# block 1

==> block_1/metal_density.png <==
Scale: 3 px per um. 27 x 27 tiles, from dark blue (low) to red (high), scaled to the fullest tile. Values are wire area over tile area, all layers added.
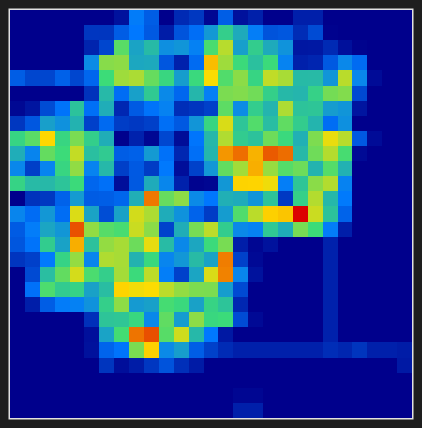

[config.mk]
export PLATFORM = sky130hd
export DESIGN_NAME = eth_port_ctrl
export DESIGN_NICKNAME = d
export VERILOG_FILES = /design/src/rtl/eth_ctrl_pkg.sv /design/src/rtl/eth_port_seq.sv /design/src/rtl/signal_sync.sv /design/src/rtl/eth_port_ctrl.sv
export SDC_FILE = /design/constraint.sdc
export NUM_CORES = 1
export LEC_CHECK = 0
export ABC_AREA = 1
export CELL_PAD_IN_SITES_DETAIL_PLACEMENT = 0
export CELL_PAD_IN_SITES_GLOBAL_PLACEMENT = 1
export CORE_AREA = 2 2 132 134
export CTS_CLUSTER_DIAMETER = 120
export DETAILED_ROUTE_END_ITERATION = 12
export DIE_AREA = 0 0 134 136
export PLACE_DENSITY = 0.67
export SLEW_MARGIN = 30
export SYNTH_ARGS = -nofsm -noshare
export SYNTH_HDL_FRONTEND = slang
export SYNTH_SLANG_ARGS = --single-unit
[constraint.sdc]
create_clock -name clk -period 2.6 [get_ports clk]
set_clock_uncertainty 0.1 [all_clocks]
set_input_delay 0.78 -clock clk [delete_from_list [all_inputs] [get_ports clk]]
set_output_delay 0.78 -clock clk [all_outputs]
set_load 0.01 [all_outputs]
[src/rtl/eth_ctrl_pkg.sv]
// Shared definitions for the Ethernet port bring-up controller.
package eth_ctrl_pkg;

    localparam logic [1:0] ST_OFF    = 2'd0;
    localparam logic [1:0] ST_ASSERT = 2'd1;
    localparam logic [1:0] ST_WAIT   = 2'd2;
    localparam logic [1:0] ST_RUN    = 2'd3;

    localparam int DROP_CNT_W = 8;

    typedef enum logic [1:0] {
        PS_OFF    = ST_OFF,
        PS_ASSERT = ST_ASSERT,
        PS_WAIT   = ST_WAIT,
        PS_RUN    = ST_RUN
    } port_state_e;

    // Largest of three cycle counts; sizes the shared per-port down-counter.
    function automatic int max3(input int a, input int b, input int c);
        int m;
        m = (a > b) ? a : b;
        return (m > c) ? m : c;
    endfunction

endpackage

[src/rtl/eth_port_seq.sv]
// One port's reset sequencer, link debounce and link-drop counter.
//
// state  | meaning
// -------+-----------------------------------------------------------
// OFF    | port disabled or PLL unlocked; PHY and MAC held in reset
// ASSERT | PHY reset pulse in progress; MAC held in reset
// WAIT   | PHY released, settling before MAC release
// RUN    | both out of reset; link debounce active
module eth_port_seq
    import eth_ctrl_pkg::*;
#(
    parameter int RstPulseCycles = 500_000,
    parameter int RstWaitCycles  = 2_500_000,
    parameter int DebounceCycles = 50_000,
    parameter bit AutoRestart    = 1'b1
) (
    input  logic                  clk,
    input  logic                  rst_n,
    input  logic                  lock,
    input  logic                  en,
    input  logic                  restart,
    input  logic                  lnk,
    output logic                  phy_rst_n,
    output logic                  mac_rst_n,
    output logic                  link_up,
    output logic                  set_10,
    output logic [DROP_CNT_W-1:0] drop_cnt
);

    localparam int CntW = $clog2(max3(RstPulseCycles, RstWaitCycles, DebounceCycles) + 1);

    // The counter runs down to zero, so each load is one less than the length.
    localparam logic [CntW-1:0] PulseLoad = CntW'(RstPulseCycles - 1);
    localparam logic [CntW-1:0] WaitLoad  = CntW'(RstWaitCycles - 1);
    localparam logic [CntW-1:0] DebLoad   = CntW'(DebounceCycles - 1);

    port_state_e     state;
    logic [CntW-1:0] cnt;
    logic            cnt_tc;
    logic            restart_ok;
    logic            deb_done;
    logic            auto_fall;
    logic            link_fall;

    assign cnt_tc     = (cnt == '0);
    assign restart_ok = restart && (state == PS_WAIT || state == PS_RUN);
    assign deb_done   = (state == PS_RUN) && (lnk != link_up) && cnt_tc;
    assign auto_fall  = AutoRestart && deb_done && link_up;
    // link_up is only ever 1 in RUN, so any exit from RUN or a debounced
    // loss while link_up=1 is a drop.
    assign link_fall  = link_up && (!lock || !en || restart_ok || deb_done);

    assign set_10 = link_up & ~lnk;

    // Port FSM with registered reset outputs, shared down-counter and drop counter.
    always_ff @(posedge clk or negedge rst_n) begin
        if (!rst_n) begin
            state     <= PS_OFF;
            cnt       <= '0;
            phy_rst_n <= 1'b0;
            mac_rst_n <= 1'b0;
            link_up   <= 1'b0;
            drop_cnt  <= '0;
        end else begin
            if (!lock || !en) begin
                state     <= PS_OFF;
                cnt       <= '0;
                phy_rst_n <= 1'b0;
                mac_rst_n <= 1'b0;
                link_up   <= 1'b0;
            end else if (restart_ok || auto_fall) begin
                state     <= PS_ASSERT;
                cnt       <= PulseLoad;
                phy_rst_n <= 1'b0;
                mac_rst_n <= 1'b0;
                link_up   <= 1'b0;
            end else begin
                case (state)
                    PS_OFF: begin
                        state     <= PS_ASSERT;
                        cnt       <= PulseLoad;
                        phy_rst_n <= 1'b0;
                        mac_rst_n <= 1'b0;
                        link_up   <= 1'b0;
                    end
                    PS_ASSERT: begin
                        if (cnt_tc) begin
                            state     <= PS_WAIT;
                            cnt       <= WaitLoad;
                            phy_rst_n <= 1'b1;
                        end else begin
                            cnt <= cnt - 1'b1;
                        end
                    end
                    PS_WAIT: begin
                        if (cnt_tc) begin
                            state     <= PS_RUN;
                            cnt       <= DebLoad;
                            mac_rst_n <= 1'b1;
                        end else begin
                            cnt <= cnt - 1'b1;
                        end
                    end
                    PS_RUN: begin
                        if (lnk == link_up) begin
                            cnt <= DebLoad;
                        end else if (cnt_tc) begin
                            link_up <= lnk;
                            cnt     <= DebLoad;
                        end else begin
                            cnt <= cnt - 1'b1;
                        end
                    end
                    default: begin
                        state <= PS_OFF;
                        cnt   <= '0;
                    end
                endcase
            end

            if (link_fall && drop_cnt != '1) begin
                drop_cnt <= drop_cnt + 1'b1;
            end
        end
    end

endmodule

[src/rtl/signal_sync.sv]
// Multi-flop synchroniser for asynchronous level inputs, reset to 0.
module signal_sync #(
    parameter int Width = 1,
    parameter int Depth = 2
) (
    input  logic             clk,
    input  logic             rst_n,
    input  logic [Width-1:0] d,
    output logic [Width-1:0] q
);

    logic [Depth-1:0][Width-1:0] stages;

    // Shift the raw input through Depth flops.
    always_ff @(posedge clk or negedge rst_n) begin
        if (!rst_n) begin
            stages <= '0;
        end else begin
            stages <= {stages[Depth-2:0], d};
        end
    end

    assign q = stages[Depth-1];

endmodule

[src/rtl/eth_port_ctrl.sv]
// Multi-port PHY/MAC bring-up controller: input synchronisers plus one
// sequencer per port.
module eth_port_ctrl
    import eth_ctrl_pkg::*;
#(
    parameter int NumPorts       = 2,
    parameter int RstPulseCycles = 500_000,
    parameter int RstWaitCycles  = 2_500_000,
    parameter int DebounceCycles = 50_000,
    parameter bit AutoRestart    = 1'b1
) (
    input  logic                           clk,
    input  logic                           rst_n,
    input  logic                           pll_locked_i,
    input  logic [NumPorts-1:0]            port_en_i,
    input  logic [NumPorts-1:0]            restart_i,
    input  logic [NumPorts-1:0]            link100_i,
    output logic [NumPorts-1:0]            phy_rst_n_o,
    output logic [NumPorts-1:0]            mac_rst_n_o,
    output logic [NumPorts-1:0]            link_up_o,
    output logic [NumPorts-1:0]            set_10_o,
    output logic [NumPorts-1:0]            set_1000_o,
    output logic [DROP_CNT_W*NumPorts-1:0] link_drop_cnt_o
);

    logic                lock_s;
    logic [NumPorts-1:0] en_s;
    logic [NumPorts-1:0] lnk_s;

    signal_sync #(.Width(1), .Depth(2)) u_lock_sync (
        .clk   (clk),
        .rst_n (rst_n),
        .d     (pll_locked_i),
        .q     (lock_s)
    );

    signal_sync #(.Width(NumPorts), .Depth(2)) u_en_sync (
        .clk   (clk),
        .rst_n (rst_n),
        .d     (port_en_i),
        .q     (en_s)
    );

    signal_sync #(.Width(NumPorts), .Depth(2)) u_lnk_sync (
        .clk   (clk),
        .rst_n (rst_n),
        .d     (link100_i),
        .q     (lnk_s)
    );

    // The PHYs are 10/100 only, so gigabit mode is never selected.
    assign set_1000_o = '0;

    for (genvar p = 0; p < NumPorts; p++) begin : g_port
        eth_port_seq #(
            .RstPulseCycles (RstPulseCycles),
            .RstWaitCycles  (RstWaitCycles),
            .DebounceCycles (DebounceCycles),
            .AutoRestart    (AutoRestart)
        ) u_seq (
            .clk       (clk),
            .rst_n     (rst_n),
            .lock      (lock_s),
            .en        (en_s[p]),
            .restart   (restart_i[p]),
            .lnk       (lnk_s[p]),
            .phy_rst_n (phy_rst_n_o[p]),
            .mac_rst_n (mac_rst_n_o[p]),
            .link_up   (link_up_o[p]),
            .set_10    (set_10_o[p]),
            .drop_cnt  (link_drop_cnt_o[DROP_CNT_W*p +: DROP_CNT_W])
        );
    end

endmodule

# block 2

`src/rtl/addsub_pkg.sv`:
```
// Shared constants for the pipelined add/subtract datapath: default geometry,
// chunk-width derivation and the add/subtract mode encoding.
package addsub_pkg;

   localparam int DEFAULT_WIDTH  = 16;
   localparam int DEFAULT_STAGES = 4;

   localparam logic MODE_ADD = 1'b0;
   localparam logic MODE_SUB = 1'b1;

   function automatic int chunk_width(input int width, input int stages);
      return width / stages;
   endfunction

endpackage

```
`src/rtl/addsub_chunk.sv`:
```
// One CW-bit ripple of full-adder cells. Also exposes the carry into the chunk
// MSB so the top can derive signed overflow from the most significant chunk.
module addsub_chunk #(
   parameter int CW = 4
) (
   input  logic [CW-1:0] a,
   input  logic [CW-1:0] b,
   input  logic          cin,
   output logic [CW-1:0] sum,
   output logic          cout,
   output logic          cmsb
);

   logic [CW:0] carry;

   always_comb begin
      sum      = '0;
      carry    = '0;
      carry[0] = cin;
      for (int i = 0; i < CW; i++) begin
         sum[i]       = a[i] ^ b[i] ^ carry[i];
         carry[i + 1] = (a[i] & b[i]) | (carry[i] & (a[i] ^ b[i]));
      end
   end

   assign cout = carry[CW];
   assign cmsb = carry[CW - 1];

endmodule

```
`src/rtl/pipelined_addsub.sv`:
```
// Pipelined ripple-carry add/subtract unit: WIDTH bits split into STAGES chunks
// with a registered carry between chunks and elastic valid/ready on both sides.
module pipelined_addsub
   import addsub_pkg::*;
#(
   parameter int WIDTH  = DEFAULT_WIDTH,
   parameter int STAGES = DEFAULT_STAGES
) (
   input  logic             clk,
   input  logic             rst,
   input  logic             in_valid,
   output logic             in_ready,
   input  logic [WIDTH-1:0] in_a,
   input  logic [WIDTH-1:0] in_b,
   input  logic             in_sub,
   input  logic             in_cin,
   output logic             out_valid,
   input  logic             out_ready,
   output logic [WIDTH-1:0] out_sum,
   output logic             out_cout,
   output logic             out_ovf
);

   localparam int CW = chunk_width(WIDTH, STAGES);

   if ((STAGES < 1) || (STAGES > WIDTH) || ((WIDTH % STAGES) != 0)) begin : g_cfg_check
      $fatal(1, "pipelined_addsub: WIDTH must be a multiple of STAGES, STAGES in 1..WIDTH");
   end

   logic             adv;
   logic [WIDTH-1:0] b_eff;
   logic             cin_eff;

   // Per-stage registers. a_q/b_q carry the operands forward so the upper
   // chunks arrive skewed; sum_q accumulates finished chunks (de-skew).
   logic [STAGES-1:0] valid_q;
   logic [STAGES-1:0] carry_q;
   logic [WIDTH-1:0]  a_q   [STAGES];
   logic [WIDTH-1:0]  b_q   [STAGES];
   logic [WIDTH-1:0]  sum_q [STAGES];
   logic              ovf_q;

   logic [WIDTH-1:0]  stage_a      [STAGES];
   logic [WIDTH-1:0]  stage_b      [STAGES];
   logic [WIDTH-1:0]  stage_sum_in [STAGES];
   logic [WIDTH-1:0]  next_sum     [STAGES];
   logic [STAGES-1:0] stage_cin;

   logic [CW-1:0]     chunk_sum  [STAGES];
   logic [STAGES-1:0] chunk_cout;
   logic              chunk_cmsb [STAGES];

   assign adv      = !out_valid || out_ready;
   assign in_ready = adv;
   assign b_eff    = (in_sub == MODE_ADD) ? in_b : ~in_b;
   assign cin_eff  = (in_sub == MODE_SUB) ? 1'b1 : in_cin;

   // Stage 0 works straight from the input port; later stages from the previous stage's registers.
   always_comb begin
      stage_a[0]      = in_a;
      stage_b[0]      = b_eff;
      stage_cin[0]    = cin_eff;
      stage_sum_in[0] = '0;
      for (int k = 1; k < STAGES; k++) begin
         stage_a[k]      = a_q[k - 1];
         stage_b[k]      = b_q[k - 1];
         stage_cin[k]    = carry_q[k - 1];
         stage_sum_in[k] = sum_q[k - 1];
      end
      for (int k = 0; k < STAGES; k++) begin
         next_sum[k]                = stage_sum_in[k];
         next_sum[k][k * CW +: CW]  = chunk_sum[k];
      end
   end

   for (genvar k = 0; k < STAGES; k++) begin : g_chunk
      addsub_chunk #(
         .CW(CW)
      ) u_chunk (
         .a   (stage_a[k][k * CW +: CW]),
         .b   (stage_b[k][k * CW +: CW]),
         .cin (stage_cin[k]),
         .sum (chunk_sum[k]),
         .cout(chunk_cout[k]),
         .cmsb(chunk_cmsb[k])
      );
   end

   // Whole pipeline advances or holds as one; bubbles keep their slot under stall.
   always_ff @(posedge clk) begin
      if (rst) begin
         valid_q <= '0;
         carry_q <= '0;
         ovf_q   <= 1'b0;
         for (int k = 0; k < STAGES; k++) begin
            a_q[k]   <= '0;
            b_q[k]   <= '0;
            sum_q[k] <= '0;
         end
      end else if (adv) begin
         valid_q[0] <= in_valid;
         for (int k = 1; k < STAGES; k++) begin
            valid_q[k] <= valid_q[k - 1];
         end
         carry_q <= chunk_cout;
         ovf_q   <= chunk_cmsb[STAGES - 1] ^ chunk_cout[STAGES - 1];
         for (int k = 0; k < STAGES; k++) begin
            a_q[k]   <= stage_a[k];
            b_q[k]   <= stage_b[k];
            sum_q[k] <= next_sum[k];
         end
      end
   end

   assign out_valid = valid_q[STAGES - 1];
   assign out_sum   = sum_q[STAGES - 1];
   assign out_cout  = carry_q[STAGES - 1];
   assign out_ovf   = ovf_q;

endmodule
```
`config.mk`:
```
export PLATFORM = sky130hd
export DESIGN_NAME = pipelined_addsub
export DESIGN_NICKNAME = d
export VERILOG_FILES = /design/src/rtl/addsub_pkg.sv /design/src/rtl/addsub_chunk.sv /design/src/rtl/pipelined_addsub.sv
export SDC_FILE = /design/constraint.sdc
export NUM_CORES = 1
export LEC_CHECK = 0
export ABC_AREA = 1
export CELL_PAD_IN_SITES_DETAIL_PLACEMENT = 0
export CELL_PAD_IN_SITES_GLOBAL_PLACEMENT = 2
export CORE_ASPECT_RATIO = 1.75
export CORE_UTILIZATION = 37
export DETAILED_ROUTE_END_ITERATION = 8
export HOLD_SLACK_MARGIN = 0.03
export PLACE_DENSITY_LB_ADDON = 0.1
export RECOVER_POWER = 50
export SYNTH_ARGS = -nofsm -noshare
export SYNTH_HDL_FRONTEND = slang
export SYNTH_SLANG_ARGS = --single-unit
export TNS_END_PERCENT = 20
```
`constraint.sdc`:
```
create_clock -name clk -period 3.2 [get_ports clk]
set_input_delay 0.32 -clock clk [delete_from_list [all_inputs] [get_ports clk]]
set_output_delay 0.32 -clock clk [all_outputs]
set_load 0.01 [all_outputs]
```
# block 3

==> config.mk <==
export PLATFORM = sky130hd
export DESIGN_NAME = iram_init_sequencer
export DESIGN_NICKNAME = d
export VERILOG_FILES = /design/src/rtl/iram_init_pkg.sv /design/src/rtl/iram_init_watchdog.sv /design/src/rtl/iram_init_sequencer.sv
export SDC_FILE = /design/constraint.sdc
export NUM_CORES = 1
export LEC_CHECK = 0
export ABC_AREA = 0
export CAP_MARGIN = 10
export CORE_ASPECT_RATIO = 1.25
export CORE_MARGIN = 3
export CORE_UTILIZATION = 50
export DETAILED_ROUTE_END_ITERATION = 10
export PLACE_DENSITY = 0.84
export RECOVER_POWER = 25
export SYNTH_ARGS = -nofsm -noshare
export SYNTH_HDL_FRONTEND = slang
export SYNTH_SLANG_ARGS = --single-unit
==> constraint.sdc <==
create_clock -name CLK -period 3.5 [get_ports CLK]
set_clock_uncertainty 0.2 [all_clocks]
set_input_delay 0.525 -clock CLK [delete_from_list [all_inputs] [get_ports CLK]]
set_output_delay 0.525 -clock CLK [all_outputs]
set_load 0.02 [all_outputs]
==> src/rtl/iram_init_pkg.sv <==
// rtl/iram_init_pkg.sv - shared state and error-code definitions for the IRAM boot loader
package iram_init_pkg;

    typedef enum logic [2:0] {
        IDLE,
        LOAD,
        CHECK,
        DONE,
        FAIL
    } state_t;

    localparam logic [1:0] ERR_NONE    = 2'b00;
    localparam logic [1:0] ERR_CHKSUM  = 2'b01;
    localparam logic [1:0] ERR_TIMEOUT = 2'b10;

endpackage

==> src/rtl/iram_init_watchdog.sv <==
// rtl/iram_init_watchdog.sv - idle-cycle counter; expired flags the LIMIT-th consecutive enabled cycle
module iram_init_watchdog #(
    parameter int LIMIT = 65535
) (
    input  logic CLK,
    input  logic RESET,
    input  logic clr,
    input  logic en,
    output logic expired
);

    localparam int CW = (LIMIT > 1) ? $clog2(LIMIT) : 1;

    logic [CW-1:0] count;

    // LIMIT of zero disables expiry entirely
    assign expired = (LIMIT != 0) && en && (count == CW'(LIMIT - 1));

    always_ff @(posedge CLK) begin
        if (RESET || clr) begin
            count <= '0;
        end else if (en && !expired) begin
            count <= count + 1'b1;
        end
    end

endmodule

==> src/rtl/iram_init_sequencer.sv <==
// rtl/iram_init_sequencer.sv - streams a boot image into the instruction RAM init port and verifies its checksum
module iram_init_sequencer
    import iram_init_pkg::*;
#(
    parameter int INITWIDTH      = 11,
    parameter int INITDATAWIDTH  = 9,
    parameter int TOTAL_WORDS    = 512,
    parameter int TIMEOUT_CYCLES = 65535
) (
    input  logic                     CLK,
    input  logic                     RESET,
    input  logic                     START,
    input  logic [INITDATAWIDTH-1:0] SRC_DATA,
    input  logic                     SRC_VALID,
    output logic                     SRC_READY,
    output logic [INITWIDTH-1:0]     INITADDR,
    output logic [INITDATAWIDTH-1:0] INITDATA,
    output logic                     INITDATVAL,
    output logic                     INITDONE,
    output logic                     BUSY,
    output logic                     ERROR,
    output logic [1:0]               ERR_CODE
);

    localparam logic [INITWIDTH:0] LAST_WORD = (INITWIDTH + 1)'(TOTAL_WORDS - 1);

    state_t                   state, state_nxt;
    logic [INITWIDTH:0]       word_cnt;
    logic [INITDATAWIDTH-1:0] acc;
    logic                     active, hs, expired, start_now;

    assign active    = (state == LOAD) || (state == CHECK);
    assign SRC_READY = active;
    assign hs        = SRC_VALID && active;
    assign start_now = START && ((state == IDLE) || (state == FAIL));

    iram_init_watchdog #(.LIMIT(TIMEOUT_CYCLES)) u_watchdog (
        .CLK     (CLK),
        .RESET   (RESET),
        .clr     (hs || !active),
        .en      (active && !hs),
        .expired (expired)
    );

    always_comb begin
        state_nxt = state;
        case (state)
            IDLE:    if (START) state_nxt = LOAD;
            LOAD: begin
                if (hs && (word_cnt == LAST_WORD)) state_nxt = CHECK;
                else if (expired)                  state_nxt = FAIL;
            end
            CHECK: begin
                if (hs)           state_nxt = (SRC_DATA == acc) ? DONE : FAIL;
                else if (expired) state_nxt = FAIL;
            end
            DONE:    state_nxt = DONE;
            FAIL:    if (START) state_nxt = LOAD;
            default: state_nxt = IDLE;
        endcase
    end

    always_ff @(posedge CLK) begin
        if (RESET) begin
            state      <= IDLE;
            word_cnt   <= '0;
            acc        <= '0;
            INITADDR   <= '0;
            INITDATA   <= '0;
            INITDATVAL <= 1'b0;
            INITDONE   <= 1'b0;
            BUSY       <= 1'b0;
            ERROR      <= 1'b0;
            ERR_CODE   <= ERR_NONE;
        end else begin
            state      <= state_nxt;
            INITADDR   <= '0;
            INITDATA   <= '0;
            INITDATVAL <= 1'b0;
            // Trails the DONE state by a cycle so the last strobe never overlaps it
            INITDONE   <= (state == DONE);
            if (start_now) begin
                word_cnt <= '0;
                acc      <= '0;
                BUSY     <= 1'b1;
                ERROR    <= 1'b0;
                ERR_CODE <= ERR_NONE;
            end
            if (state == LOAD && hs) begin
                INITDATVAL <= 1'b1;
                INITADDR   <= word_cnt[INITWIDTH-1:0];
                INITDATA   <= SRC_DATA;
                acc        <= acc + SRC_DATA;
                word_cnt   <= word_cnt + 1'b1;
            end
            if (state_nxt == FAIL && state != FAIL) begin
                BUSY     <= 1'b0;
                ERROR    <= 1'b1;
                ERR_CODE <= (state == CHECK && hs) ? ERR_CHKSUM : ERR_TIMEOUT;
            end
            if (state_nxt == DONE && state == CHECK) begin
                BUSY <= 1'b0;
            end
        end
    end

endmodule
# block 4

$ cat config.mk
export PLATFORM = sky130hd
export DESIGN_NAME = boot_rom_copier
export DESIGN_NICKNAME = d
export VERILOG_FILES = /design/src/rtl/boot_rom_copier_pkg.sv /design/src/rtl/boot_rom_copier.sv
export SDC_FILE = /design/constraint.sdc
export NUM_CORES = 1
export LEC_CHECK = 0
export CORE_MARGIN = 1.5
export CORE_UTILIZATION = 40
export CTS_CLUSTER_DIAMETER = 60
export DETAILED_ROUTE_END_ITERATION = 12
export PLACE_DENSITY = 0.77
export SYNTH_ARGS = -nofsm -noshare
export SYNTH_HDL_FRONTEND = slang
export SYNTH_SLANG_ARGS = --single-unit
$ cat constraint.sdc
create_clock -name CLK -period 6.55 [get_ports CLK]
set_input_delay 1.31 -clock CLK [delete_from_list [all_inputs] [get_ports CLK]]
set_output_delay 1.31 -clock CLK [all_outputs]
set_load 0.1 [all_outputs]
$ cat src/rtl/boot_rom_copier_pkg.sv
// Shared types and constants for the boot ROM to instruction RAM copier.
package boot_copy_pkg;

    typedef enum logic [1:0] {
        IDLE = 2'd0,
        RD   = 2'd1,
        WR   = 2'd2,
        DONE = 2'd3
    } state_e;

    localparam logic [3:0] RAM_BE_ALL = 4'hF;

endpackage

$ cat src/rtl/boot_rom_copier.sv
// Copies NUM_WORDS words from a 1-cycle-latency boot ROM into instruction RAM over a
// req/gnt write port, then raises fetch enable for the core.
module boot_rom_copier
    import boot_copy_pkg::*;
#(
    parameter int unsigned           ROM_AW    = 10,
    parameter int unsigned           NUM_WORDS = 800,
    parameter int unsigned           RAM_AW    = 32,
    parameter logic [RAM_AW-1:0]     RAM_BASE  = '0
) (
    input  logic              CLK,
    input  logic              RST,
    input  logic              start_i,
    output logic              rom_csn_o,
    output logic [ROM_AW-1:0] rom_a_o,
    input  logic [31:0]       rom_q_i,
    output logic              ram_req_o,
    output logic              ram_we_o,
    output logic [3:0]        ram_be_o,
    output logic [RAM_AW-1:0] ram_addr_o,
    output logic [31:0]       ram_wdata_o,
    input  logic              ram_gnt_i,
    output logic              busy_o,
    output logic              done_o,
    output logic              fetch_enable_o,
    output logic [31:0]       checksum_o
);

    // One extra index bit so NUM_WORDS == 2**ROM_AW never wraps the counter.
    localparam int unsigned        IDX_W    = ROM_AW + 1;
    localparam logic [IDX_W-1:0]   LAST_IDX = IDX_W'(NUM_WORDS - 1);

    state_e           state_q, state_d;
    logic [IDX_W-1:0] idx_q, idx_d;
    logic [31:0]      checksum_q, checksum_d;
    logic             last_w;

    assign last_w = (idx_q == LAST_IDX);

    always_ff @(posedge CLK or posedge RST) begin
        if (RST) begin
            state_q    <= IDLE;
            idx_q      <= '0;
            checksum_q <= '0;
        end else begin
            state_q    <= state_d;
            idx_q      <= idx_d;
            checksum_q <= checksum_d;
        end
    end

    always_comb begin
        state_d    = state_q;
        idx_d      = idx_q;
        checksum_d = checksum_q;
        case (state_q)
            IDLE: begin
                if (start_i) begin
                    idx_d      = '0;
                    checksum_d = '0;
                    state_d    = RD;
                end
            end
            RD: state_d = WR;
            WR: begin
                if (ram_gnt_i) begin
                    checksum_d = checksum_q ^ rom_q_i;
                    if (last_w) begin
                        state_d = DONE;
                    end else begin
                        idx_d = idx_q + IDX_W'(1);
                    end
                end
            end
            DONE: state_d = DONE;
            default: state_d = IDLE;
        endcase
    end

    // Accepting a non-final word issues the next ROM read in the same cycle,
    // which keeps the copy at one word per cycle while gnt stays high.
    always_comb begin
        rom_csn_o   = 1'b1;
        rom_a_o     = '0;
        ram_req_o   = 1'b0;
        ram_be_o    = '0;
        ram_addr_o  = '0;
        ram_wdata_o = '0;
        case (state_q)
            RD: begin
                rom_csn_o = 1'b0;
                rom_a_o   = ROM_AW'(idx_q);
            end
            WR: begin
                ram_req_o   = 1'b1;
                ram_be_o    = RAM_BE_ALL;
                ram_addr_o  = RAM_BASE + RAM_AW'({idx_q, 2'b00});
                ram_wdata_o = rom_q_i;
                rom_a_o     = ROM_AW'(idx_q);
                if (ram_gnt_i && !last_w) begin
                    rom_csn_o = 1'b0;
                    rom_a_o   = ROM_AW'(idx_q + IDX_W'(1));
                end
            end
            default: ;
        endcase
    end

    assign ram_we_o       = ram_req_o;
    assign busy_o         = (state_q == RD) || (state_q == WR);
    assign done_o         = (state_q == DONE);
    assign fetch_enable_o = done_o;
    assign checksum_o     = checksum_q;

endmodule

==> block_4/congestion.png <==
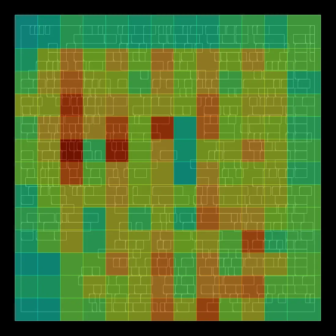
routing usage on met3: 3.45%
most used routing layer: met2
met2 usage: 33.6%
gr usage total: 19.1%

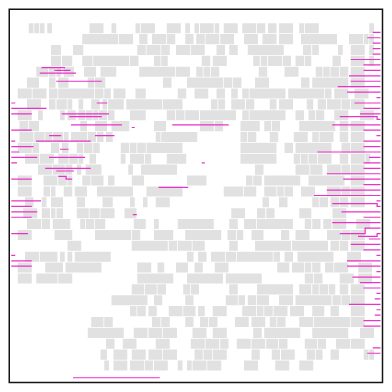
(block_4/layer_met3.png)
Scale: 4 px per um. Cells faint in the background.
nets with wire on the layer: 92
wire length on this layer: 547 um
longest straight run: 21.4 um

==> flow_metrics.py, block 4 <==
# Synthesis and PnR figures
metrics = {
    "final_layout": {
        "mi_logic_area_mm2": 0.00188,
        "seq_area_share_pct": 24.8,
        "sh_comb_area_pct": 41.4,
        "n_all_inverters": 3,
        "lay_top_cells": "clkdlybuf4s50_1, nand2b_1, o21ai_0",
        "clk_share_pct": 1.90,
        "buffers": 131,
        "logic_gates": 300,
    },
    "routing": {
        "met3WireLength_um": 547,
        "dr_total_vias": 3037,
    },
    "logic_synthesis": {
        "synth.most_common_cell": "nand2b_1",
        "yosysWarnings": 0,
        "ys_ff": 45,
    },
    "critical_path": {
        "crit_path_frequent_cell": "clkdlybuf4s50_1",
        "path_buffers": 2,
    },
    "worst_hold_path": {
        "min_from": "checksum_o[30]",
    },
    "timing": {
        "fin_setup_tns_ns": 0,
        "hold_viol": 0,
        "finalSetupViolations": 0,
        "period_used_pct": 78.6,
    },
    "place": {
        "io_buffers": 130,
    },
    "outcome": {
        "status": "complete, no violations",
    },
    "die": {
        "rows": 32,
    },
    "power_and_ir_drop": {
        "power_density_mw_per_mm2": 119,
    },
    "clock_network": {
        "cts_setup_buffers": 0,
    },
}
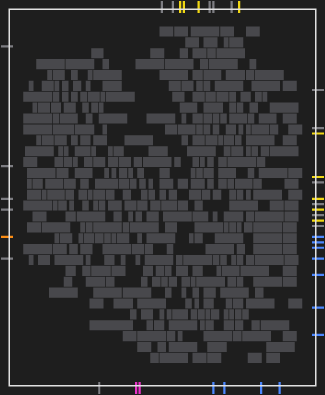
(block_3/io_placement.png)
Scale: 4 px per um. Pins as bars across the die edge, other pins in grey.
[blue] `INITADDR` | pins: 11 | direction: output | edge: 7 right, 4 bottom
[orange] `BUSY` | pins: 1 | direction: output | edge: left
[magenta] `ERR_CODE` | pins: 2 | direction: output | edge: bottom
[yellow] `SRC_DATA` | pins: 9 | direction: input | edge: 5 right, 4 top
all pins by edge: 18 right, 9 top, 7 bottom, 6 left

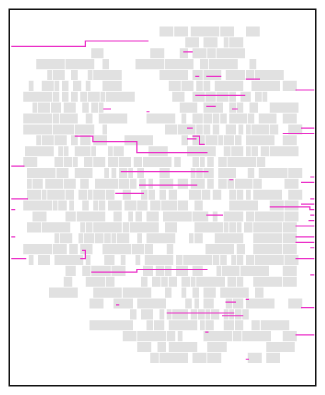
(block_3/layer_met3.png)
Scale: 4 px per um. Cells faint in the background.
longest straight run: 21.6 um
nets with wire on the layer: 37
wire length on this layer: 286 um
main direction: horizontal

==> flow_metrics.py, block 3 <==
# Synthesis and PnR figures
metrics = {
    "outcome": {
        "status": "complete, no violations",
    },
    "die": {
        "rows": 31,
        "fp_util_pct": 52.3,
        "core_mm2": 0.00590,
    },
    "worst_hold_path": {
        "min_from": "ERR_CODE[0]",
    },
    "timing": {
        "fin_setup_tns_ns": 0,
        "finalSetupViolations": 0,
    },
    "power_and_ir_drop": {
        "switching_share_pct": 25.0,
        "p_seq_mw": 0.777,
    },
    "global_route": {
        "grt_max_degree": 34,
    },
    "final_layout": {
        "lay_top_cells": "dfxtp_1, clkdlybuf4s50_1, nor2_1",
        "final_net_count": 409,
        "seq_area_share_pct": 35.6,
    },
    "logic_synthesis": {
        "topCellsByArea": "dfxtp_1, and3_1, xnor2_1",
        "synth.most_common_cell": "dfxtp_1",
        "syn_nets": 373,
        "synthCells": 348,
        "ys_ff": 66,
        "ys_sh_simple_pct": 28.5,
        "ys_top_cells_by_count": "dfxtp_1, nor2_1, and3_1, a21oi_1, nand2_1",
    },
    "clock_network": {
        "insertion_delay_ns": 0.34,
        "cts_setup_buffers": 0,
    },
    "routing": {
        "dr_total_vias": 2671,
        "vias_per_cell": 5.68,
        "top_layer_used": "met4",
    },
    "job": {
        "drv_cap": 0,
    },
    "critical_path": {
        "crit_start": "SRC_DATA[1]",
        "cp_num_cells": 6,
        "cp_slowest_stage_delay_ns": 0.56,
        "worstSetupEndpointType": "flip-flop",
    },
}
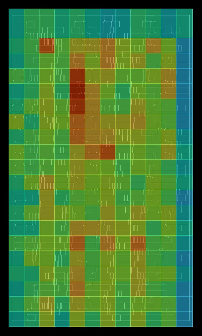
(block_2/congestion.png)
M1 GR Usage: 13.5%
met2 usage: 20.2%

==> flow_metrics.py, block 2 <==
# Synthesis and PnR figures
metrics = {
    "die": {
        "die_width_um": 83.3,
        "die-area_mm2": 0.0120,
    },
    "critical_path": {
        "cp_cell_sequence": "clkdlybuf4s50_1 > xnor2_1 > fa_1 > inv_1 > fa_1 > inv_1 > fa_1 > inv_1 > fa_1 > inv_1 > nor2_1",
        "r2r_end": "sum_q[3][15]",
        "r2r_cells": 8,
    },
    "routing": {
        "wl_met2_mm": 3.24,
        "drtAntennaViolNets": 0,
        "met3WireLength_um": 209,
        "drt-initial-drc-count": 132,
        "dr_total_vias": 2355,
    },
    "logic_synthesis": {
        "aoi_share_pct": 0.117,
        "synthCells": 360,
        "logic_family": "simple AND/OR/NAND/NOR gates",
    },
    "clock_network": {
        "cts_setup_buffers": 0,
        "cts-resized-gates": 0,
        "clk_pin_slew_ns": 0.07,
    },
    "global_route": {
        "grt_max_degree": 56,
        "top_usage_layer": "met2",
        "grt_use_met3_pct": 2.68,
    },
    "timing": {
        "finalSetupViolations": 0,
        "hold_ws_ns": 0.450,
        "relSlewSlack_pct": 28.0,
    },
    "outcome": {
        "status": "complete, no violations",
    },
    "final_layout": {
        "final_net_count": 477,
    },
    "place": {
        "placed_cell_area_mm2": 0.00499,
    },
}
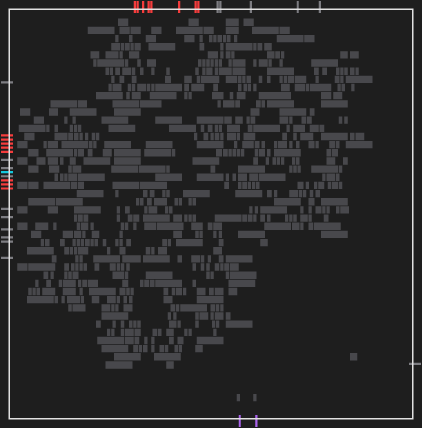
(block_1/io_placement.png)
Scale: 3 px per um. Pins as bars across the die edge, other pins in grey.
[cyan] `pll_locked_i` | pins: 1 | direction: input | edge: left
[purple] `set_1000_o` | pins: 2 | direction: output | edge: bottom
[red] `link_drop_cnt_o` | pins: 16 | direction: output | edge: 8 left, 8 top
all pins by edge: 19 left, 13 top, 2 bottom, 1 right
Horiz. Die Dim: 134 um
Port Buffers: 32

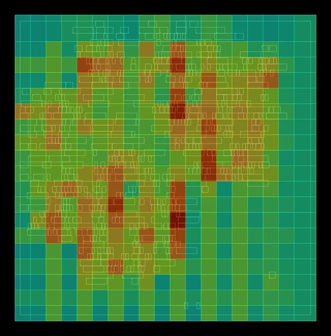
(block_1/congestion.png)
met2 usage: 20.1%
gr usage total: 12.8%
routing usage on met3: 2.24%
M1 GR Usage: 17.6%
most used routing layer: met2

Notes on block_1/metal_density.png above:
tiles over half the peak: 16%
nearly empty tiles: 38%
emptiest ninth of the die: lower right
mean over tiles: 0.092
fullest tile: 0.41
DR vias: 3707
drt total wl: 10.8 mm

==> flow_metrics.py, block 1 <==
# Synthesis and PnR figures
metrics = {
    "outcome": {
        "status": "complete, no violations",
    },
    "global_route": {
        "grt_pass1_vias": 3761,
        "grt_max_degree": 32,
    },
    "logic_synthesis": {
        "synth.most_common_cell": "nand2_1",
        "netlist.area_leader.share_pct": 43.0,
        "yosysWarnings": 0,
        "ys_seq_share_pct": 43.0,
        "avgSynthCellArea_um2": 8.09,
        "synthCells": 576,
    },
    "die": {
        "nWellTaps": 225,
        "fp_util_pct": 27.6,
    },
    "critical_path": {
        "cp_cell_sequence": "ha_1 > clkdlybuf4s50_1",
        "r2r_end": "g_port[1].u_seq.cnt[15]",
        "cp_slowest_stage_delay_ns": 0.54,
    },
    "routing": {
        "drtAntennaViolNets": 0,
        "wl_per_cell_um": 12.9,
    },
    "final_layout": {
        "stdcell_area_mm2": 0.00551,
        "largest_register": "g_port.u_seq.cnt",
        "sh_comb_area_pct": 42.2,
    },
    "power_and_ir_drop": {
        "power_density_mw_per_mm2": 615,
    },
    "clock_network": {
        "cts_setup_buffers": 0,
        "cts_tree": "done",
    },
}

==> screenshots <==
Wiring heat map.
(a)
Scale: 4 px per um. 19 x 19 tiles, from dark blue (low) to red (high), scaled to the fullest tile. Values are wire area over tile area, all layers added.
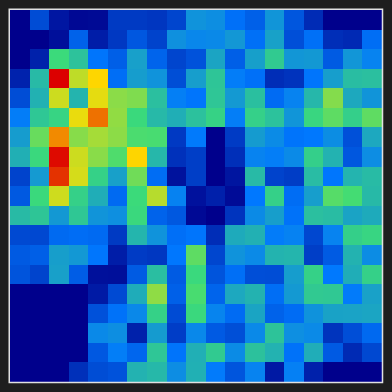
(b)
Scale: 4 px per um. 15 x 19 tiles, from dark blue (low) to red (high), scaled to the fullest tile. Values are wire area over tile area, all layers added.
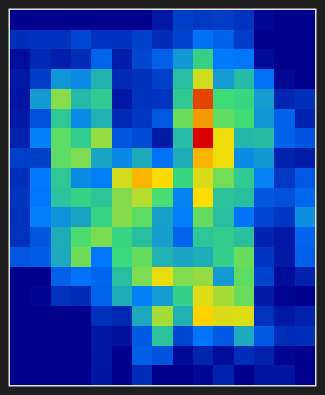
(c)
Scale: 3 px per um. 17 x 29 tiles, from dark blue (low) to red (high), scaled to the fullest tile. Values are wire area over tile area, all layers added.
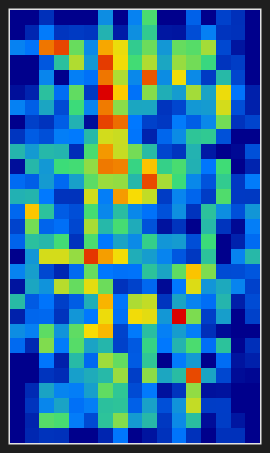
block 3: (b)
block 4: (a)
block 2: (c)
- smallest die: (b)
- largest die: (c)

Key to (b):
emptiest ninth of the die: lower left
fullest tile: 0.57
nearly empty tiles: 17%
densest ninth of the die: centre
tiles over half the peak: 16%


# block 5

==> block_5/congestion.png <==
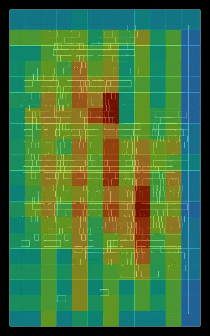

$ cat config.mk
export PLATFORM = sky130hd
export DESIGN_NAME = digit_scanner
export DESIGN_NICKNAME = d
export VERILOG_FILES = /design/src/rtl/digit_scanner.sv
export SDC_FILE = /design/constraint.sdc
export NUM_CORES = 1
export LEC_CHECK = 0
export ABC_AREA = 1
export CAP_MARGIN = 20
export CORE_ASPECT_RATIO = 1.75
export CORE_MARGIN = 5
export CORE_UTILIZATION = 30
export CTS_CLUSTER_DIAMETER = 150
export CTS_CLUSTER_SIZE = 12
export DETAILED_ROUTE_END_ITERATION = 16
export PLACE_DENSITY = 0.56
export SETUP_SLACK_MARGIN = 0.05
export SLEW_MARGIN = 25
export SYNTH_ARGS = -nofsm -noshare
export SYNTH_HDL_FRONTEND = slang
export SYNTH_SLANG_ARGS = --single-unit
$ cat constraint.sdc
create_clock -name clk -period 3.7 [get_ports clk]
set_input_delay 0.74 -clock clk [delete_from_list [all_inputs] [get_ports clk]]
set_output_delay 0.74 -clock clk [all_outputs]
set_load 0.02 [all_outputs]
$ cat src/rtl/digit_scanner.sv
// Four-digit common-anode seven-segment scanner with per-frame input snapshot.
// Optional DIGIT_SCANNER_ZERO_BLANK_EN enables leading-zero suppression.
module digit_scanner #(
  parameter int unsigned SCAN_DIV = 100000
) (
  input  logic        clk,
  input  logic        rst,
  input  logic [15:0] group_in,
  input  logic        blank,
  input  logic [3:0]  dp_in,
  output logic [3:0]  an,
  output logic [6:0]  seg,
  output logic        dp,
  output logic        frame_start
);

  localparam logic [19:0] TC = 20'(SCAN_DIV - 1);

  logic [19:0] div_cnt_q, div_cnt_d;
  logic [1:0]  dig_q, dig_d;
  logic [15:0] grp_q, grp_d;
  logic [3:0]  dp_q, dp_d;
  logic        first_q;
  logic [3:0]  an_q, an_d;
  logic [6:0]  seg_q, seg_d;
  logic        dpo_q, dpo_d;
  logic        fs_q, fs_d;

  logic       tc;
  logic       snap;
  logic       supp;
  logic       off;
  logic [3:0] nib;

  assign tc   = (div_cnt_q == TC);
  assign snap = first_q | (tc & (dig_q == 2'd3));
  assign nib  = grp_q[{dig_q, 2'b00} +: 4];

`ifdef DIGIT_SCANNER_ZERO_BLANK_EN
  // A digit is dark while it and everything left of it is zero
  always_comb begin
    supp = 1'b0;
    unique case (dig_q)
      2'd3:    supp = (grp_q[15:12] == 4'h0);
      2'd2:    supp = (grp_q[15:8] == 8'h00);
      2'd1:    supp = (grp_q[15:4] == 12'h000);
      default: supp = 1'b0;
    endcase
  end
`else
  assign supp = 1'b0;
`endif

  // The snapshot cycle after reset keeps the display dark and the count parked
  assign off = blank | tc | supp | first_q;

  always_comb begin
    div_cnt_d = div_cnt_q + 20'd1;
    dig_d     = dig_q;
    if (first_q) begin
      div_cnt_d = 20'd0;
    end else if (tc) begin
      div_cnt_d = 20'd0;
      dig_d     = dig_q + 2'd1;
    end
    grp_d = snap ? group_in : grp_q;
    dp_d  = snap ? dp_in : dp_q;
    fs_d  = snap;
    an_d  = off ? 4'b1111 : ~(4'b0001 << dig_q);
    dpo_d = off | ~dp_q[dig_q];
  end

  always_comb begin
    seg_d = 7'b1111111;
    unique case (nib)
      4'h0: seg_d = 7'b1000000;
      4'h1: seg_d = 7'b1111001;
      4'h2: seg_d = 7'b0100100;
      4'h3: seg_d = 7'b0110000;
      4'h4: seg_d = 7'b0011001;
      4'h5: seg_d = 7'b0010010;
      4'h6: seg_d = 7'b0000010;
      4'h7: seg_d = 7'b1111000;
      4'h8: seg_d = 7'b0000000;
      4'h9: seg_d = 7'b0010000;
      4'hA: seg_d = 7'b0001000;
      4'hB: seg_d = 7'b0000011;
      4'hC: seg_d = 7'b1000110;
      4'hD: seg_d = 7'b0100001;
      4'hE: seg_d = 7'b0000110;
      4'hF: seg_d = 7'b0001110;
    endcase
    if (first_q) seg_d = 7'b1111111;
  end

  always_ff @(posedge clk) begin
    if (rst) begin
      div_cnt_q <= 20'd0;
      dig_q     <= 2'd0;
      grp_q     <= 16'h0000;
      dp_q      <= 4'h0;
      first_q   <= 1'b1;
      an_q      <= 4'b1111;
      seg_q     <= 7'b1111111;
      dpo_q     <= 1'b1;
      fs_q      <= 1'b0;
    end else begin
      div_cnt_q <= div_cnt_d;
      dig_q     <= dig_d;
      grp_q     <= grp_d;
      dp_q      <= dp_d;
      first_q   <= 1'b0;
      an_q      <= an_d;
      seg_q     <= seg_d;
      dpo_q     <= dpo_d;
      fs_q      <= fs_d;
    end
  end

  assign an          = an_q;
  assign seg         = seg_q;
  assign dp          = dpo_q;
  assign frame_start = fs_q;

endmodule

# block 6

## src/rtl/oled_i2c_sequencer.sv

```systemverilog
// Byte-level I2C master: frames START / 8 data bits / ACK slot / STOP from valid-ready byte commands.
// Latency: an IDLE command with START drops SDA HALF_PERIOD clocks after acceptance; a byte takes 2*HALF_PERIOD per bit.
// Backpressure: cmd_ready is high only in IDLE or HOLD, so a new byte waits until the current frame completes.
// Ports: clk/rst (sync, active-high); cmd_valid/cmd_ready/cmd_start/cmd_stop/cmd_data (upstream byte command);
//        sda_in (pad level for ACK); scl/sda_out/sda_oe (pad controls); done (completion pulse), busy, ack_err (sticky NACK).
// Optional: define OLED_I2C_ACK_CHECK_EN to act on NACK (set ack_err and force STOP); otherwise sda_in is ignored.
module oled_i2c_sequencer #(
  parameter int HALF_PERIOD = 350,
  parameter int SDA_SETUP   = HALF_PERIOD / 2
) (
  input  logic       clk,
  input  logic       rst,
  input  logic       cmd_valid,
  output logic       cmd_ready,
  input  logic       cmd_start,
  input  logic       cmd_stop,
  input  logic [7:0] cmd_data,
  input  logic       sda_in,
  output logic       scl,
  output logic       sda_out,
  output logic       sda_oe,
  output logic       done,
  output logic       busy,
  output logic       ack_err
);

  localparam int CW = $clog2(HALF_PERIOD);
  localparam logic [CW-1:0] CNT_LAST   = CW'(HALF_PERIOD - 1);
  // Registered SDA changes are decided one count early so they are visible from count SDA_SETUP.
  localparam logic [CW-1:0] CNT_SETUP  = CW'(SDA_SETUP - 1);
  localparam logic [CW-1:0] CNT_SAMPLE = CW'(HALF_PERIOD / 2);

  typedef enum logic [2:0] {
    S_IDLE, S_HOLD, S_RSTART, S_START, S_BIT, S_ACK, S_STOP
  } state_t;

  state_t        state_q, state_d;
  logic [1:0]    sub_q, sub_d;      // half-period slot inside the current state
  logic [CW-1:0] cnt_q, cnt_d;
  logic [2:0]    idx_q, idx_d;
  logic [7:0]    data_q, data_d;
  logic          stop_q, stop_d;
  logic          scl_q, scl_d;
  logic          sda_q, sda_d;
  logic          oe_q, oe_d;
  logic          done_q, done_d;
  logic          accept, wrap, at_setup;

  assign cmd_ready = (state_q == S_IDLE) || (state_q == S_HOLD);
  assign busy      = !cmd_ready;
  assign accept    = cmd_valid && cmd_ready;
  assign wrap      = (cnt_q == CNT_LAST);
  assign at_setup  = (cnt_q == CNT_SETUP);

  assign scl     = scl_q;
  assign sda_out = sda_q;
  assign sda_oe  = oe_q;
  assign done    = done_q;

`ifdef OLED_I2C_ACK_CHECK_EN
  logic ack_err_q, ack_err_d;
  assign ack_err = ack_err_q;
`else
  logic unused_sda_in;
  assign unused_sda_in = sda_in;
  assign ack_err       = 1'b0;
`endif

  always_comb begin
    state_d = state_q;
    sub_d   = sub_q;
    idx_d   = idx_q;
    data_d  = data_q;
    stop_d  = stop_q;
    scl_d   = scl_q;
    sda_d   = sda_q;
    oe_d    = oe_q;
    done_d  = 1'b0;
    cnt_d   = wrap ? '0 : cnt_q + 1'b1;
`ifdef OLED_I2C_ACK_CHECK_EN
    ack_err_d = ack_err_q;
`endif
    case (state_q)
      S_IDLE, S_HOLD: begin
        cnt_d = '0;
        sub_d = '0;
        if (accept) begin
          data_d = cmd_data;
          stop_d = cmd_stop;
`ifdef OLED_I2C_ACK_CHECK_EN
          if (cmd_start) ack_err_d = 1'b0;
`endif
          if (state_q == S_HOLD && !cmd_start) begin
            state_d = S_BIT;
            idx_d   = 3'd7;
          end else if (state_q == S_HOLD) begin
            state_d = S_RSTART;
          end else begin
            // From a released bus every byte is framed with START, even if cmd_start was low.
            state_d = S_START;
            scl_d   = 1'b1;
            sda_d   = 1'b1;
            oe_d    = 1'b1;
          end
        end
      end
      S_RSTART: begin
        if (at_setup) sda_d = 1'b1;
        if (wrap) begin
          scl_d   = 1'b1;
          state_d = S_START;
          sub_d   = 2'd0;
        end
      end
      S_START: begin
        if (wrap) begin
          if (sub_q == 2'd0) begin
            sda_d = 1'b0;
            sub_d = 2'd1;
          end else begin
            scl_d   = 1'b0;
            state_d = S_BIT;
            idx_d   = 3'd7;
            sub_d   = 2'd0;
          end
        end
      end
      S_BIT: begin
        if (sub_q == 2'd0) begin
          if (at_setup) sda_d = data_q[idx_q];
          if (wrap) begin
            scl_d = 1'b1;
            sub_d = 2'd1;
          end
        end else if (wrap) begin
          scl_d = 1'b0;
          sub_d = 2'd0;
          if (idx_q == 3'd0) state_d = S_ACK;
          else               idx_d   = idx_q - 3'd1;
        end
      end
      S_ACK: begin
        if (sub_q == 2'd0) begin
          if (at_setup) begin
            oe_d  = 1'b0;
            sda_d = 1'b1;
          end
          if (wrap) begin
            scl_d = 1'b1;
            sub_d = 2'd1;
          end
        end else begin
`ifdef OLED_I2C_ACK_CHECK_EN
          // A NACK turns this frame into a STOP frame by overriding the latched stop request.
          if (cnt_q == CNT_SAMPLE && sda_in) begin
            ack_err_d = 1'b1;
            stop_d    = 1'b1;
          end
`endif
          if (wrap) begin
            scl_d = 1'b0;
            sub_d = 2'd0;
            if (stop_q) begin
              state_d = S_STOP;
            end else begin
              state_d = S_HOLD;
              oe_d    = 1'b1;
              sda_d   = 1'b0;
              done_d  = 1'b1;
            end
          end
        end
      end
      S_STOP: begin
        if (sub_q == 2'd0) begin
          if (at_setup) begin
            oe_d  = 1'b1;
            sda_d = 1'b0;
          end
          if (wrap) begin
            scl_d = 1'b1;
            sub_d = 2'd1;
          end
        end else if (sub_q == 2'd1) begin
          if (wrap) begin
            sda_d = 1'b1;
            sub_d = 2'd2;
          end
        end else if (wrap) begin
          oe_d    = 1'b0;
          state_d = S_IDLE;
          sub_d   = 2'd0;
          done_d  = 1'b1;
        end
      end
      default: state_d = S_IDLE;
    endcase
  end

  always_ff @(posedge clk) begin
    if (rst) begin
      state_q <= S_IDLE;
      sub_q   <= '0;
      cnt_q   <= '0;
      idx_q   <= '0;
      data_q  <= '0;
      stop_q  <= 1'b0;
      scl_q   <= 1'b1;
      sda_q   <= 1'b1;
      oe_q    <= 1'b0;
      done_q  <= 1'b0;
    end else begin
      state_q <= state_d;
      sub_q   <= sub_d;
      cnt_q   <= cnt_d;
      idx_q   <= idx_d;
      data_q  <= data_d;
      stop_q  <= stop_d;
      scl_q   <= scl_d;
      sda_q   <= sda_d;
      oe_q    <= oe_d;
      done_q  <= done_d;
    end
  end

`ifdef OLED_I2C_ACK_CHECK_EN
  always_ff @(posedge clk) begin
    if (rst) ack_err_q <= 1'b0;
    else     ack_err_q <= ack_err_d;
  end
`endif

endmodule

```

## config.mk

```make
export PLATFORM = sky130hd
export DESIGN_NAME = oled_i2c_sequencer
export DESIGN_NICKNAME = d
export VERILOG_FILES = /design/src/rtl/oled_i2c_sequencer.sv
export SDC_FILE = /design/constraint.sdc
export NUM_CORES = 1
export LEC_CHECK = 0
export ABC_AREA = 1
export CORE_ASPECT_RATIO = 1.5
export CORE_MARGIN = 3
export CORE_UTILIZATION = 54
export CTS_CLUSTER_SIZE = 10
export DETAILED_ROUTE_END_ITERATION = 16
export GPL_ROUTABILITY_DRIVEN = 0
export PLACE_DENSITY = 0.77
export SLEW_MARGIN = 10
export SYNTH_ARGS = -nofsm -noshare
export SYNTH_HDL_FRONTEND = slang
export SYNTH_SLANG_ARGS = --single-unit
```

## constraint.sdc

```tcl
create_clock -name clk -period 1.8 [get_ports clk]
set_clock_uncertainty 0.2 [all_clocks]
set_input_delay 0.27 -clock clk [delete_from_list [all_inputs] [get_ports clk]]
set_output_delay 0.27 -clock clk [all_outputs]
set_load 0.005 [all_outputs]
```

# block 7

### config.mk
export PLATFORM = sky130hd
export DESIGN_NAME = inst_fetch_queue_flat
export DESIGN_NICKNAME = d
export VERILOG_FILES = /design/src/rtl/inst_fetch_queue_if.sv /design/src/rtl/inst_fetch_queue.sv /design/src/flat_wrapper.sv
export SDC_FILE = /design/constraint.sdc
export NUM_CORES = 1
export LEC_CHECK = 0
export CORE_MARGIN = 3
export CORE_UTILIZATION = 50
export DETAILED_ROUTE_END_ITERATION = 7
export PLACE_DENSITY_LB_ADDON = 0.12
export SLEW_MARGIN = 20
export SYNTH_ARGS = -nofsm -noshare
export SYNTH_HDL_FRONTEND = slang
export SYNTH_SLANG_ARGS = --single-unit
### constraint.sdc
create_clock -name clk -period 13.8 [get_ports clk]
set_input_delay 2.76 -clock clk [delete_from_list [all_inputs] [get_ports clk]]
set_output_delay 2.76 -clock clk [all_outputs]
set_load 0.1 [all_outputs]
### src/rtl/inst_fetch_queue_if.sv
// Fetch-queue bus: instruction-memory request/response, redirect and decode slots.
// master = fetch queue side, slave = memory/decode/commit side.
interface inst_fetch_queue_if #(
  parameter int unsigned AW = 3
);
  logic [31:0] inst_address;
  logic        InstMem_Read;
  logic        InstMem_Ready;
  logic [31:0] inst1_in;
  logic [31:0] inst2_in;
  logic        Redirect_Valid;
  logic [31:0] Redirect_PC;
  logic [1:0]  Dec_Valid;
  logic [31:0] Dec_Inst_1;
  logic [31:0] Dec_Inst_2;
  logic [31:0] Dec_PC_1;
  logic [31:0] Dec_PC_2;
  logic [1:0]  Dec_Take;
  logic [AW:0] Queue_Count;

  modport master (
    output inst_address, InstMem_Read,
    input  InstMem_Ready, inst1_in, inst2_in,
    input  Redirect_Valid, Redirect_PC,
    output Dec_Valid, Dec_Inst_1, Dec_Inst_2, Dec_PC_1, Dec_PC_2,
    input  Dec_Take,
    output Queue_Count
  );

  modport slave (
    input  inst_address, InstMem_Read,
    output InstMem_Ready, inst1_in, inst2_in,
    output Redirect_Valid, Redirect_PC,
    input  Dec_Valid, Dec_Inst_1, Dec_Inst_2, Dec_PC_1, Dec_PC_2,
    output Dec_Take,
    input  Queue_Count
  );
endinterface

### src/rtl/inst_fetch_queue.sv
// Dual-word instruction fetch queue: fetch PC, circular {PC,inst} buffer, two decode slots.
// Optional same-cycle fetch-to-decode bypass on an empty queue: define FETCH_BYPASS_EN.
module inst_fetch_queue #(
  parameter int unsigned DEPTH    = 8,
  parameter int unsigned AW       = 3,
  parameter logic [31:0] RESET_PC = 32'h0
) (
  input logic               clk,
  input logic               rst,
  inst_fetch_queue_if.master bus
);

  localparam logic [AW+1:0] DepthW = (AW+2)'(DEPTH);

  logic [31:0]   inst_mem_q [DEPTH];
  logic [31:0]   pc_mem_q   [DEPTH];

  logic [AW-1:0] head_q, head_d;
  logic [AW-1:0] tail_q, tail_d;
  logic [AW:0]   count_q, count_d;
  logic [31:0]   fetch_pc_q, fetch_pc_d;

  logic [1:0]    avail;
  logic [1:0]    take_eff;
  logic [AW+1:0] free_after;
  logic          read;
  logic          hit;
  logic [AW-1:0] head_p1;
  logic [AW-1:0] tail_p1;

  logic          wr0_en, wr1_en;
  logic [AW-1:0] wr0_idx, wr1_idx;
  logic [31:0]   wr0_inst, wr1_inst, wr0_pc, wr1_pc;

`ifdef FETCH_BYPASS_EN
  logic          bypass_act;
  logic [1:0]    bypass_take;
`endif

  assign head_p1 = head_q + AW'(1);
  assign tail_p1 = tail_q + AW'(1);

  // Only entries actually present can be consumed; an empty queue ignores Dec_Take.
  always_comb begin
    avail    = (count_q >= (AW+1)'(2)) ? 2'd2 : count_q[1:0];
    take_eff = (bus.Dec_Take > avail) ? avail : bus.Dec_Take;
  end

  assign free_after = DepthW - {1'b0, count_q} + {{AW{1'b0}}, take_eff};
  assign read       = !rst && !bus.Redirect_Valid && (free_after >= (AW+2)'(2));
  assign hit        = read && bus.InstMem_Ready;

`ifdef FETCH_BYPASS_EN
  assign bypass_act  = hit && (count_q == '0);
  assign bypass_take = (bus.Dec_Take == 2'd3) ? 2'd2 : bus.Dec_Take;
`endif

  // Next-state and write-port selection.
  always_comb begin
    head_d     = head_q;
    tail_d     = tail_q;
    count_d    = count_q;
    fetch_pc_d = fetch_pc_q;
    wr0_en     = 1'b0;
    wr1_en     = 1'b0;
    wr0_idx    = tail_q;
    wr1_idx    = tail_p1;
    wr0_inst   = bus.inst1_in;
    wr1_inst   = bus.inst2_in;
    wr0_pc     = fetch_pc_q;
    wr1_pc     = fetch_pc_q + 32'd4;

    if (bus.Redirect_Valid) begin
      head_d     = '0;
      tail_d     = '0;
      count_d    = '0;
      fetch_pc_d = bus.Redirect_PC & 32'hFFFF_FFFC;
    end else begin
      head_d  = head_q + AW'(take_eff);
      count_d = count_q - (AW+1)'(take_eff);
      if (hit) begin
        wr0_en     = 1'b1;
        wr1_en     = 1'b1;
        tail_d     = tail_q + AW'(2);
        count_d    = count_q - (AW+1)'(take_eff) + (AW+1)'(2);
        fetch_pc_d = fetch_pc_q + 32'd8;
      end
`ifdef FETCH_BYPASS_EN
      // Words consumed straight from memory never occupy a queue slot.
      if (bypass_act) begin
        head_d = head_q;
        unique case (bypass_take)
          2'd0: begin
            tail_d  = tail_q + AW'(2);
            count_d = (AW+1)'(2);
          end
          2'd1: begin
            wr1_en   = 1'b0;
            wr0_inst = bus.inst2_in;
            wr0_pc   = fetch_pc_q + 32'd4;
            tail_d   = tail_p1;
            count_d  = (AW+1)'(1);
          end
          default: begin
            wr0_en  = 1'b0;
            wr1_en  = 1'b0;
            tail_d  = tail_q;
            count_d = '0;
          end
        endcase
      end
`endif
    end
  end

  always_ff @(posedge clk or posedge rst) begin
    if (rst) begin
      head_q     <= '0;
      tail_q     <= '0;
      count_q    <= '0;
      fetch_pc_q <= RESET_PC & 32'hFFFF_FFFC;
    end else begin
      head_q     <= head_d;
      tail_q     <= tail_d;
      count_q    <= count_d;
      fetch_pc_q <= fetch_pc_d;
    end
  end

  // Entry storage carries no reset; validity is tracked by count_q alone.
  always_ff @(posedge clk) begin
    if (wr0_en) begin
      inst_mem_q[wr0_idx] <= wr0_inst;
      pc_mem_q[wr0_idx]   <= wr0_pc;
    end
    if (wr1_en) begin
      inst_mem_q[wr1_idx] <= wr1_inst;
      pc_mem_q[wr1_idx]   <= wr1_pc;
    end
  end

  always_comb begin
    bus.inst_address = fetch_pc_q;
    bus.InstMem_Read = read;
    bus.Queue_Count  = count_q;
    bus.Dec_Inst_1   = inst_mem_q[head_q];
    bus.Dec_Inst_2   = inst_mem_q[head_p1];
    bus.Dec_PC_1     = pc_mem_q[head_q];
    bus.Dec_PC_2     = pc_mem_q[head_p1];
    if (count_q >= (AW+1)'(2)) begin
      bus.Dec_Valid = 2'b11;
    end else if (count_q == (AW+1)'(1)) begin
      bus.Dec_Valid = 2'b01;
    end else begin
      bus.Dec_Valid = 2'b00;
    end
`ifdef FETCH_BYPASS_EN
    if (bypass_act) begin
      bus.Dec_Valid  = 2'b11;
      bus.Dec_Inst_1 = bus.inst1_in;
      bus.Dec_Inst_2 = bus.inst2_in;
      bus.Dec_PC_1   = fetch_pc_q;
      bus.Dec_PC_2   = fetch_pc_q + 32'd4;
    end
`endif
  end

endmodule

### src/flat_wrapper.sv
// flat-port wrapper written by rule: the top's interface ports become plain ports
module inst_fetch_queue_flat 
#(
  parameter int unsigned DEPTH    = 8,
  parameter int unsigned AW       = 3,
  parameter logic [31:0] RESET_PC = 32'h0
)
  (clk, rst, bus_inst_address, bus_InstMem_Read, bus_InstMem_Ready, bus_inst1_in, bus_inst2_in, bus_Redirect_Valid, bus_Redirect_PC, bus_Dec_Valid, bus_Dec_Inst_1, bus_Dec_Inst_2, bus_Dec_PC_1, bus_Dec_PC_2, bus_Dec_Take, bus_Queue_Count);
  inst_fetch_queue_if #(.AW(AW)) bus_i ();
  input logic clk;
  input logic rst;
  output wire logic [$bits(bus_i.inst_address)-1:0] bus_inst_address;
  output wire logic [$bits(bus_i.InstMem_Read)-1:0] bus_InstMem_Read;
  input wire logic [$bits(bus_i.InstMem_Ready)-1:0] bus_InstMem_Ready;
  input wire logic [$bits(bus_i.inst1_in)-1:0] bus_inst1_in;
  input wire logic [$bits(bus_i.inst2_in)-1:0] bus_inst2_in;
  input wire logic [$bits(bus_i.Redirect_Valid)-1:0] bus_Redirect_Valid;
  input wire logic [$bits(bus_i.Redirect_PC)-1:0] bus_Redirect_PC;
  output wire logic [$bits(bus_i.Dec_Valid)-1:0] bus_Dec_Valid;
  output wire logic [$bits(bus_i.Dec_Inst_1)-1:0] bus_Dec_Inst_1;
  output wire logic [$bits(bus_i.Dec_Inst_2)-1:0] bus_Dec_Inst_2;
  output wire logic [$bits(bus_i.Dec_PC_1)-1:0] bus_Dec_PC_1;
  output wire logic [$bits(bus_i.Dec_PC_2)-1:0] bus_Dec_PC_2;
  input wire logic [$bits(bus_i.Dec_Take)-1:0] bus_Dec_Take;
  output wire logic [$bits(bus_i.Queue_Count)-1:0] bus_Queue_Count;
  assign bus_inst_address = bus_i.inst_address;
  assign bus_InstMem_Read = bus_i.InstMem_Read;
  assign bus_i.InstMem_Ready = bus_InstMem_Ready;
  assign bus_i.inst1_in = bus_inst1_in;
  assign bus_i.inst2_in = bus_inst2_in;
  assign bus_i.Redirect_Valid = bus_Redirect_Valid;
  assign bus_i.Redirect_PC = bus_Redirect_PC;
  assign bus_Dec_Valid = bus_i.Dec_Valid;
  assign bus_Dec_Inst_1 = bus_i.Dec_Inst_1;
  assign bus_Dec_Inst_2 = bus_i.Dec_Inst_2;
  assign bus_Dec_PC_1 = bus_i.Dec_PC_1;
  assign bus_Dec_PC_2 = bus_i.Dec_PC_2;
  assign bus_i.Dec_Take = bus_Dec_Take;
  assign bus_Queue_Count = bus_i.Queue_Count;
  inst_fetch_queue #(.DEPTH(DEPTH), .AW(AW), .RESET_PC(RESET_PC)) u_core (.clk(clk), .rst(rst), .bus(bus_i));
endmodule
# block 8

### src/rtl/clock_ctrl_pkg.sv
// Shared definitions for the clock-enable controller: FSM state encoding and default widths.
package clock_ctrl_pkg;

    localparam int unsigned CntWDefault = 4;

    typedef enum logic [1:0] {
        StHalt = 2'd0,
        StRun  = 2'd1,
        StStep = 2'd2
    } state_e;

endpackage

### src/rtl/clk_en_counter.sv
// Period counter: counts 0..div_cur while enabled, flags the boundary cycle and
// registers a one-cycle clk_en pulse in the cycle after each boundary.
module clk_en_counter
    import clock_ctrl_pkg::*;
#(
    parameter int unsigned CNT_W = CntWDefault
) (
    input  logic             clk_in,
    input  logic             rst_n,
    input  logic             count_en,
    input  logic [CNT_W-1:0] div_cur,
    output logic             boundary,
    output logic             clk_en
);

    logic [CNT_W-1:0] cnt_q, cnt_d;
    logic             clk_en_q;

    assign boundary = count_en && (cnt_q == div_cur);
    assign clk_en   = clk_en_q;

    // Counter rests at 0 whenever disabled, so every new period starts clean.
    always_comb begin
        cnt_d = cnt_q;
        if (!count_en || boundary) begin
            cnt_d = '0;
        end else begin
            cnt_d = cnt_q + 1'b1;
        end
    end

    always_ff @(posedge clk_in or negedge rst_n) begin
        if (!rst_n) begin
            cnt_q    <= '0;
            clk_en_q <= 1'b0;
        end else begin
            cnt_q    <= cnt_d;
            clk_en_q <= boundary;
        end
    end

endmodule

### src/rtl/clock_ctrl.sv
// Clock-enable controller: HALT/RUN/STEP sequencing plus a glitch-free divide-ratio
// change handshake that only switches ratio on period boundaries.
module clock_ctrl
    import clock_ctrl_pkg::*;
#(
    parameter int unsigned CNT_W     = CntWDefault,
    parameter int unsigned DIV_RESET = 3
) (
    input  logic             clk_in,
    input  logic             rst_n,
    input  logic             run,
    input  logic             step,
    input  logic [CNT_W-1:0] div_sel,
    input  logic             div_req,
    output logic             div_ack,
    output logic             clk_en,
    output logic             busy,
    output logic [CNT_W-1:0] div_cur
);

    state_e           state_q, state_d;
    logic [CNT_W-1:0] div_cur_q, div_cur_d;
    logic [CNT_W-1:0] pend_sel_q, pend_sel_d;
    logic             pend_q, pend_d;
    logic             apply_q, apply;
    logic             div_ack_q;
    logic             count_en;
    logic             boundary;

    assign count_en = (state_q != StHalt);
    assign busy     = count_en;
    assign div_cur  = div_cur_q;
    assign div_ack  = div_ack_q;

    clk_en_counter #(
        .CNT_W (CNT_W)
    ) u_counter (
        .clk_in   (clk_in),
        .rst_n    (rst_n),
        .count_en (count_en),
        .div_cur  (div_cur_q),
        .boundary (boundary),
        .clk_en   (clk_en)
    );

    always_comb begin
        state_d = state_q;
        unique case (state_q)
            StHalt: begin
                if (run) begin
                    state_d = StRun;
                end else if (step) begin
                    state_d = StStep;
                end
            end
            StRun:   if (boundary && !run) state_d = StHalt;
            StStep:  if (boundary) state_d = StHalt;
            default: state_d = StHalt;
        endcase
    end

    // apply_q blocks a second application while the ack is still in flight.
    assign apply = pend_q && !apply_q && ((state_q == StHalt) || boundary);

    always_comb begin
        pend_d     = pend_q;
        pend_sel_d = pend_sel_q;
        div_cur_d  = div_cur_q;
        if (apply_q) begin
            pend_d = 1'b0;
        end else if (div_req && !pend_q) begin
            pend_d     = 1'b1;
            pend_sel_d = div_sel;
        end
        if (apply) begin
            div_cur_d = pend_sel_q;
        end
    end

    always_ff @(posedge clk_in or negedge rst_n) begin
        if (!rst_n) begin
            state_q    <= StHalt;
            div_cur_q  <= CNT_W'(DIV_RESET);
            pend_sel_q <= '0;
            pend_q     <= 1'b0;
            apply_q    <= 1'b0;
            div_ack_q  <= 1'b0;
        end else begin
            state_q    <= state_d;
            div_cur_q  <= div_cur_d;
            pend_sel_q <= pend_sel_d;
            pend_q     <= pend_d;
            apply_q    <= apply;
            div_ack_q  <= apply_q;
        end
    end

endmodule
### config.mk
export PLATFORM = sky130hd
export DESIGN_NAME = clock_ctrl
export DESIGN_NICKNAME = d
export VERILOG_FILES = /design/src/rtl/clock_ctrl_pkg.sv /design/src/rtl/clk_en_counter.sv /design/src/rtl/clock_ctrl.sv
export SDC_FILE = /design/constraint.sdc
export NUM_CORES = 1
export LEC_CHECK = 0
export CAP_MARGIN = 25
export CORE_MARGIN = 2
export CORE_UTILIZATION = 51
export CTS_CLUSTER_SIZE = 16
export DETAILED_ROUTE_END_ITERATION = 8
export PLACE_DENSITY = 0.8
export SLEW_MARGIN = 10
export SYNTH_ARGS = -nofsm -noshare
export SYNTH_HDL_FRONTEND = slang
export SYNTH_SLANG_ARGS = --single-unit
### constraint.sdc
create_clock -name clk_in -period 4 [get_ports clk_in]
set_clock_uncertainty 0.2 [all_clocks]
set_input_delay 0.8 -clock clk_in [delete_from_list [all_inputs] [get_ports clk_in]]
set_output_delay 0.8 -clock clk_in [all_outputs]
set_load 0.01 [all_outputs]
==> block_8/metal_density.png <==
Scale: 10 px per um. 8 x 8 tiles, from dark blue (low) to red (high), scaled to the fullest tile. Values are wire area over tile area, all layers added.
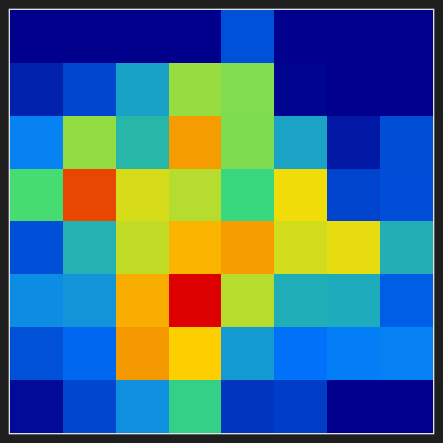
fullest tile: 0.29
tiles over half the peak: 31%
mean over tiles: 0.10
nearly empty tiles: 19%
densest ninth of the die: centre
emptiest ninth of the die: upper right
Avg WL per Cell: 13.5 um
gr usage total: 15.3%
drt total wl: 1.16 mm
DR vias: 455

==> flow_metrics.py, block 8 <==
# Synthesis and PnR figures
metrics = {
    "outcome": {
        "status": "complete, no violations",
    },
    "critical_path": {
        "rrSetupSlack_ns": 2.02,
        "cp_cell_sequence": "nor2_8 > inv_1 > clkdlybuf4s50_1",
    },
    "place": {
        "dp_slack_ns": 1.52,
    },
    "logic_synthesis": {
        "avgSynthCellArea_um2": 14.1,
        "ys_top_cells_by_count": "dfrtp_1, nor2_1, xnor2_1, mux2_2, mux2_4",
        "logic_family": "multiplexers",
        "xor_share_pct": 7.02,
        "yosysWarnings": 0,
        "netlist-cell-type-count": 19,
        "ys_area_um2": 748,
        "synthCells": 53,
    },
    "final_layout": {
        "fin_cells": 86,
        "drive_above_1_share_pct": 21.1,
        "fillers": 93,
        "stdcell_area_um2": 942,
        "buffer_area_share_pct": 15.9,
        "buffers": 15,
        "sh_comb_area_pct": 29.7,
    },
    "job": {
        "drv_cap": 0,
    },
    "clock_network": {
        "cts_setup_buffers": 0,
        "clockBufferDepth": 2,
    },
    "routing": {
        "drc_errors": 0,
    },
}
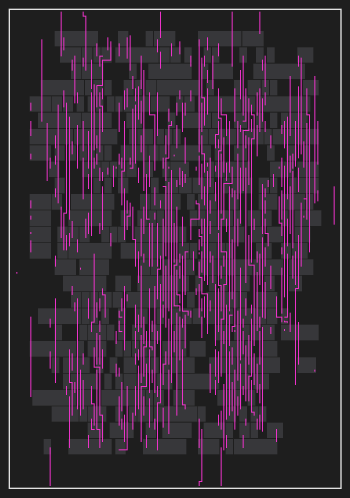
(block_6/layer_met2.png)
Scale: 6 px per um. Cells faint in the background.
longest straight run: 35.4 um
wire length on this layer: 2340 um

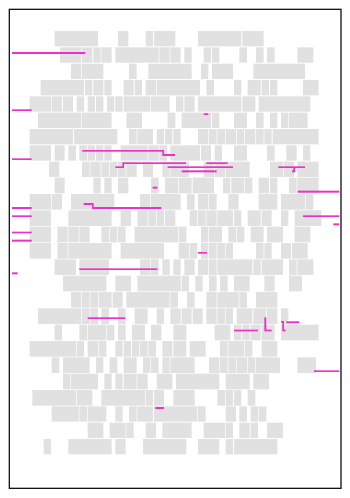
(block_6/layer_met3.png)
Scale: 6 px per um. Cells faint in the background.
share of all routed wire: 3.3%
wire length on this layer: 145 um
nets with wire on the layer: 24
main direction: horizontal
longest straight run: 13.3 um

==> flow_metrics.py, block 6 <==
# Synthesis and PnR figures
metrics = {
    "outcome": {
        "status": "complete, no violations",
    },
    "final_layout": {
        "largest_class": "combinational gates",
        "top_regs": "cnt_q x9, data_q x8",
    },
    "logic_synthesis": {
        "logic_family": "simple AND/OR/NAND/NOR gates",
        "syn_area_mm2": 0.00195,
        "synthCells": 302,
    },
    "critical_path": {
        "cp_cell_sequence": "inv_1 > ha_1 > nand2_1 > nor2_1 > nand2_2 > o21ai_2 > nand4_1 > nor2_1 > nor2_1",
    },
    "clock_network": {
        "clockBufferDepth": 2,
        "cts_tree": "done",
        "htree_num_levels": 2,
        "clk_pin_slew_ns": 0.06,
    },
    "die": {
        "die_h_um": 79.6,
        "nWellTaps": 42,
    },
}
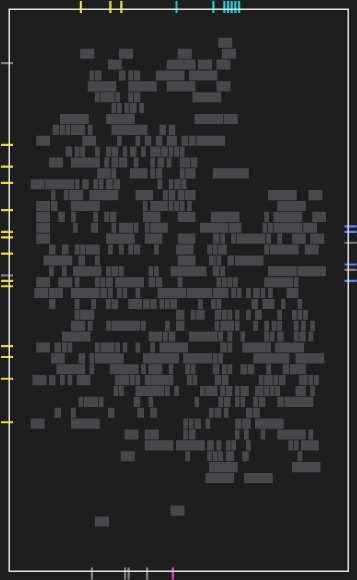
(block_5/io_placement.png)
Scale: 4 px per um. Pins as bars across the die edge, other pins in grey.
[magenta] `frame_start` | pins: 1 | direction: output | edge: bottom
[yellow] `group_in` | pins: 16 | direction: input | edge: 13 left, 3 top
[cyan] `seg` | pins: 7 | direction: output | edge: top
[blue] `an` | pins: 4 | direction: output | edge: right

About block_5/congestion.png:
routing usage on met3: 2.35%
met2 usage: 21.5%
gr usage total: 11.4%
Avg WL per Cell: 11.5 um
fin util: 36.3%

==> flow_metrics.py, block 5 <==
# Synthesis and PnR figures
metrics = {
    "place": {
        "dp_slack_ns": 1.02,
        "dp_hpwl_mm": 4.80,
        "placed_cell_area_mm2": 0.00331,
    },
    "global_route": {
        "grt_max_degree": 46,
        "grt_remaining_overflow": 0,
    },
    "timing": {
        "finalSetupViolations": 0,
        "fin_skew_ns": 0.00540,
        "period_used_pct": 62.7,
    },
    "critical_path": {
        "rrSetupSlack_ns": 1.58,
        "reg2reg_from": "dig_q[0]",
        "cp_cell_sequence": "clkdlybuf4s50_1 > nor2_1 > nand2_2 > nor2_1 > nand2_1",
    },
    "routing": {
        "totalWireLength_mm": 6.41,
        "drc_errors": 0,
    },
    "clock_network": {
        "cts-buffers-inserted": 5,
        "clockBufferDepth": 2,
    },
    "logic_synthesis": {
        "ys_sh_simple_pct": 35.6,
        "xor_share_pct": 1.21,
        "synthCells": 408,
    },
    "final_layout": {
        "fillers": 1044,
        "largest_register_ffs": 20,
        "mi_logic_area_mm2": 0.00147,
        "logic_gates": 282,
        "largest_register": "div_cnt_q",
    },
    "outcome": {
        "status": "complete, no violations",
    },
    "die": {
        "rows": 47,
        "die_width_um": 84.4,
    },
}
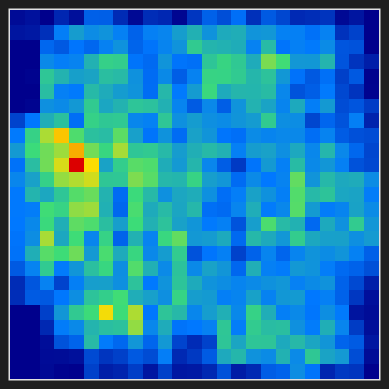
(block_7/metal_density.png)
Scale: 1.5 px per um. 25 x 25 tiles, from dark blue (low) to red (high), scaled to the fullest tile. Values are wire area over tile area, all layers added.
densest ninth of the die: middle left
mean over tiles: 0.20
fullest tile: 0.68
nearly empty tiles: 5.1%
tiles over half the peak: 7.5%

==> flow_metrics.py, block 7 <==
# Synthesis and PnR figures
metrics = {
    "outcome": {
        "status": "complete, no violations",
    },
    "logic_synthesis": {
        "synthArstFlopShare_pct": 7.29,
        "netlist-cell-type-count": 52,
        "yosysWarnings": 0,
        "synthMuxAreaShare_pct": 29.5,
        "avgSynthCellArea_um2": 15.9,
    },
    "die": {
        "die-area_mm2": 0.0606,
    },
    "timing": {
        "max_freq_mhz": 104,
    },
    "final_layout": {
        "mi_logic_area_mm2": 0.0120,
        "syn_to_final_growth_pct": 16.2,
    },
    "critical_path": {
        "cp_cell_sequence": "clkdlybuf4s50_1 > inv_1 > ha_1 > inv_1 > o22ai_1 > a221oi_1 > ha_1 > fa_1 > and2_1 > o21ai_0 > a221oi_4 > buf_4 > nor3_1 > clkdlybuf4s50_1",
    },
}

## Gallery

Routing congestion.
shot_01.png
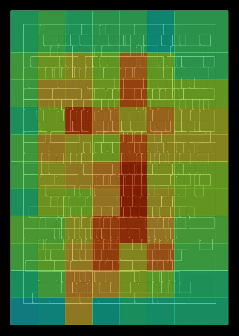
shot_02.png
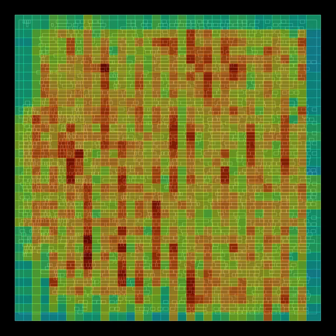
shot_03.png
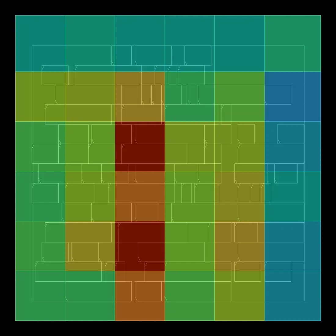
Of these, lowest track usage: shot_03.png
Of these, least wire per cell: shot_01.png
block 8 -> shot_03.png
block 7 -> shot_02.png
block 6 -> shot_01.png



==> notes/layouts.md <==
Pictures saved along the way, in no particular order.

Ports around the boundary.
image #1
Scale: 12 px per um. Pins as bars across the die edge, other pins in grey.
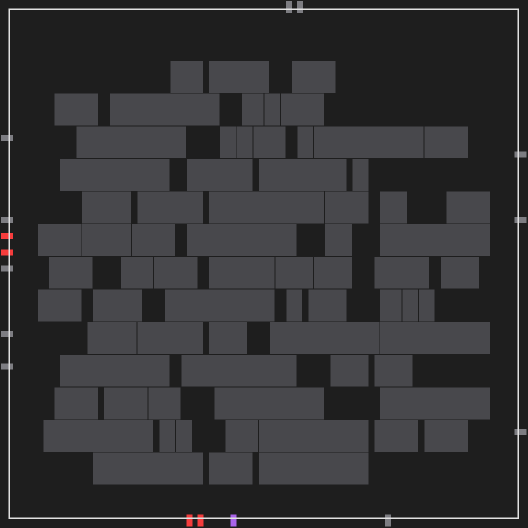
image #2
Scale: 2 px per um. Pins as bars across the die edge, other pins in grey.
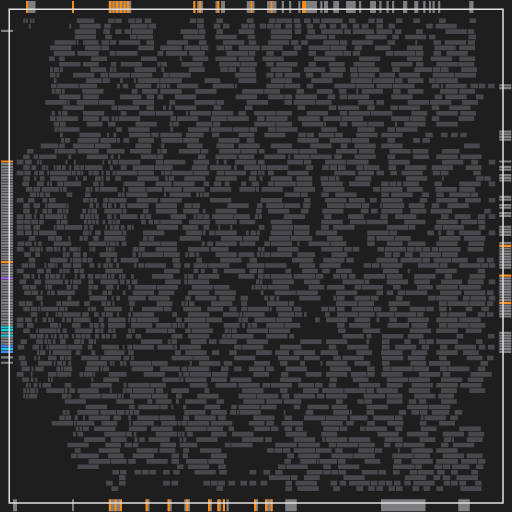
image #3
Scale: 6 px per um. Pins as bars across the die edge, other pins in grey.
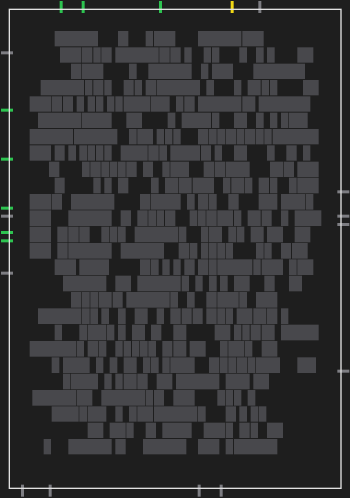
image #4
Scale: 4 px per um. Pins as bars across the die edge, other pins in grey.
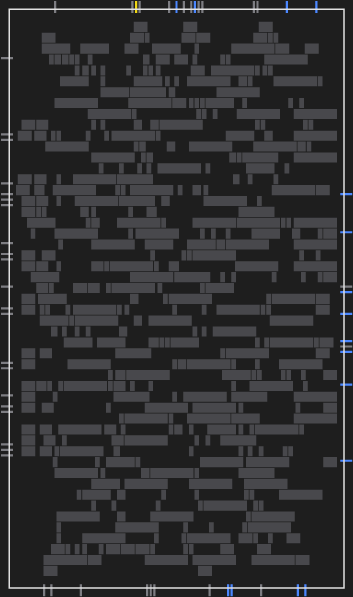
image #5
Scale: 4 px per um. Pins as bars across the die edge, other pins in grey.
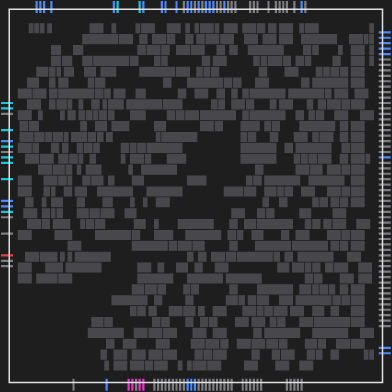
image #1: block 8
image #4: block 2
image #3: block 6
image #2: block 7
image #5: block 4
The one with the largest die is image #2.


==> notes/layouts.md <==
Pictures saved along the way, in no particular order.

Metal 2.
Plate I
Scale: 4 px per um. Cells faint in the background.
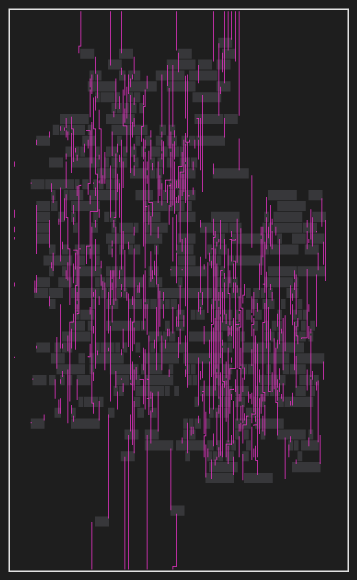
Plate II
Scale: 3 px per um. Cells faint in the background.
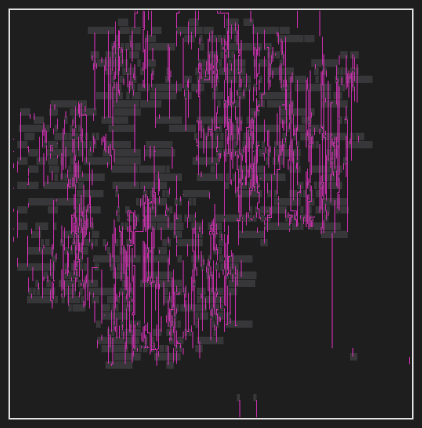
Plate III
Scale: 2 px per um. Cells faint in the background.
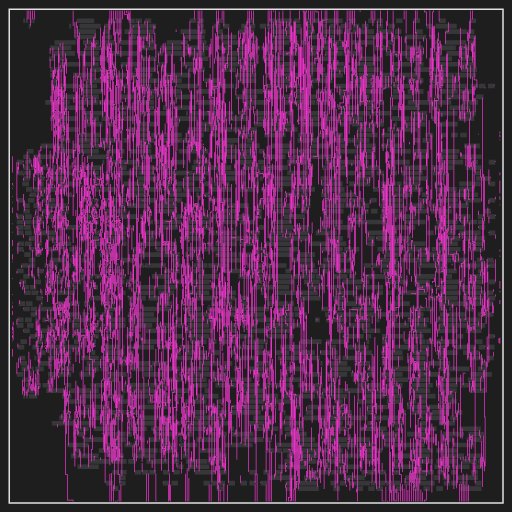
Plate IV
Scale: 4 px per um. Cells faint in the background.
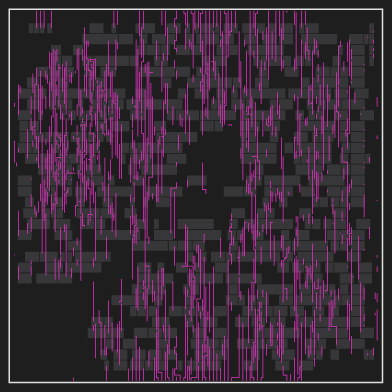
Plate V
Scale: 12 px per um. Cells faint in the background.
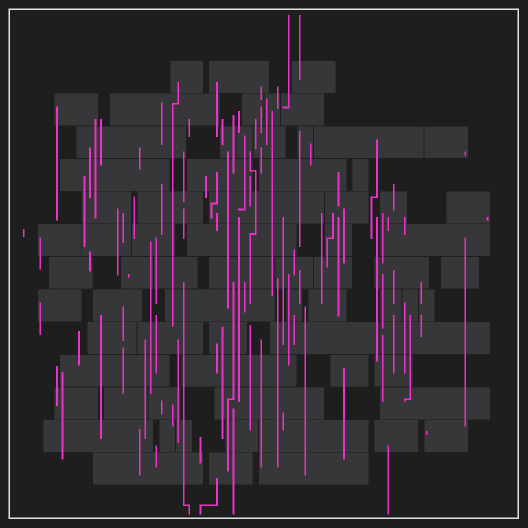
Plate VI
Scale: 4 px per um. Cells faint in the background.
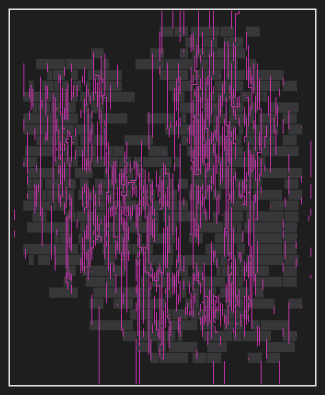
block 1 -> Plate II
block 4 -> Plate IV
block 3 -> Plate VI
block 8 -> Plate V
block 7 -> Plate III
block 5 -> Plate I
The one with the largest die is Plate III.
The one with the smallest die is Plate V.

Key to Plate IV:
wire length on this layer: 3990 um
nets with wire on the layer: 447
main direction: vertical
longest straight run: 54.7 um
share of all routed wire: 48%

